# ---- block 1 ----
==> block_1/congestion.png <==
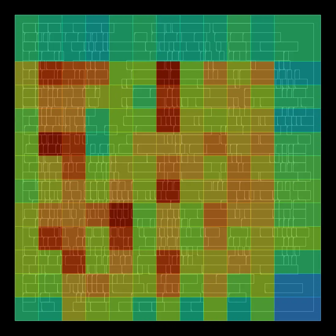

### config.mk
export PLATFORM = sky130hd
export DESIGN_NAME = expu_scheduler
export DESIGN_NICKNAME = d
export VERILOG_FILES = /design/src/rtl/expu_pkg.sv /design/src/rtl/expu_result_fifo.sv /design/src/rtl/expu_result_fifo_checker.sv /design/src/rtl/expu_scheduler.sv
export SDC_FILE = /design/constraint.sdc
export NUM_CORES = 1
export LEC_CHECK = 0
export ABC_AREA = 1
export CAP_MARGIN = 10
export CORE_MARGIN = 2
export CORE_UTILIZATION = 49
export CTS_CLUSTER_SIZE = 20
export DETAILED_ROUTE_END_ITERATION = 12
export HOLD_SLACK_MARGIN = 0.15
export PLACE_DENSITY = 0.87
export SYNTH_ARGS = -nofsm -noshare
export SYNTH_HDL_FRONTEND = slang
export SYNTH_HIERARCHICAL = 1
export SYNTH_SLANG_ARGS = --single-unit
### constraint.sdc
create_clock -name clk_i -period 3.6 [get_ports clk_i]
set_input_delay 0.36 -clock clk_i [delete_from_list [all_inputs] [get_ports clk_i]]
set_output_delay 0.36 -clock clk_i [all_outputs]
set_load 0.05 [all_outputs]
### src/rtl/expu_pkg.sv
// ---------------------------------------------------------------------------
// expu_pkg
// Shared definitions for the exponential-unit scheduler slice:
//   - fp_format_e     : floating-point format selector (fpnew encoding)
//   - fp_width / fp_exp_bits / fp_man_bits : format geometry
//   - rr_pick         : round-robin one-hot pick starting at a pointer
// No ports (package).
// ---------------------------------------------------------------------------
package expu_pkg;

    typedef enum logic [2:0] {
        FP32    = 3'd0,
        FP64    = 3'd1,
        FP16    = 3'd2,
        FP8     = 3'd3,
        FP16ALT = 3'd4
    } fp_format_e;

    // Widest requester vector rr_pick can handle.
    localparam int unsigned RR_MAX = 32'd32;

    function automatic int unsigned fp_width(input fp_format_e fmt);
        case (fmt)
            FP32:    return 32'd32;
            FP64:    return 32'd64;
            FP16:    return 32'd16;
            FP8:     return 32'd8;
            FP16ALT: return 32'd16;
            default: return 32'd16;
        endcase
    endfunction

    function automatic int unsigned fp_exp_bits(input fp_format_e fmt);
        case (fmt)
            FP32:    return 32'd8;
            FP64:    return 32'd11;
            FP16:    return 32'd5;
            FP8:     return 32'd5;
            FP16ALT: return 32'd8;
            default: return 32'd8;
        endcase
    endfunction

    function automatic int unsigned fp_man_bits(input fp_format_e fmt);
        case (fmt)
            FP32:    return 32'd23;
            FP64:    return 32'd52;
            FP16:    return 32'd10;
            FP8:     return 32'd2;
            FP16ALT: return 32'd7;
            default: return 32'd7;
        endcase
    endfunction

    // Returns a one-hot vector selecting the first set bit of valid[n-1:0],
    // searching upward from ptr and wrapping modulo n. Zero if none set.
    function automatic logic [RR_MAX-1:0] rr_pick(
        input logic [RR_MAX-1:0] valid,
        input int unsigned       ptr,
        input int unsigned       n
    );
        logic [RR_MAX-1:0] grant;
        logic              found;
        int unsigned       idx;
        grant = '0;
        found = 1'b0;
        for (int unsigned k = 0; k < RR_MAX; k++) begin
            idx = ptr + k;
            if (idx >= n) begin
                idx = idx - n;
            end else begin
                idx = idx;
            end
            if ((k < n) && !found && valid[idx[4:0]]) begin
                grant[idx[4:0]] = 1'b1;
                found           = 1'b1;
            end else begin
                found = found;
            end
        end
        return grant;
    endfunction

endpackage

### src/rtl/expu_result_fifo.sv
// ---------------------------------------------------------------------------
// expu_result_fifo
// First-word-fall-through FIFO of DEPTH entries of type T.
// Ports:
//   clk_i, rst_ni (async active-low), clear_i (sync flush)
//   push_i, data_i         : write side (no full check; caller guarantees room)
//   valid_o, ready_i, data_o : FWFT read side, pop on valid_o & ready_i
//   count_o                : number of stored entries
// data_o reads as zero while the FIFO is empty.
// ---------------------------------------------------------------------------
module expu_result_fifo #(
    parameter int unsigned DEPTH = 3,
    parameter type         T     = logic [7:0],
    localparam int unsigned CNT_W = $clog2(DEPTH + 1),
    localparam int unsigned PTR_W = $clog2(DEPTH)
) (
    input  logic             clk_i,
    input  logic             rst_ni,
    input  logic             clear_i,
    input  logic             push_i,
    input  T                 data_i,
    output logic             valid_o,
    input  logic             ready_i,
    output T                 data_o,
    output logic [CNT_W-1:0] count_o
);

    T                 r_mem [DEPTH];
    logic [PTR_W-1:0] r_wr_ptr;
    logic [PTR_W-1:0] r_rd_ptr;
    logic [CNT_W-1:0] r_count;
    logic             w_pop;

    function automatic logic [PTR_W-1:0] ptr_inc(input logic [PTR_W-1:0] p);
        return (p == PTR_W'(DEPTH - 1)) ? '0 : p + PTR_W'(1);
    endfunction

    assign valid_o = (r_count != '0);
    assign w_pop   = valid_o & ready_i;
    assign count_o = r_count;

    // Head of FIFO, forced to zero when empty.
    always_comb begin
        data_o = '0;
        if (valid_o) begin
            data_o = r_mem[r_rd_ptr];
        end else begin
            data_o = '0;
        end
    end

    // Storage array; contents are only meaningful under r_count.
    always_ff @(posedge clk_i) begin
        if (push_i) begin
            r_mem[r_wr_ptr] <= data_i;
        end
    end

    // Pointers and occupancy.
    always_ff @(posedge clk_i or negedge rst_ni) begin
        if (!rst_ni) begin
            r_wr_ptr <= '0;
            r_rd_ptr <= '0;
            r_count  <= '0;
        end else if (clear_i) begin
            r_wr_ptr <= '0;
            r_rd_ptr <= '0;
            r_count  <= '0;
        end else begin
            if (push_i) begin
                r_wr_ptr <= ptr_inc(r_wr_ptr);
            end
            if (w_pop) begin
                r_rd_ptr <= ptr_inc(r_rd_ptr);
            end
            case ({push_i, w_pop})
                2'b10:   r_count <= r_count + CNT_W'(1);
                2'b01:   r_count <= r_count - CNT_W'(1);
                default: r_count <= r_count;
            endcase
        end
    end

    expu_result_fifo_checker #(
        .DEPTH (DEPTH),
        .CNT_W (CNT_W)
    ) u_chk (
        .clk_i   (clk_i),
        .rst_ni  (rst_ni),
        .clear_i (clear_i),
        .push_i  (push_i),
        .pop_i   (w_pop),
        .count_i (r_count)
    );

endmodule

### src/rtl/expu_result_fifo_checker.sv
// ---------------------------------------------------------------------------
// expu_result_fifo_checker
// Property checks for expu_result_fifo.
// Ports: clk_i, rst_ni, clear_i, push_i, pop_i, count_i (observed only).
// ---------------------------------------------------------------------------
module expu_result_fifo_checker #(
    parameter int unsigned DEPTH = 3,
    parameter int unsigned CNT_W = 2
) (
    input logic             clk_i,
    input logic             rst_ni,
    input logic             clear_i,
    input logic             push_i,
    input logic             pop_i,
    input logic [CNT_W-1:0] count_i
);

    // A push without a simultaneous pop must never land on a full FIFO.
    a_no_overflow: assert property (
        @(posedge clk_i) disable iff (!rst_ni || clear_i)
        (push_i && !pop_i) |-> (count_i < CNT_W'(DEPTH))
    );

endmodule

### src/rtl/expu_scheduler.sv
// ---------------------------------------------------------------------------
// expu_scheduler
// Shares one expu_schraudolph datapath among N_REQ requesters.
// Ports:
//   clk_i, rst_ni (async active-low), clear_i (sync flush)
//   req_valid_i / req_op_i / req_ready_o : per-requester valid/ready input
//   dp_enable_o / dp_clear_o / dp_op_o   : drive the datapath input register
//   dp_mantissa_i / dp_exponent_i        : datapath result, valid 1 cycle after issue
//   res_valid_o / res_ready_i / res_id_o / res_data_o : ID-tagged result stream
//   busy_o : an op is in flight or results are buffered
// Grants are round-robin and gated so that every issued op is guaranteed a
// FIFO slot; the gate never looks at res_ready_i.
// ---------------------------------------------------------------------------
module expu_scheduler
    import expu_pkg::*;
#(
    parameter int unsigned  N_REQ         = 4,
    parameter fp_format_e   FPFORMAT      = FP16ALT,
    parameter int unsigned  DEPTH         = 3,
    localparam int unsigned WIDTH         = fp_width(FPFORMAT),
    localparam int unsigned EXPONENT_BITS = fp_exp_bits(FPFORMAT),
    localparam int unsigned MANTISSA_BITS = fp_man_bits(FPFORMAT),
    localparam int unsigned ID_W          = $clog2(N_REQ)
) (
    input  logic                        clk_i,
    input  logic                        rst_ni,
    input  logic                        clear_i,
    input  logic [N_REQ-1:0]            req_valid_i,
    input  logic [N_REQ-1:0][WIDTH-1:0] req_op_i,
    output logic [N_REQ-1:0]            req_ready_o,
    output logic                        dp_enable_o,
    output logic                        dp_clear_o,
    output logic [WIDTH-1:0]            dp_op_o,
    input  logic [MANTISSA_BITS-1:0]    dp_mantissa_i,
    input  logic [EXPONENT_BITS-1:0]    dp_exponent_i,
    output logic                        res_valid_o,
    input  logic                        res_ready_i,
    output logic [ID_W-1:0]             res_id_o,
    output logic [WIDTH-1:0]            res_data_o,
    output logic                        busy_o
);

    localparam int unsigned CNT_W = $clog2(DEPTH + 1);

    typedef struct packed {
        logic [ID_W-1:0]  id;
        logic [WIDTH-1:0] data;
    } expu_res_t;

    logic             r_run;
    logic [ID_W-1:0]  r_rr_ptr;
    logic             r_inflight_vld;
    logic [ID_W-1:0]  r_inflight_id;

    logic             w_issue_ok;
    logic [N_REQ-1:0] w_pick;
    logic [N_REQ-1:0] w_grant;
    logic             w_grant_any;
    logic [ID_W-1:0]  w_grant_id;
    logic [WIDTH-1:0] w_grant_op;
    logic [ID_W-1:0]  w_rr_ptr_nxt;
    logic [CNT_W-1:0] w_fifo_count;
    logic             w_fifo_valid;
    expu_res_t        w_push_data;
    expu_res_t        w_head;

    // Issue gate: counting the in-flight op reserves its FIFO slot up front.
    always_comb begin
        w_issue_ok = 1'b0;
        if (r_run && !clear_i &&
            ((int'(w_fifo_count) + int'(r_inflight_vld)) < int'(DEPTH))) begin
            w_issue_ok = 1'b1;
        end else begin
            w_issue_ok = 1'b0;
        end
    end

    // Round-robin pick and gated grant.
    always_comb begin
        w_pick = N_REQ'(rr_pick(RR_MAX'(req_valid_i), 32'(r_rr_ptr), N_REQ));
        if (w_issue_ok) begin
            w_grant = w_pick;
        end else begin
            w_grant = '0;
        end
    end

    // One-hot grant to index and operand mux (OR-reduction, zero when idle).
    always_comb begin
        w_grant_id = '0;
        w_grant_op = '0;
        for (int unsigned i = 0; i < N_REQ; i++) begin
            w_grant_id = w_grant_id | (w_grant[i] ? ID_W'(i) : '0);
            w_grant_op = w_grant_op | (w_grant[i] ? req_op_i[i] : '0);
        end
        w_grant_any = |w_grant;
    end

    // Pointer moves to the requester after the one just granted.
    always_comb begin
        w_rr_ptr_nxt = '0;
        if (w_grant_id == ID_W'(N_REQ - 1)) begin
            w_rr_ptr_nxt = '0;
        end else begin
            w_rr_ptr_nxt = w_grant_id + ID_W'(1);
        end
    end

    // Run flag, arbitration pointer and in-flight tracking.
    always_ff @(posedge clk_i or negedge rst_ni) begin
        if (!rst_ni) begin
            r_run          <= 1'b0;
            r_rr_ptr       <= '0;
            r_inflight_vld <= 1'b0;
            r_inflight_id  <= '0;
        end else begin
            r_run <= 1'b1;
            if (clear_i) begin
                r_rr_ptr       <= '0;
                r_inflight_vld <= 1'b0;
                r_inflight_id  <= '0;
            end else begin
                r_inflight_vld <= w_grant_any;
                r_inflight_id  <= w_grant_id;
                if (w_grant_any) begin
                    r_rr_ptr <= w_rr_ptr_nxt;
                end
            end
        end
    end

    // The datapath result is valid exactly one cycle after the issue.
    assign w_push_data.id   = r_inflight_id;
    assign w_push_data.data = {1'b0, dp_exponent_i, dp_mantissa_i};

    expu_result_fifo #(
        .DEPTH (DEPTH),
        .T     (expu_res_t)
    ) u_fifo (
        .clk_i   (clk_i),
        .rst_ni  (rst_ni),
        .clear_i (clear_i),
        .push_i  (r_inflight_vld),
        .data_i  (w_push_data),
        .valid_o (w_fifo_valid),
        .ready_i (res_ready_i),
        .data_o  (w_head),
        .count_o (w_fifo_count)
    );

    assign req_ready_o = w_grant;
    assign dp_enable_o = w_grant_any;
    assign dp_clear_o  = clear_i;
    assign dp_op_o     = w_grant_op;
    assign res_valid_o = w_fifo_valid;
    assign res_id_o    = w_head.id;
    assign res_data_o  = w_head.data;
    assign busy_o      = r_inflight_vld | (w_fifo_count != '0);

endmodule

# ---- block 2 ----
<file path="config.mk">
export PLATFORM = sky130hd
export DESIGN_NAME = conv_block_scheduler
export DESIGN_NICKNAME = d
export VERILOG_FILES = /design/src/rtl/conv_block_scheduler.sv
export SDC_FILE = /design/constraint.sdc
export NUM_CORES = 1
export LEC_CHECK = 0
export ABC_AREA = 1
export CAP_MARGIN = 0
export CELL_PAD_IN_SITES_DETAIL_PLACEMENT = 1
export CELL_PAD_IN_SITES_GLOBAL_PLACEMENT = 2
export CORE_UTILIZATION = 35
export CTS_BUF_LIST = sky130_fd_sc_hd__clkbuf_4
export DETAILED_ROUTE_END_ITERATION = 7
export PLACE_DENSITY_LB_ADDON = 0.15
export SYNTH_ARGS = -nofsm -noshare
export SYNTH_HDL_FRONTEND = slang
export SYNTH_SLANG_ARGS = --single-unit
</file>
<file path="constraint.sdc">
create_clock -name i_CLK -period 5.14 [get_ports i_CLK]
set_input_delay 1.028 -clock i_CLK [delete_from_list [all_inputs] [get_ports i_CLK]]
set_output_delay 1.028 -clock i_CLK [all_outputs]
set_load 0.005 [all_outputs]
</file>
<file path="src/rtl/conv_block_scheduler.sv">
// Block sequencer in front of Fsmv: per column block it opens the line-memory write
// window, pulses start-of-process and waits for end-of-process, guarded by a RUN watchdog.
module conv_block_scheduler #(
    parameter int NB_IMAGE   = 10,
    parameter int NB_BLOCK   = 8,
    parameter int NB_TIMEOUT = 16
) (
    input  logic                i_CLK,
    input  logic                i_reset,
    input  logic                i_start,
    input  logic [NB_IMAGE-1:0] i_imgLength,
    input  logic [NB_BLOCK-1:0] i_nBlocks,
    input  logic                i_loadVld,
    input  logic                i_EoP,
    output logic                o_SoP,
    output logic [NB_IMAGE-1:0] o_imgLength,
    output logic                o_loadEn,
    output logic [NB_BLOCK-1:0] o_blockIdx,
    output logic                o_busy,
    output logic                o_done,
    output logic                o_error
);

    typedef enum logic [2:0] {
        S_IDLE, S_LOAD, S_START, S_RUN, S_NEXT, S_DONE
    } state_t;

    // The watchdog expires on the RUN cycle whose increment would reach 2**NB_TIMEOUT-1,
    // so a silent Fsmv keeps us in RUN for exactly 2**NB_TIMEOUT-1 cycles.
    localparam logic [NB_TIMEOUT-1:0] WD_LAST = {{(NB_TIMEOUT-1){1'b1}}, 1'b0};

    state_t              state, state_nxt;
    logic [NB_BLOCK-1:0] nblk;
    logic [NB_IMAGE-1:0] ld_cnt;
    logic [NB_TIMEOUT-1:0] wd;
    logic                sop_d, busy_d, done_d;
    logic                accept, ld_last, wd_expire, blk_last;

    assign accept    = (state == S_IDLE) && i_start;
    assign ld_last   = (state == S_LOAD) && i_loadVld && (ld_cnt == o_imgLength - 1'b1);
    assign wd_expire = (state == S_RUN) && !i_EoP && (wd == WD_LAST);
    assign blk_last  = (o_blockIdx == nblk - 1'b1);
    assign o_loadEn  = (state == S_LOAD) && i_loadVld;

    always_ff @(posedge i_CLK or negedge i_reset) begin
        if (!i_reset) begin
            state  <= S_IDLE;
            o_SoP  <= 1'b0;
            o_busy <= 1'b0;
            o_done <= 1'b0;
        end else begin
            state  <= state_nxt;
            o_SoP  <= sop_d;
            o_busy <= busy_d;
            o_done <= done_d;
        end
    end

    always_comb begin
        state_nxt = state;
        case (state)
            S_IDLE: begin
                if (i_start) begin
                    if (i_imgLength == '0 || i_nBlocks == '0)
                        state_nxt = S_DONE;
                    else
                        state_nxt = S_LOAD;
                end
            end
            S_LOAD:  if (ld_last) state_nxt = S_START;
            S_START: state_nxt = S_RUN;
            S_RUN: begin
                if (i_EoP)
                    state_nxt = S_NEXT;
                else if (wd_expire)
                    state_nxt = S_IDLE;
            end
            S_NEXT:  state_nxt = blk_last ? S_DONE : S_LOAD;
            S_DONE:  state_nxt = S_IDLE;
            default: state_nxt = S_IDLE;
        endcase
    end

    // Outputs are decoded from the next state and registered alongside it.
    always_comb begin
        sop_d  = 1'b0;
        busy_d = 1'b0;
        done_d = 1'b0;
        case (state_nxt)
            S_LOAD, S_RUN, S_NEXT: busy_d = 1'b1;
            S_START: begin
                busy_d = 1'b1;
                sop_d  = 1'b1;
            end
            S_DONE:  done_d = 1'b1;
            default: ;
        endcase
    end

    always_ff @(posedge i_CLK or negedge i_reset) begin
        if (!i_reset) begin
            o_imgLength <= '0;
            nblk        <= '0;
            o_blockIdx  <= '0;
            o_error     <= 1'b0;
            ld_cnt      <= '0;
            wd          <= '0;
        end else begin
            if (accept) begin
                o_imgLength <= i_imgLength;
                nblk        <= i_nBlocks;
                o_blockIdx  <= '0;
                o_error     <= 1'b0;
                ld_cnt      <= '0;
            end
            if (o_loadEn)
                ld_cnt <= ld_last ? '0 : ld_cnt + 1'b1;
            if (state == S_RUN && !i_EoP && !wd_expire)
                wd <= wd + 1'b1;
            else
                wd <= '0;
            if (wd_expire)
                o_error <= 1'b1;
            if (state == S_NEXT && !blk_last)
                o_blockIdx <= o_blockIdx + 1'b1;
        end
    end

endmodule

</file>
==> block_1/layer_met3.png <==
Drawn at 3 px/um.
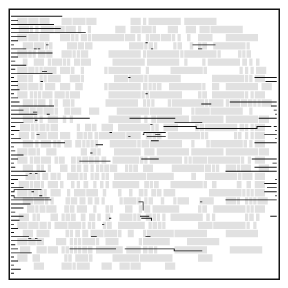
longest straight run: 26.0 um
main direction: horizontal
share of all routed wire: 6.7%

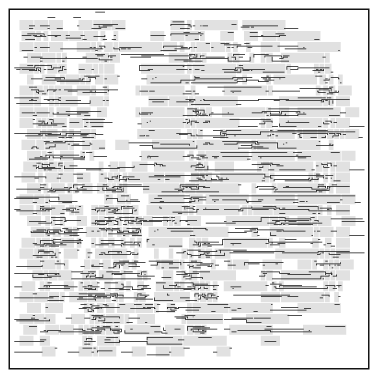
(block_1/layer_met1.png)
Drawn at 4 px/um.
main direction: horizontal
wire length on this layer: 3320 um
longest straight run: 36.3 um

Notes on block_1/congestion.png above:
Global Route met2 Usage: 43.37%
met3 Track Usage GR: 6.279%

==> notes.org, block 1 <==
* Implementation run

** Setup path
- For the worst setup path, the data required time is 3.24 ns.
- Number of buffer and inverter instances along the worst setup path :: 5
- Maximum fanout along the worst path :: 11
- In the setup report, the worst path falls into the class register to output port.
- Critical Path AT :: 2.84 ns

** Finish
- Synthesis-to-finish area growth :: 42.85%

** Status
- The run finished with clean final reports.

** Detailed routing
- The final layout contains routed wiring with a total length of 9.255 mm.
- Number of search-and-repair iterations in the first detailed-routing pass :: 5
- Max Used Layer :: met4
- Via count :: 3314

** Synth
- Synthesis produced a netlist whose cell count is 411.
- After Yosys synthesis, and, or, nand and nor cells account for 33.34% of the synthesized area.
- Total cell area reported by yosys after synthesis :: 3580 um^2
- After synthesis, flip-flops and latches occupy 53.69% of the total area.
- Multiplexer share of the synthesized area :: 0%

** Placement
- Per the placement log, port buffering inserted 128 buffers.

** Pwr
- The clock network is responsible for 17.6% of the overall power.

** STA
- Derived from the worst setup path, the maximum achievable clock frequency is 312.1 MHz.
- Share of the clock period used by the worst path :: 89.01%

** Clock network
- Clock tree from TritonCTS :: built

** GRT
- Overflow after GRT :: 0
block 1: final timing paths:
path / to / start / slack, ns
setup / recovery: dp_op_o[3] / r_rr_ptr[0] / 0.40
hold / removal: r_run / rst_ni / 0.37
setup reg to reg: r_rr_ptr[1] / r_rr_ptr[0] / 1.25
hold reg to reg: u_fifo/r_mem[2][16] / r_inflight_id[0] / 0.48
max in group asynchronous: u_fifo/count_o[0] / rst_ni / 2.87
min in group clk_i: u_fifo/r_mem[2][16] / r_inflight_id[0] / 0.48
block 1: metrics by stage:
stage          setup slack, ns  hold slack, ns  instance area (um^2)
2_1_floorplan           0.8527         0.06441                  3587
3_3_place_gp            0.4275          0.4417                  4895
3_5_place_dp            0.3036          0.4741                  4895
4_1_cts                0.06604          0.3818                  5109
5_1_grt                0.08814          0.4148                  5114
6_report                0.3955          0.3746                  5114
block 1: layout make-up:
| class | instances | share of cell area (%) |
|---|---|---|
| Clock buffer | 15 | 3.646 |
| Inverter | 44 | 3.352 |
| Timing Repair Buffer | 133 | 25.15 |
| Sequential cell | 66 | 37.58 |
| Tap cell | 99 | 2.422 |
| Clock inverter | 1 | 0.5872 |
| Multi-Input combinational cell | 292 | 27.26 |
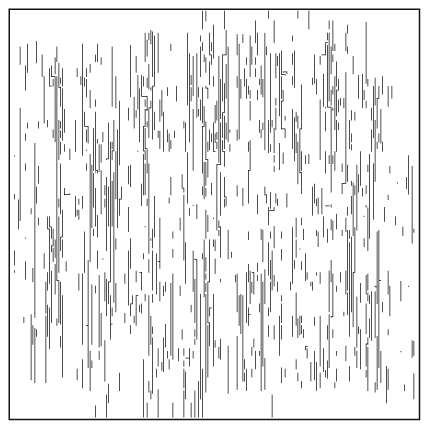
(block_2/layer_met2.png)
Drawn at 4 px/um.
share of all routed wire: 47%
longest straight run: 51.0 um
nets with wire on the layer: 484
wire length on this layer: 4330 um

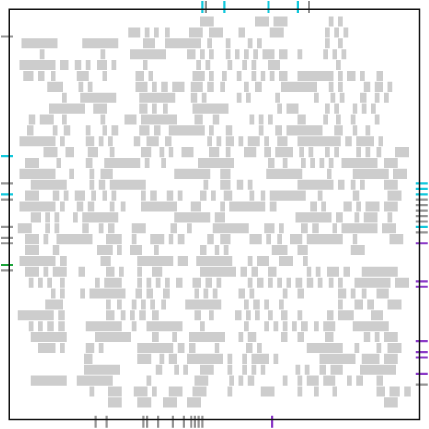
(block_2/io_placement.png)
Drawn at 4 px/um. Pins as bars across the die edge, other pins in grey.
| colour | port | pins | direction | edge |
|---|---|---|---|---|
| green | `i_loadVld` | 1 | input | left |
| purple | `o_blockIdx` | 8 | output | 7 right, 1 bottom |
| cyan | `o_imgLength` | 10 | output | 4 right, 4 top, 2 left |

==> notes.org, block 2 <==
* Implementation run

** Synth
- Count of flip-flops with a built-in enable after synthesis :: 0
- Cell count after synthesis :: 479
- The number of nets in the synthesized netlist is 508.
- The cell-mix breakdown from Yosys lists the XOR/XNOR area share as 5.486%.

** Die
- Die extent in x :: 102.2 um
- The initialized floorplan defines 36 standard-cell rows.

** Pwr
- Static Leakage :: 2.066 nW

** GRT
- Number of global-route vias before repair :: 3325
- Global routing finished with a remaining overflow of 0.
- The first global-routing pass estimated 15.69 mm of wire.

** Detailed routing
- Dividing the detail-routed via count by the number of cells gives 4.820.
- Max Used Layer :: met4
- Number of DRC violations after detailed routing :: 0
- Number of search-and-repair iterations in the first detailed-routing pass :: 4
- Via count :: 3220

** Clock network
- Count of hold-fix buffers inserted at cts :: 0
- Clk root buf :: clkbuf_4
- Total of cells resized after clock tree synthesis :: 0
- Number of clock buffers inserted by TritonCTS :: 9
- Clock Sink Count :: 59

** Placement
- Instance count after placement with tap cells included :: 653
- Input and output buffers added on the ports amount to 45.

** Finish
- Fraction of layout cells with a size suffix above 1 :: 8.972%
- The register with the most flip-flops in the layout has 16 of them.
- Once layout is complete, the utilization of the core stands at 43.61%.
- The net count of the finished layout is 560.
- Among all cell classes, the greatest summed area belongs to logic gates.

** Status
- Result of the run :: complete, no violations

** STA
- Per the final timing report, the hold violations number 0.

** Run
- Number of maximum-capacitance violations :: 0

** Setup path
- The critical path ends at o_loadEn.
==> block 2: power by group through the flow <==
stage | registers (mW) | clock network [mW] | logic, mW
4_1_cts | 0.745 | 0.338 | 0.845
2_1_floorplan | 0.696 | 0 | 0.584
3_3_place_gp | 0.748 | 0 | 0.807
5_1_grt | 0.765 | 0.354 | 0.972
3_5_place_dp | 0.754 | 0 | 0.838
6_report | 0.742 | 0.322 | 0.831
==> block 2: per-stage QoR <==
stage	total power, mW	worst slack [ns]
after floorplan	1.280	2.922
after global placement	1.556	1.788
after detailed placement	1.593	1.787
after CTS	1.928	1.787
after global routing	2.091	1.716
final	1.895	1.803
==> block 2: cells in the mapped netlist, drive strengths merged (6+ instances only) <==
master,number,area (um^2)
nand2,134,528.0
inv,82,307.8
dfrtp,59,1476
nor2,51,219.0
nand3,36,190.2
o21ai,31,162.7
xor2,18,157.7
nor3,14,80.08
o22ai,10,62.56
a21oi,8,40.04
nand4,8,50.05
ha,6,75.07
==> block 2: routing by layer <==
layer | track usage, % | vias to the layer above
met4 | 5.385 | 0
met1 | 25.01 | 1548
met5 | 0 | -
met3 | 4.446 | 12
li1 | - | 1616
met2 | 33.20 | 44

# ---- block 3 ----
==> block_3/layer_met2.png <==
Drawn at 3 px/um.
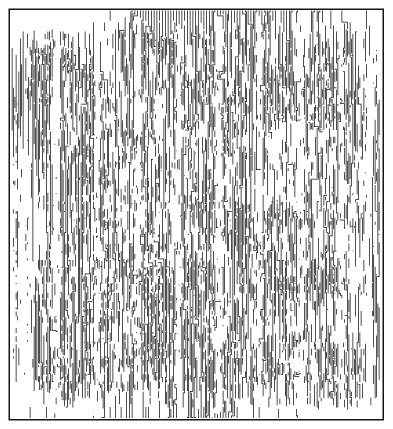

===== config.mk =====
export PLATFORM = sky130hd
export DESIGN_NAME = div_frontend
export DESIGN_NICKNAME = d
export VERILOG_FILES = /design/src/rtl/div_pkg.sv /design/src/rtl/div_sign_adjust.sv /design/src/rtl/div_frontend.sv
export SDC_FILE = /design/constraint.sdc
export NUM_CORES = 1
export LEC_CHECK = 0
export ABC_AREA = 1
export CORE_ASPECT_RATIO = 1.1
export CORE_MARGIN = 1.5
export CORE_UTILIZATION = 55
export CTS_BUF_LIST = sky130_fd_sc_hd__clkbuf_4
export DETAILED_ROUTE_END_ITERATION = 6
export PLACE_DENSITY = 0.88
export SYNTH_ARGS = -nofsm -noshare
export SYNTH_HDL_FRONTEND = slang
export SYNTH_SLANG_ARGS = --single-unit

===== constraint.sdc =====
create_clock -name clk -period 4.6 [get_ports clk]
set_input_delay 0.69 -clock clk [delete_from_list [all_inputs] [get_ports clk]]
set_output_delay 0.69 -clock clk [all_outputs]
set_load 0.01 [all_outputs]

===== src/rtl/div_pkg.sv =====
// Shared definitions for the divider front end: op encodings, FSM states,
// response payload layout and the fixed results of the bypass cases.
package div_pkg;

  localparam int unsigned DATA_W = 32;

  // Request op encodings
  typedef enum logic [1:0] {
    OP_DIV  = 2'b00,
    OP_DIVU = 2'b01,
    OP_REM  = 2'b10,
    OP_REMU = 2'b11
  } divOp_t;

  // Front-end FSM states
  typedef enum logic [1:0] {
    ST_IDLE   = 2'b00,
    ST_LAUNCH = 2'b01,
    ST_WAIT   = 2'b10,
    ST_RESP   = 2'b11
  } divState_t;

  // Response payload held stable while the consumer stalls
  typedef struct packed {
    logic [DATA_W-1:0] data;
    logic              dbz;
    logic              err;
  } divResp_t;

  localparam logic [DATA_W-1:0] INT_MIN  = 32'h8000_0000;
  localparam logic [DATA_W-1:0] NEG_ONE  = 32'hFFFF_FFFF;
  // Divide-by-zero quotient; the remainder path returns the dividend
  localparam logic [DATA_W-1:0] DBZ_QUOT = 32'hFFFF_FFFF;
  // INT_MIN / -1 results
  localparam logic [DATA_W-1:0] OVF_QUOT = 32'h8000_0000;
  localparam logic [DATA_W-1:0] OVF_REM  = 32'h0000_0000;

  function automatic logic isSignedOp(input logic [1:0] op);
    return (op == OP_DIV) || (op == OP_REM);
  endfunction

  function automatic logic isRemOp(input logic [1:0] op);
    return (op == OP_REM) || (op == OP_REMU);
  endfunction

endpackage


===== src/rtl/div_sign_adjust.sv =====
// Combinational sign handling around an unsigned divider.
//   opA/opB, signedOp       : raw request operands and signedness
//   magA/magB               : operands to hand to the divider (|x| when signed)
//   quotRaw/remRaw          : unsigned divider results
//   negQuot/negRem          : negate the respective result
//   quotFixed/remFixed      : signed-corrected results (two's complement, mod 2^32)
module div_sign_adjust
  import div_pkg::*;
(
  input  logic [31:0] opA,
  input  logic [31:0] opB,
  input  logic        signedOp,
  output logic [31:0] magA,
  output logic [31:0] magB,
  input  logic [31:0] quotRaw,
  input  logic [31:0] remRaw,
  input  logic        negQuot,
  input  logic        negRem,
  output logic [31:0] quotFixed,
  output logic [31:0] remFixed
);

  function automatic logic [DATA_W-1:0] twosNeg(input logic [DATA_W-1:0] v);
    return DATA_W'(~v + DATA_W'(1));
  endfunction

  // Magnitudes; |INT_MIN| wraps to 0x80000000, which is correct as unsigned
  always_comb begin
    magA = opA;
    magB = opB;
    if (signedOp && opA[DATA_W-1]) magA = twosNeg(opA);
    if (signedOp && opB[DATA_W-1]) magB = twosNeg(opB);
  end

  // Result sign restoration
  always_comb begin
    quotFixed = negQuot ? twosNeg(quotRaw) : quotRaw;
    remFixed  = negRem  ? twosNeg(remRaw)  : remRaw;
  end

endmodule


===== src/rtl/div_frontend.sv =====
// Request/response front end for an external iterative unsigned divider.
// Handles signed ops, divide-by-zero and INT_MIN/-1 without launching the
// divider, masks stale div_done right after a launch and times out a
// divider that never answers.
//   clk, rst                     : clock, synchronous active-high reset
//   req_valid/req_ready          : request handshake (op, a, b)
//   resp_valid/resp_ready        : response handshake (data, dbz, err)
//   div_dividend/div_divisor     : unsigned operands to the divider
//   div_done/quotient/remainder  : divider results
module div_frontend
  import div_pkg::*;
#(
  parameter int unsigned DONE_MASK_CYCLES = 2,
  parameter int unsigned TIMEOUT_CYCLES   = 96
) (
  input  logic        clk,
  input  logic        rst,
  input  logic        req_valid,
  output logic        req_ready,
  input  logic [1:0]  req_op,
  input  logic [31:0] req_a,
  input  logic [31:0] req_b,
  output logic        resp_valid,
  input  logic        resp_ready,
  output logic [31:0] resp_data,
  output logic        resp_dbz,
  output logic        resp_err,
  output logic [31:0] div_dividend,
  output logic [31:0] div_divisor,
  input  logic        div_done,
  input  logic [31:0] div_quotient,
  input  logic [31:0] div_remainder
);

  // LAUNCH always lasts at least one cycle since it is the operand-load state
  localparam int unsigned MASK_LAST    = (DONE_MASK_CYCLES > 0) ? DONE_MASK_CYCLES - 1 : 0;
  localparam int unsigned TIMEOUT_LAST = (TIMEOUT_CYCLES > 0) ? TIMEOUT_CYCLES - 1 : 0;
  localparam int unsigned CNT_MAX      = (MASK_LAST > TIMEOUT_LAST) ? MASK_LAST : TIMEOUT_LAST;
  localparam int unsigned CNT_W        = (CNT_MAX > 0) ? $clog2(CNT_MAX + 1) : 1;

  divState_t        state;
  divState_t        nextState;
  logic [1:0]       opReg;
  logic             aNeg;
  logic             bNeg;
  logic [CNT_W-1:0] cnt;
  divResp_t         respReg;

  logic             reqFire;
  logic             reqSigned;
  logic             reqDbz;
  logic             reqBypass;
  logic             maskLast;
  logic             waitLast;
  logic             latchSigned;
  logic             latchRem;
  divResp_t         bypassResp;
  logic [31:0]      magA;
  logic [31:0]      magB;
  logic [31:0]      quotFixed;
  logic [31:0]      remFixed;

  div_sign_adjust uSignAdjust (
    .opA       (req_a),
    .opB       (req_b),
    .signedOp  (reqSigned),
    .magA      (magA),
    .magB      (magB),
    .quotRaw   (div_quotient),
    .remRaw    (div_remainder),
    .negQuot   (latchSigned & (aNeg ^ bNeg)),
    .negRem    (latchSigned & aNeg),
    .quotFixed (quotFixed),
    .remFixed  (remFixed)
  );

  // Request classification and counter decode
  always_comb begin
    reqSigned   = isSignedOp(req_op);
    reqDbz      = (req_b == '0);
    reqBypass   = reqDbz | (reqSigned & (req_a == INT_MIN) & (req_b == NEG_ONE));
    reqFire     = req_valid & (state == ST_IDLE);
    maskLast    = (cnt == CNT_W'(MASK_LAST));
    waitLast    = (cnt == CNT_W'(TIMEOUT_LAST));
    latchSigned = isSignedOp(opReg);
    latchRem    = isRemOp(opReg);
  end

  // Fixed results for requests that never reach the divider
  always_comb begin
    bypassResp     = '0;
    bypassResp.dbz = reqDbz;
    if (reqDbz) begin
      bypassResp.data = isRemOp(req_op) ? req_a : DBZ_QUOT;
    end else begin
      bypassResp.data = isRemOp(req_op) ? OVF_REM : OVF_QUOT;
    end
  end

  // State register
  always_ff @(posedge clk) begin
    if (rst) state <= ST_IDLE;
    else     state <= nextState;
  end

  // Next-state logic
  always_comb begin
    nextState = state;
    unique case (state)
      ST_IDLE: begin
        if (reqFire) nextState = reqBypass ? ST_RESP : ST_LAUNCH;
      end
      ST_LAUNCH: begin
        if (maskLast) nextState = ST_WAIT;
      end
      ST_WAIT: begin
        if (div_done || waitLast) nextState = ST_RESP;
      end
      ST_RESP: begin
        if (resp_ready) nextState = ST_IDLE;
      end
      default: nextState = ST_IDLE;
    endcase
  end

  // Handshake outputs decoded from the state register
  always_comb begin
    req_ready  = 1'b0;
    resp_valid = 1'b0;
    unique case (state)
      ST_IDLE: req_ready  = 1'b1;
      ST_RESP: resp_valid = 1'b1;
      default: ;
    endcase
  end

  // Datapath: operand latch, divider operands, shared mask/timeout counter, response
  always_ff @(posedge clk) begin
    if (rst) begin
      opReg        <= '0;
      aNeg         <= 1'b0;
      bNeg         <= 1'b0;
      cnt          <= '0;
      div_dividend <= '0;
      div_divisor  <= '0;
      respReg      <= '0;
    end else begin
      unique case (state)
        ST_IDLE: begin
          if (reqFire) begin
            opReg <= req_op;
            aNeg  <= req_a[DATA_W-1];
            bNeg  <= req_b[DATA_W-1];
            cnt   <= '0;
            if (reqBypass) begin
              respReg <= bypassResp;
            end else begin
              // Only point where the divider operands move
              div_dividend <= magA;
              div_divisor  <= magB;
            end
          end
        end
        ST_LAUNCH: begin
          cnt <= maskLast ? '0 : cnt + CNT_W'(1);
        end
        ST_WAIT: begin
          if (div_done) begin
            respReg.data <= latchRem ? remFixed : quotFixed;
            respReg.dbz  <= 1'b0;
            respReg.err  <= 1'b0;
            cnt          <= '0;
          end else if (waitLast) begin
            respReg.data <= '0;
            respReg.dbz  <= 1'b0;
            respReg.err  <= 1'b1;
            cnt          <= '0;
          end else begin
            cnt <= cnt + CNT_W'(1);
          end
        end
        default: ;
      endcase
    end
  end

  assign resp_data = respReg.data;
  assign resp_dbz  = respReg.dbz;
  assign resp_err  = respReg.err;

endmodule


# ---- block 4 ----
`config.mk`:
```
export PLATFORM = sky130hd
export DESIGN_NAME = interrupt_ack_sequencer
export DESIGN_NICKNAME = d
export VERILOG_FILES = /design/src/rtl/interrupt_ack_sequencer.sv
export SDC_FILE = /design/constraint.sdc
export NUM_CORES = 1
export LEC_CHECK = 0
export CORE_MARGIN = 2
export CORE_UTILIZATION = 40
export CTS_CLUSTER_DIAMETER = 80
export DETAILED_ROUTE_END_ITERATION = 6
export PLACE_DENSITY = 0.76
export SKIP_CTS_REPAIR_TIMING = 1
export SKIP_LAST_GASP = 1
export SLEW_MARGIN = 20
export SYNTH_ARGS = -nofsm -noshare
export SYNTH_HDL_FRONTEND = slang
export SYNTH_SLANG_ARGS = --single-unit
```
`constraint.sdc`:
```
create_clock -name clk -period 1.3 [get_ports clk]
set_input_delay 0.195 -clock clk [delete_from_list [all_inputs] [get_ports clk]]
set_output_delay 0.195 -clock clk [all_outputs]
set_load 0.01 [all_outputs]
```
`src/rtl/interrupt_ack_sequencer.sv`:
```
// Purpose : CPU-facing end of the interrupt path; raises INT, runs the two-pulse INTA acknowledge, keeps the ISR and services EOI.
// Latency : int_out 1 clk after a request in IDLE; ISR/clear_irr/data_out 1 clk after the sampled INTA edge.
// Backpressure: none; the CPU paces the sequence through inta_n, and requests are held off while an acknowledge is in progress.
//
// Ports:
//   clk, rst_n               - clock (rising edge) and asynchronous active-low reset
//   interrupt[7:0]           - one-hot winning request from the priority resolver (lowest index wins if several)
//   inta_n                   - CPU acknowledge, active low, already synchronous to clk
//   eoi_valid/specific/level - one-cycle EOI command; specific clears eoi_level, non-specific clears lowest ISR bit
//   vector_base[4:0]         - upper five bits of the vector byte
//   int_out                  - interrupt request to the CPU
//   in_service_register      - ISR
//   highest_level_in_service - one-hot lowest-index set ISR bit, 0 when ISR empty
//   clear_irr                - one-cycle one-hot pulse dropping the acknowledged IRR bit
//   data_out/data_oe         - vector byte and its bus drive enable (data_out is 0 when not driving)
module interrupt_ack_sequencer #(
    parameter bit         AUTO_EOI       = 1'b0,
    parameter logic [2:0] SPURIOUS_LEVEL = 3'd7
) (
    input  logic       clk,
    input  logic       rst_n,
    input  logic [7:0] interrupt,
    input  logic       inta_n,
    input  logic       eoi_valid,
    input  logic       eoi_specific,
    input  logic [2:0] eoi_level,
    input  logic [4:0] vector_base,
    output logic       int_out,
    output logic [7:0] in_service_register,
    output logic [7:0] highest_level_in_service,
    output logic [7:0] clear_irr,
    output logic [7:0] data_out,
    output logic       data_oe
);

    typedef enum logic [2:0] {
        ST_IDLE,
        ST_REQ,
        ST_ACK1,
        ST_WAIT2,
        ST_ACK2
    } state_t;

    state_t     state_q, state_d;
    logic       int_out_q, int_out_d;
    logic [7:0] isr_q, isr_d;
    logic [7:0] clear_irr_q, clear_irr_d;
    logic [7:0] data_out_q, data_out_d;
    logic       data_oe_q, data_oe_d;
    logic [2:0] level_q, level_d;
    logic       spurious_q, spurious_d;
    logic       inta_prev_q;

    logic       inta_fall, inta_rise;
    logic [7:0] req_oh;
    logic [2:0] req_lvl;
    logic [7:0] isr_low;
    logic [7:0] eoi_clr;
    logic [7:0] auto_clr;
    logic [7:0] isr_set;

    always_comb begin
        inta_fall = inta_prev_q & ~inta_n;
        inta_rise = ~inta_prev_q & inta_n;

        // x & -x isolates the lowest set bit.
        req_oh  = interrupt & (~interrupt + 8'd1);
        isr_low = isr_q & (~isr_q + 8'd1);

        req_lvl = 3'd0;
        for (int i = 7; i >= 0; i--) begin
            if (interrupt[i]) begin
                req_lvl = 3'(i);
            end
        end

        eoi_clr = 8'd0;
        if (eoi_valid) begin
            eoi_clr = eoi_specific ? (8'd1 << eoi_level) : isr_low;
        end

        state_d     = state_q;
        int_out_d   = int_out_q;
        clear_irr_d = 8'd0;
        data_out_d  = data_out_q;
        data_oe_d   = data_oe_q;
        level_d     = level_q;
        spurious_d  = spurious_q;
        isr_set     = 8'd0;
        auto_clr    = 8'd0;

        case (state_q)
            ST_IDLE: begin
                // Stray INTA edges here are ignored; only a request moves us on.
                if (interrupt != 8'd0) begin
                    int_out_d = 1'b1;
                    state_d   = ST_REQ;
                end
            end
            ST_REQ: begin
                // int_out is held even if the request vanishes; a vanished
                // request turns into a spurious acknowledge at the first INTA.
                if (inta_fall) begin
                    int_out_d = 1'b0;
                    state_d   = ST_ACK1;
                    if (interrupt != 8'd0) begin
                        level_d     = req_lvl;
                        spurious_d  = 1'b0;
                        isr_set     = req_oh;
                        clear_irr_d = req_oh;
                    end else begin
                        level_d    = SPURIOUS_LEVEL;
                        spurious_d = 1'b1;
                    end
                end
            end
            ST_ACK1: begin
                if (inta_rise) begin
                    state_d = ST_WAIT2;
                end
            end
            ST_WAIT2: begin
                if (inta_fall) begin
                    data_out_d = {vector_base, level_q};
                    data_oe_d  = 1'b1;
                    state_d    = ST_ACK2;
                end
            end
            ST_ACK2: begin
                if (inta_rise) begin
                    data_out_d = 8'd0;
                    data_oe_d  = 1'b0;
                    state_d    = ST_IDLE;
                    if (AUTO_EOI && !spurious_q) begin
                        auto_clr = 8'd1 << level_q;
                    end
                end
            end
            default: begin
                state_d = ST_IDLE;
            end
        endcase

        // Set applied last so an INTA set beats an EOI clear on the same bit.
        isr_d = (isr_q & ~eoi_clr & ~auto_clr) | isr_set;
    end

    always_ff @(posedge clk or negedge rst_n) begin
        if (!rst_n) begin
            state_q     <= ST_IDLE;
            int_out_q   <= 1'b0;
            isr_q       <= 8'd0;
            clear_irr_q <= 8'd0;
            data_out_q  <= 8'd0;
            data_oe_q   <= 1'b0;
            level_q     <= 3'd0;
            spurious_q  <= 1'b0;
            inta_prev_q <= 1'b1;
        end else begin
            state_q     <= state_d;
            int_out_q   <= int_out_d;
            isr_q       <= isr_d;
            clear_irr_q <= clear_irr_d;
            data_out_q  <= data_out_d;
            data_oe_q   <= data_oe_d;
            level_q     <= level_d;
            spurious_q  <= spurious_d;
            inta_prev_q <= inta_n;
        end
    end

    assign int_out                  = int_out_q;
    assign in_service_register      = isr_q;
    assign highest_level_in_service = isr_low;
    assign clear_irr                = clear_irr_q;
    assign data_out                 = data_out_q;
    assign data_oe                  = data_oe_q;

endmodule

```
# ---- block 5 ----
==> config.mk <==
export PLATFORM = sky130hd
export DESIGN_NAME = axi4_lite_cmd_mst_flat
export DESIGN_NICKNAME = d
export VERILOG_FILES = /design/src/rtl/axi4_lite_if_pkg.sv /design/src/rtl/axi4_lite_if.sv /design/src/rtl/axi4_lite_txn_wdog.sv /design/src/rtl/axi4_lite_cmd_mst.sv /design/src/flat_wrapper.sv
export SDC_FILE = /design/constraint.sdc
export NUM_CORES = 1
export LEC_CHECK = 0
export ABC_CLOCK_PERIOD_IN_PS = 4260
export CORE_MARGIN = 2
export CORE_UTILIZATION = 33
export DETAILED_ROUTE_END_ITERATION = 7
export GPL_TIMING_DRIVEN = 0
export HOLD_SLACK_MARGIN = 0.08
export PLACE_DENSITY = 0.82
export SYNTH_ARGS = -nofsm -noshare
export SYNTH_HDL_FRONTEND = slang
export SYNTH_SLANG_ARGS = --single-unit
==> constraint.sdc <==
create_clock -name i_clk -period 4.26 [get_ports i_clk]
set_input_delay 0.426 -clock i_clk [delete_from_list [all_inputs] [get_ports i_clk]]
set_output_delay 0.426 -clock i_clk [all_outputs]
set_load 0.02 [all_outputs]
==> src/rtl/axi4_lite_if_pkg.sv <==
// ----------------------------------------------------------------------------
// axi4_lite_if_pkg
// Shared AXI4-Lite definitions: the response code type used on BRESP/RRESP
// and the fixed protection value driven on AWPROT/ARPROT.
// ----------------------------------------------------------------------------
package axi4_lite_if_pkg;

  typedef enum logic [1:0] {
    AXI4_RESP_OKAY   = 2'b00,
    AXI4_RESP_EXOKAY = 2'b01,
    AXI4_RESP_SLVERR = 2'b10,
    AXI4_RESP_DECERR = 2'b11
  } axi4_resp_t;

  // Unprivileged, secure, data access.
  localparam logic [2:0] AXI4_PROT_DEFAULT = 3'b000;

endpackage : axi4_lite_if_pkg

==> src/rtl/axi4_lite_if.sv <==
// ----------------------------------------------------------------------------
// axi4_lite_if
// AXI4-Lite signal bundle (AW, W, B, AR, R channels).
// Parameters : ADDR_W address width, DATA_W data width (WSTRB is DATA_W/8).
// Modports   : mst_port - master side (drives VALIDs, BREADY/RREADY, payload)
//              slv_port - slave side (drives READYs, B/R payload)
// ----------------------------------------------------------------------------
interface axi4_lite_if
  import axi4_lite_if_pkg::*;
#(
  parameter int ADDR_W = 32,
  parameter int DATA_W = 32
);

  logic                awvalid;
  logic                awready;
  logic [ADDR_W-1:0]   awaddr;
  logic [2:0]          awprot;

  logic                wvalid;
  logic                wready;
  logic [DATA_W-1:0]   wdata;
  logic [DATA_W/8-1:0] wstrb;

  logic                bvalid;
  logic                bready;
  axi4_resp_t          bresp;

  logic                arvalid;
  logic                arready;
  logic [ADDR_W-1:0]   araddr;
  logic [2:0]          arprot;

  logic                rvalid;
  logic                rready;
  logic [DATA_W-1:0]   rdata;
  axi4_resp_t          rresp;

  modport mst_port (
    output awvalid, awaddr, awprot,
    input  awready,
    output wvalid, wdata, wstrb,
    input  wready,
    input  bvalid, bresp,
    output bready,
    output arvalid, araddr, arprot,
    input  arready,
    input  rvalid, rdata, rresp,
    output rready
  );

  modport slv_port (
    input  awvalid, awaddr, awprot,
    output awready,
    input  wvalid, wdata, wstrb,
    output wready,
    output bvalid, bresp,
    input  bready,
    input  arvalid, araddr, arprot,
    output arready,
    output rvalid, rdata, rresp,
    input  rready
  );

endinterface : axi4_lite_if

==> src/rtl/axi4_lite_txn_wdog.sv <==
// ----------------------------------------------------------------------------
// axi4_lite_txn_wdog
// Transaction watchdog. Counts cycles while active_i is high, restarting the
// count whenever kick_i marks the first cycle of a new FSM state. When the
// count reaches TIMEOUT_CYCLES the flag is set and stays set until reset.
// Ports : clk_i    clock (rising edge)
//         rst_i    synchronous active-high reset
//         kick_i   high in the first cycle of every new state
//         active_i high while the FSM is in a state that should be bounded
//         flag_o   sticky timeout flag
// ----------------------------------------------------------------------------
module axi4_lite_txn_wdog #(
  parameter int TIMEOUT_CYCLES = 256
) (
  input  logic clk_i,
  input  logic rst_i,
  input  logic kick_i,
  input  logic active_i,
  output logic flag_o
);

  localparam int CNT_W = $clog2(TIMEOUT_CYCLES + 1);

  logic [CNT_W-1:0] count_q, count_d;
  logic             flag_q;

  // The first cycle of a new state already counts as one cycle spent in it,
  // so a kick loads 1 (or 0 for an unbounded state). Saturates at the limit.
  always_comb begin
    count_d = count_q;
    if (kick_i) begin
      count_d = active_i ? CNT_W'(1) : '0;
    end else if (active_i && (count_q != CNT_W'(TIMEOUT_CYCLES))) begin
      count_d = count_q + 1'b1;
    end
  end

  always_ff @(posedge clk_i) begin
    if (rst_i) begin
      count_q <= '0;
      flag_q  <= 1'b0;
    end else begin
      count_q <= count_d;
      if (count_d == CNT_W'(TIMEOUT_CYCLES)) begin
        flag_q <= 1'b1;
      end
    end
  end

  assign flag_o = flag_q;

endmodule : axi4_lite_txn_wdog

==> src/rtl/axi4_lite_cmd_mst.sv <==
// ----------------------------------------------------------------------------
// axi4_lite_cmd_mst
// Converts a simple valid/ready command/response pair into single AXI4-Lite
// read or write transactions, one outstanding at a time.
// Ports : i_clk, i_sync_rst          clock and synchronous active-high reset
//         i_cmd_* / o_cmd_ready      command (we, addr, wdata, wstrb)
//         o_rsp_* / i_rsp_ready      response (rdata, resp); rdata is 0 for writes
//         o_timeout                  sticky watchdog flag
//         if_m_axi4_lite             AXI4-Lite master port
// Build option : define AXI4_LITE_CMD_MST_WDOG_EN to include the transaction
//                watchdog; otherwise o_timeout is tied low.
// ----------------------------------------------------------------------------
module axi4_lite_cmd_mst
  import axi4_lite_if_pkg::*;
#(
  parameter int AXI4_LITE_ADDR_BIT_WIDTH = 32,
  parameter int AXI4_LITE_DATA_BIT_WIDTH = 32,
  parameter int TIMEOUT_CYCLES           = 256
) (
  input  logic                                  i_clk,
  input  logic                                  i_sync_rst,
  input  logic                                  i_cmd_valid,
  output logic                                  o_cmd_ready,
  input  logic                                  i_cmd_we,
  input  logic [AXI4_LITE_ADDR_BIT_WIDTH-1:0]   i_cmd_addr,
  input  logic [AXI4_LITE_DATA_BIT_WIDTH-1:0]   i_cmd_wdata,
  input  logic [AXI4_LITE_DATA_BIT_WIDTH/8-1:0] i_cmd_wstrb,
  output logic                                  o_rsp_valid,
  input  logic                                  i_rsp_ready,
  output logic [AXI4_LITE_DATA_BIT_WIDTH-1:0]   o_rsp_rdata,
  output logic [1:0]                            o_rsp_resp,
  output logic                                  o_timeout,
  axi4_lite_if.mst_port                         if_m_axi4_lite
);

  if ((AXI4_LITE_DATA_BIT_WIDTH != 32) && (AXI4_LITE_DATA_BIT_WIDTH != 64)) begin : g_bad_data_width
    $error("axi4_lite_cmd_mst: AXI4_LITE_DATA_BIT_WIDTH must be 32 or 64");
  end
  if (TIMEOUT_CYCLES < 2) begin : g_bad_timeout
    $error("axi4_lite_cmd_mst: TIMEOUT_CYCLES must be at least 2");
  end

  typedef enum logic [2:0] {
    IDLE,
    WR,
    WR_RESP,
    RD_ADDR,
    RD_DATA,
    RSP
  } state_t;

  state_t                                state_q;
  logic                                  cmd_ready_q;
  logic                                  awvalid_q, wvalid_q, arvalid_q;
  logic                                  bready_q, rready_q;
  logic                                  rsp_valid_q;
  logic [AXI4_LITE_ADDR_BIT_WIDTH-1:0]   addr_q;
  logic [AXI4_LITE_DATA_BIT_WIDTH-1:0]   wdata_q;
  logic [AXI4_LITE_DATA_BIT_WIDTH/8-1:0] wstrb_q;
  logic [AXI4_LITE_DATA_BIT_WIDTH-1:0]   rsp_rdata_q;
  axi4_resp_t                            rsp_resp_q;

  logic aw_hs, w_hs, b_hs, ar_hs, r_hs;

  assign aw_hs = awvalid_q & if_m_axi4_lite.awready;
  assign w_hs  = wvalid_q  & if_m_axi4_lite.wready;
  assign b_hs  = bready_q  & if_m_axi4_lite.bvalid;
  assign ar_hs = arvalid_q & if_m_axi4_lite.arready;
  assign r_hs  = rready_q  & if_m_axi4_lite.rvalid;

  always_ff @(posedge i_clk) begin
    if (i_sync_rst) begin
      state_q     <= IDLE;
      cmd_ready_q <= 1'b0;
      awvalid_q   <= 1'b0;
      wvalid_q    <= 1'b0;
      arvalid_q   <= 1'b0;
      bready_q    <= 1'b0;
      rready_q    <= 1'b0;
      rsp_valid_q <= 1'b0;
      rsp_rdata_q <= '0;
      rsp_resp_q  <= AXI4_RESP_OKAY;
    end else begin
      case (state_q)
        IDLE: begin
          // Ready comes up one cycle after reset release or response drain.
          cmd_ready_q <= 1'b1;
          if (i_cmd_valid && cmd_ready_q) begin
            cmd_ready_q <= 1'b0;
            addr_q      <= i_cmd_addr;
            wdata_q     <= i_cmd_wdata;
            wstrb_q     <= i_cmd_wstrb;
            if (i_cmd_we) begin
              state_q   <= WR;
              awvalid_q <= 1'b1;
              wvalid_q  <= 1'b1;
            end else begin
              state_q   <= RD_ADDR;
              arvalid_q <= 1'b1;
            end
          end
        end

        WR: begin
          if (aw_hs) awvalid_q <= 1'b0;
          if (w_hs)  wvalid_q  <= 1'b0;
          // Each channel is done if it handshakes now or already dropped.
          if ((aw_hs || !awvalid_q) && (w_hs || !wvalid_q)) begin
            state_q  <= WR_RESP;
            bready_q <= 1'b1;
          end
        end

        WR_RESP: begin
          if (b_hs) begin
            bready_q    <= 1'b0;
            rsp_valid_q <= 1'b1;
            rsp_rdata_q <= '0;
            rsp_resp_q  <= if_m_axi4_lite.bresp;
            state_q     <= RSP;
          end
        end

        RD_ADDR: begin
          if (ar_hs) begin
            arvalid_q <= 1'b0;
            rready_q  <= 1'b1;
            state_q   <= RD_DATA;
          end
        end

        RD_DATA: begin
          if (r_hs) begin
            rready_q    <= 1'b0;
            rsp_valid_q <= 1'b1;
            rsp_rdata_q <= if_m_axi4_lite.rdata;
            rsp_resp_q  <= if_m_axi4_lite.rresp;
            state_q     <= RSP;
          end
        end

        RSP: begin
          if (i_rsp_ready) begin
            rsp_valid_q <= 1'b0;
            cmd_ready_q <= 1'b1;
            state_q     <= IDLE;
          end
        end

        default: begin
          state_q <= IDLE;
        end
      endcase
    end
  end

  assign o_cmd_ready = cmd_ready_q;
  assign o_rsp_valid = rsp_valid_q;
  assign o_rsp_rdata = rsp_rdata_q;
  assign o_rsp_resp  = rsp_resp_q;

  assign if_m_axi4_lite.awvalid = awvalid_q;
  assign if_m_axi4_lite.awaddr  = addr_q;
  assign if_m_axi4_lite.awprot  = AXI4_PROT_DEFAULT;
  assign if_m_axi4_lite.wvalid  = wvalid_q;
  assign if_m_axi4_lite.wdata   = wdata_q;
  assign if_m_axi4_lite.wstrb   = wstrb_q;
  assign if_m_axi4_lite.bready  = bready_q;
  assign if_m_axi4_lite.arvalid = arvalid_q;
  assign if_m_axi4_lite.araddr  = addr_q;
  assign if_m_axi4_lite.arprot  = AXI4_PROT_DEFAULT;
  assign if_m_axi4_lite.rready  = rready_q;

`ifdef AXI4_LITE_CMD_MST_WDOG_EN
  state_t state_prev_q;
  logic   wdog_kick;
  logic   wdog_active;

  always_ff @(posedge i_clk) begin
    if (i_sync_rst) begin
      state_prev_q <= IDLE;
    end else begin
      state_prev_q <= state_q;
    end
  end

  // IDLE and RSP wait on the command side, so they are not bounded.
  assign wdog_kick   = (state_q != state_prev_q);
  assign wdog_active = (state_q != IDLE) && (state_q != RSP);

  axi4_lite_txn_wdog #(
    .TIMEOUT_CYCLES(TIMEOUT_CYCLES)
  ) u_wdog (
    .clk_i   (i_clk),
    .rst_i   (i_sync_rst),
    .kick_i  (wdog_kick),
    .active_i(wdog_active),
    .flag_o  (o_timeout)
  );
`else
  assign o_timeout = 1'b0;
`endif

endmodule : axi4_lite_cmd_mst

==> src/flat_wrapper.sv <==
// flat-port wrapper written by rule: the top's interface ports become plain ports
module axi4_lite_cmd_mst_flat import axi4_lite_if_pkg::*;
#(
  parameter int AXI4_LITE_ADDR_BIT_WIDTH = 32,
  parameter int AXI4_LITE_DATA_BIT_WIDTH = 32,
  parameter int TIMEOUT_CYCLES           = 256
)
  (i_clk, i_sync_rst, i_cmd_valid, o_cmd_ready, i_cmd_we, i_cmd_addr, i_cmd_wdata, i_cmd_wstrb, o_rsp_valid, i_rsp_ready, o_rsp_rdata, o_rsp_resp, o_timeout, if_m_axi4_lite_awvalid, if_m_axi4_lite_awaddr, if_m_axi4_lite_awprot, if_m_axi4_lite_awready, if_m_axi4_lite_wvalid, if_m_axi4_lite_wdata, if_m_axi4_lite_wstrb, if_m_axi4_lite_wready, if_m_axi4_lite_bvalid, if_m_axi4_lite_bresp, if_m_axi4_lite_bready, if_m_axi4_lite_arvalid, if_m_axi4_lite_araddr, if_m_axi4_lite_arprot, if_m_axi4_lite_arready, if_m_axi4_lite_rvalid, if_m_axi4_lite_rdata, if_m_axi4_lite_rresp, if_m_axi4_lite_rready);
  axi4_lite_if #(.ADDR_W(32), .DATA_W(32)) if_m_axi4_lite_i ();
  input  logic i_clk;
  input  logic i_sync_rst;
  input  logic i_cmd_valid;
  output logic o_cmd_ready;
  input  logic i_cmd_we;
  input  logic [AXI4_LITE_ADDR_BIT_WIDTH-1:0] i_cmd_addr;
  input  logic [AXI4_LITE_DATA_BIT_WIDTH-1:0] i_cmd_wdata;
  input  logic [AXI4_LITE_DATA_BIT_WIDTH/8-1:0] i_cmd_wstrb;
  output logic o_rsp_valid;
  input  logic i_rsp_ready;
  output logic [AXI4_LITE_DATA_BIT_WIDTH-1:0] o_rsp_rdata;
  output logic [1:0] o_rsp_resp;
  output logic o_timeout;
  output wire logic [$bits(if_m_axi4_lite_i.awvalid)-1:0] if_m_axi4_lite_awvalid;
  output wire logic [$bits(if_m_axi4_lite_i.awaddr)-1:0] if_m_axi4_lite_awaddr;
  output wire logic [$bits(if_m_axi4_lite_i.awprot)-1:0] if_m_axi4_lite_awprot;
  input wire logic [$bits(if_m_axi4_lite_i.awready)-1:0] if_m_axi4_lite_awready;
  output wire logic [$bits(if_m_axi4_lite_i.wvalid)-1:0] if_m_axi4_lite_wvalid;
  output wire logic [$bits(if_m_axi4_lite_i.wdata)-1:0] if_m_axi4_lite_wdata;
  output wire logic [$bits(if_m_axi4_lite_i.wstrb)-1:0] if_m_axi4_lite_wstrb;
  input wire logic [$bits(if_m_axi4_lite_i.wready)-1:0] if_m_axi4_lite_wready;
  input wire logic [$bits(if_m_axi4_lite_i.bvalid)-1:0] if_m_axi4_lite_bvalid;
  input wire logic [$bits(if_m_axi4_lite_i.bresp)-1:0] if_m_axi4_lite_bresp;
  output wire logic [$bits(if_m_axi4_lite_i.bready)-1:0] if_m_axi4_lite_bready;
  output wire logic [$bits(if_m_axi4_lite_i.arvalid)-1:0] if_m_axi4_lite_arvalid;
  output wire logic [$bits(if_m_axi4_lite_i.araddr)-1:0] if_m_axi4_lite_araddr;
  output wire logic [$bits(if_m_axi4_lite_i.arprot)-1:0] if_m_axi4_lite_arprot;
  input wire logic [$bits(if_m_axi4_lite_i.arready)-1:0] if_m_axi4_lite_arready;
  input wire logic [$bits(if_m_axi4_lite_i.rvalid)-1:0] if_m_axi4_lite_rvalid;
  input wire logic [$bits(if_m_axi4_lite_i.rdata)-1:0] if_m_axi4_lite_rdata;
  input wire logic [$bits(if_m_axi4_lite_i.rresp)-1:0] if_m_axi4_lite_rresp;
  output wire logic [$bits(if_m_axi4_lite_i.rready)-1:0] if_m_axi4_lite_rready;
  assign if_m_axi4_lite_awvalid = if_m_axi4_lite_i.awvalid;
  assign if_m_axi4_lite_awaddr = if_m_axi4_lite_i.awaddr;
  assign if_m_axi4_lite_awprot = if_m_axi4_lite_i.awprot;
  assign if_m_axi4_lite_i.awready = if_m_axi4_lite_awready;
  assign if_m_axi4_lite_wvalid = if_m_axi4_lite_i.wvalid;
  assign if_m_axi4_lite_wdata = if_m_axi4_lite_i.wdata;
  assign if_m_axi4_lite_wstrb = if_m_axi4_lite_i.wstrb;
  assign if_m_axi4_lite_i.wready = if_m_axi4_lite_wready;
  assign if_m_axi4_lite_i.bvalid = if_m_axi4_lite_bvalid;
  assign if_m_axi4_lite_i.bresp = if_m_axi4_lite_bresp;
  assign if_m_axi4_lite_bready = if_m_axi4_lite_i.bready;
  assign if_m_axi4_lite_arvalid = if_m_axi4_lite_i.arvalid;
  assign if_m_axi4_lite_araddr = if_m_axi4_lite_i.araddr;
  assign if_m_axi4_lite_arprot = if_m_axi4_lite_i.arprot;
  assign if_m_axi4_lite_i.arready = if_m_axi4_lite_arready;
  assign if_m_axi4_lite_i.rvalid = if_m_axi4_lite_rvalid;
  assign if_m_axi4_lite_i.rdata = if_m_axi4_lite_rdata;
  assign if_m_axi4_lite_i.rresp = if_m_axi4_lite_rresp;
  assign if_m_axi4_lite_rready = if_m_axi4_lite_i.rready;
  axi4_lite_cmd_mst #(.AXI4_LITE_ADDR_BIT_WIDTH(AXI4_LITE_ADDR_BIT_WIDTH), .AXI4_LITE_DATA_BIT_WIDTH(AXI4_LITE_DATA_BIT_WIDTH), .TIMEOUT_CYCLES(TIMEOUT_CYCLES)) u_core (.i_clk(i_clk), .i_sync_rst(i_sync_rst), .i_cmd_valid(i_cmd_valid), .o_cmd_ready(o_cmd_ready), .i_cmd_we(i_cmd_we), .i_cmd_addr(i_cmd_addr), .i_cmd_wdata(i_cmd_wdata), .i_cmd_wstrb(i_cmd_wstrb), .o_rsp_valid(o_rsp_valid), .i_rsp_ready(i_rsp_ready), .o_rsp_rdata(o_rsp_rdata), .o_rsp_resp(o_rsp_resp), .o_timeout(o_timeout), .if_m_axi4_lite(if_m_axi4_lite_i));
endmodule
==> block_5/layer_met2.png <==
Drawn at 4 px/um.
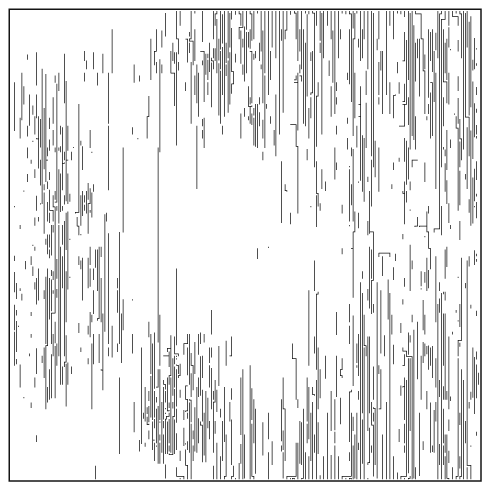
longest straight run: 53.7 um
wire length on this layer: 6890 um
main direction: vertical
share of all routed wire: 50%
nets with wire on the layer: 641

==> notes.org, block 5 <==
* Implementation run

** Detailed routing
- Metal2 WL :: 6.887 mm
- Dividing the detail-routed via count by the number of cells gives 4.562.
- Summed over all nets, wire length on met3 after detailed routing comes to 1.346 mm.
- Count of nets left with antenna violations after detail routing :: 0
- In the final routed layout, each cell accounts on average for 17.57 um.
- The detailed router put a total of 5.020 mm of wire on met1.

** Die
- Taps Inserted :: 172
- The share of the core area taken by cells at floorplan is 33.74%.
- Chip area :: 13830 um^2

** Synth
- After Yosys synthesis, XOR and XNOR cells account for 0% of the synthesized area.
- After synthesis the cells add up to 4258 um^2.
- The share of the Yosys chip area taken by registers is 68.65%.

** GRT
- Number of global-route vias before repair :: 3602
- Pin count of the biggest net entering global routing :: 35
- Met1 usage :: 20.79%
- Number of antenna violations at the first check in global routing :: 1

** Clock network
- The clock drives 112 sinks.

** STA
- Worst slew pin tran :: 0.6574 ns
- Measured against its own limit, the worst slew margin works out to 56.17%.
- For the final database, setup skew stands at 0.004214 ns.

** Setup path
- The worst setup path is launched from a register.

** Pwr
- Clock network power for this build is 829 uW.
- Net switching component of the power :: 766.9 uW
- Combinational cells account for 24.9% of the total power.

** Status
- The flow ran to the end, and the final reports show no timing, DRC or antenna violations.

** Finish
- In the finished design the tool counted flip-flops and latches totalling 112.
==> block 5: cells in the final DEF (no fill, tap or decap), types with 2 or more instances in the layout <==
| cell | count |
|---|---|
| buf_4 | 40 |
| buf_2 | 6 |
| nor3_1 | 5 |
| nand3_1 | 27 |
| nor2_1 | 5 |
| nand2_1 | 38 |
| nand3b_1 | 2 |
| clkdlybuf4s50_1 | 253 |
| a22oi_1 | 2 |
| buf_8 | 3 |
| a21oi_2 | 8 |
| edfxtp_1 | 68 |
| a211oi_2 | 2 |
| mux2i_1 | 2 |
| nand3_2 | 8 |
| a21oi_1 | 31 |
| a211oi_1 | 2 |
| dfxtp_1 | 44 |
| o2111ai_1 | 2 |
| buf_1 | 2 |
| clkbuf_1 | 8 |
| inv_1 | 5 |
| conb_1 | 7 |
| clkbuf_16 | 9 |
| o21ai_0 | 3 |
==> block 5: through the flow <==
stage                     worst slack [ns]  setup TNS [ns]  std cells  area (um^2)
after floorplan                      1.095               0        335         4283
after global placement           -0.002144        -0.02676        760         7030
after detailed placement             1.699               0        762         7083
after CTS                            1.957               0        778         7372
after global routing                 1.799               0        778         7372
final                                1.965               0        778         7372
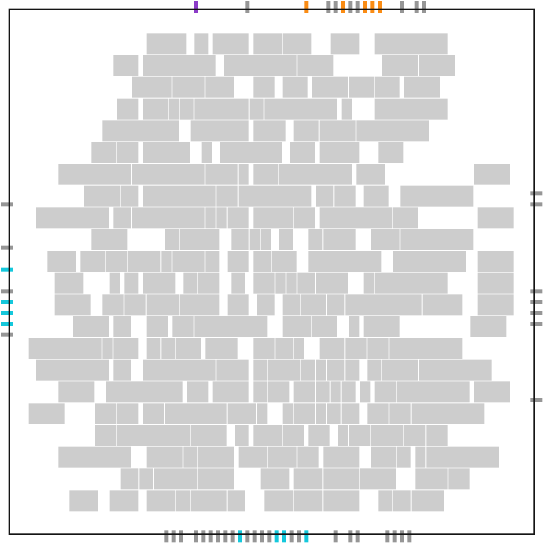
(block_4/io_placement.png)
Drawn at 8 px/um. Pins as bars across the die edge, other pins in grey.
| colour | port | pins | direction | edge |
|---|---|---|---|---|
| purple | `inta_n` | 1 | input | top |
| cyan | `interrupt` | 8 | input | 4 left, 4 bottom |
| orange | `vector_base` | 5 | input | top |

==> notes.org, block 4 <==
* Implementation run

** Detailed routing
- Routed via count divided by cell count :: 5.218
- Amount of wire on met3 after detailed routing :: 207 um
- The script logs the mean routed wire length per placed instance as 15.56 um.

** Clock network
- Number of clock buffers inserted by TritonCTS :: 5
- Clock tree from TritonCTS :: built
- Clock Sink Count :: 33
- The clock H-tree reported by CTS has 2 levels.
- Clock latency reported for the late side of the worst-skew pair :: 0.28 ns

** Finish
- Multi-input logic gates represent a cell area share of 29.06%.
- Count of clock-net buffers in the final layout :: 8
- Non-Clock Inverter Count :: 4
- Commonest non-fill, non-tap cells in the layout :: dfrtp_1 (30), buf_4 (29), dlymetal6s2s_1 (28), clkdlybuf4s50_1 (20)
- The layout report lists the non-clock buffer share of cell area as 33.36%.
- Fraction of layout cells with a size suffix above 1 :: 33.76%
- The top cell type in the final layout, fill and taps aside, is dfrtp_1.

** Synth
- The synthesis stat section lists a flop and latch total of 33.
- In this run the cell area of the synthesized design comes to 1509 um^2.
- Fraction of the mapped netlist area in compound gates :: 17.83%
- Post-Synthesis Mean Instance Area :: 10.55 um^2
- Leading register cell type out of synthesis :: dfrtp_1

** GRT
- The initial antenna violation count is 0.

** STA
- Final number of setup-violating endpoints :: 34
- Across all setup checks in the final design, the least slack found is -0.4402 ns.
- Pins over their slew limit in the final report were tallied at 0.
- Setup repair after global routing could not meet its margin everywhere.

** Die
- Per the OpenROAD floorplan log, the width of the die is 65.42 um.

** Status
- Failing checks :: negative setup slack
- Result of the run :: finished with violations

** Setup path
- Maximum fanout along the worst path :: 2
- The critical path runs through a total of 4 cells.
- The worst register-to-register path ends at in_service_register[5].
- Type of element launching the critical path :: register
## block 4: cells in the mapped netlist, types with 4 or more instances
cell      instances  area share [%]
nor3_1            4             1.3
nand2b_1          6             2.5
o21ai_0          15             5.0
and3_1            4             1.7
inv_1             4            0.99
a21o_1            5             2.5
dfrtp_1          32              53
a22o_1            8             4.6
nor2_1           10             2.5
nand2_1          13             3.2
## block 4: worst reg2reg max path: cells and delay by family, from the launching register on
kind            cells  cell delay (ns)
flops               1             0.54
simple gates        3             0.79
compound gates      1             0.12
## block 4: registers in the layout, indices dropped and copies added (netlist names)
name,cells
data_out,8
data_oe,1
level_q,3
state_q,3
inta_prev_q,1
in_service_register,8
int_out,1
clear_irr,8
## block 4: stage by stage
step | power, mW | cell area, um^2 | setup TNS [ns] | hold slack, ns | worst slack [ns]
global placement | 2.751 | 2345 | -10.04 | 0.4644 | -0.4418
global route | 3.999 | 2648 | -8.373 | 0.2421 | -0.5136
finish | 3.791 | 2648 | -6.288 | 0.2254 | -0.4402
CTS | 3.596 | 2435 | -10.54 | 0.2308 | -0.8156
detailed placement | 2.811 | 2345 | -11.42 | 0.4683 | -0.5078
floorplan | 2.040 | 1531 | -1.041 | -0.1006 | -0.1200
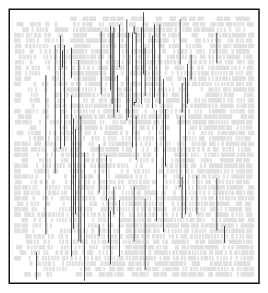
(block_3/layer_met4.png)
Drawn at 2 px/um.
nets with wire on the layer: 47
main direction: vertical

About block_3/layer_met2.png:
share of all routed wire: 46%
longest straight run: 59.5 um
nets with wire on the layer: 1519

==> notes.org, block 3 <==
* Implementation run

** Status
- Result of the run :: complete, no violations

** Setup path
- The critical path goes through inv_1 > ha_1 > nand2_1 > clkinv_1 > o21ai_0 > a31oi_1 > nor3_1 > nor2_1.
- R2R Path Start :: state[0]
- Cell depth of the worst flop-to-flop path :: 8
- The critical path in this run is classified as register to register.

** Pwr
- Per the breakdown, switching nets consume 46.38% of all power.
- Share of total power in sequential cells :: 31.2%
- The internal portion of the total power is 2.525 mW.
- Pwr dens :: 412.6 nW/um^2
- Net switching component of the power :: 2.183 mW
- Combinational cells account for 58.5% of the total power.

** Finish
- FF+latch area :: 2222 um^2
- According to the finish report, the design has a final net count of 1908.
- According to the cell report, the number of logic gates is 1202.
- Fraction of area in clock buffers and inverters :: 1.195%
- Combined area of the multi-input logic cells :: 5644 um^2
- Of the total standard cell area in the layout, the multi-input combinational portion is 49.46%.

** Synth
- XOR/XNOR share of the synthesized area :: 4.535%
- Synth top cells by count :: nand2_1 (403), nor2_1 (256), inv_1 (186)
- Area contributors post-synth :: dfxtp_1 (25%), nand2_1 (17%), nor2_1 (11%)
- Cell count listed in synth_stat.txt :: 1563
- Per the post-synthesis report, the nets total 1710.
- Once synthesis finished, the tally of register bits stood at 111.

** GRT
- In the global route stage, met1 resource usage came out at 47.28%.
- The first global-routing pass estimated 49.89 mm of wire.
- Overall routing resource usage recorded by global route was 38.00%.
- Met3 Track Usage GR :: 4.362%

** Detailed routing
- After detailed routing, the total wire length is 32.52 mm.

** Placement
- Estimated wirelength of the detail-placed design :: 25.70 mm

** Die
- 235 I/O pins were placed.

** Run
- The report counts max-capacitance violations totalling 0.

** Clock network
- Clock Sink Count :: 111
[block 3: layer usage]
layer | routed length [um] | part of all wire, %
met5 | 0 | 0
met4 | 1905 | 5.9
met3 | 2633 | 8.1
met1 | 12900 | 40
met2 | 15090 | 46
[block 3: how the worst max path moves through the flow]
stage | startpoint | to | cells after the start
after floorplan | req_b[1] | div_dividend[18] | 13
after global placement | req_b[0] | div_divisor[20] | 12
after detailed placement | req_b[0] | div_divisor[20] | 12
after CTS | state[0] | resp_data[3] | 8
after global routing | state[0] | resp_data[3] | 8
final | state[0] | resp_data[3] | 8
[block 3: placed cells by master, fill, tap and decap left out, types with 2 or more instances in the layout]
cell type and instances:
and3_1 2, xnor2_1 10, a21oi_1 106, nor3_1 17
o211ai_1 11, inv_8 2, and2_1 3, inv_1 185
nand3_1 157, or2_2 7, ha_1 12, clkinv_1 5
nand3_2 3, inv_2 3, clkdlybuf4s50_1 234, xor2_1 36
a31oi_1 8, clkbuf_4 9, nand4_1 29, nand3b_1 9
buf_4 9, nand2_1 403, o21ai_1 8, nor2_2 5
o21ai_0 110, clkinv_4 3, nor2_1 255, dfxtp_1 111
a211oi_1 2


==> layout pictures side by side <==
Track usage over the die.
image #1
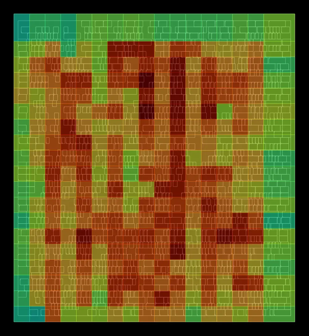
image #2
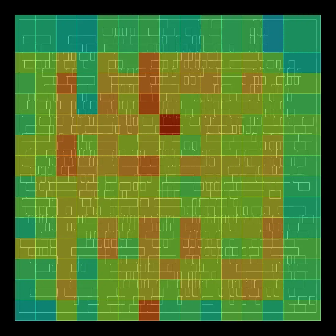
image #3
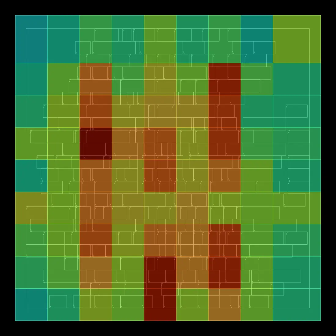
image #4
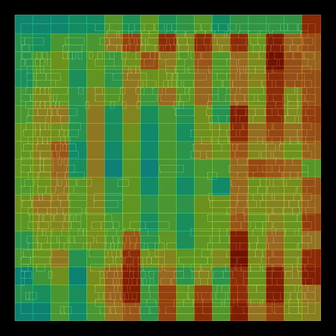
- highest track usage: image #1
- lowest utilization: image #2
For block 3, see image #1.
For block 2, see image #2.
For block 4, see image #3.
For block 5, see image #4.


==> notes/layouts.md <==
Pictures saved along the way, in no particular order.

Metal 3.
picture 1
Drawn at 4 px/um.
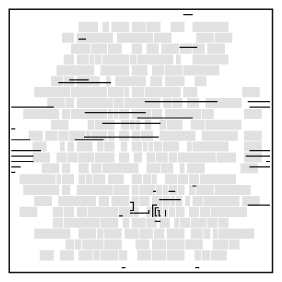
picture 2
Drawn at 2 px/um.
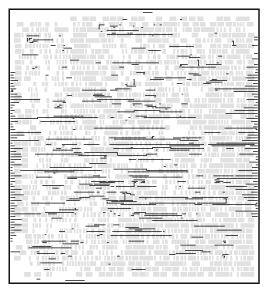
picture 3
Drawn at 2 px/um.
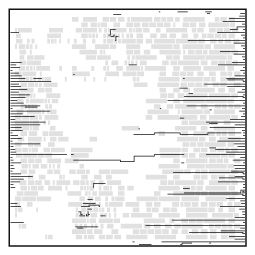
picture 4
Drawn at 3 px/um.
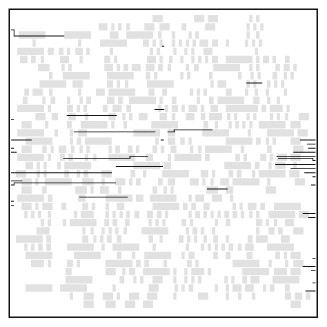
Of these, largest die: picture 2
Of these, smallest die: picture 1
picture 4 -> block 2
picture 3 -> block 5
picture 1 -> block 4
picture 2 -> block 3

Key to picture 2:
longest straight run: 46.9 um
share of all routed wire: 8.1%

Power and IR drop assume default switching activity.
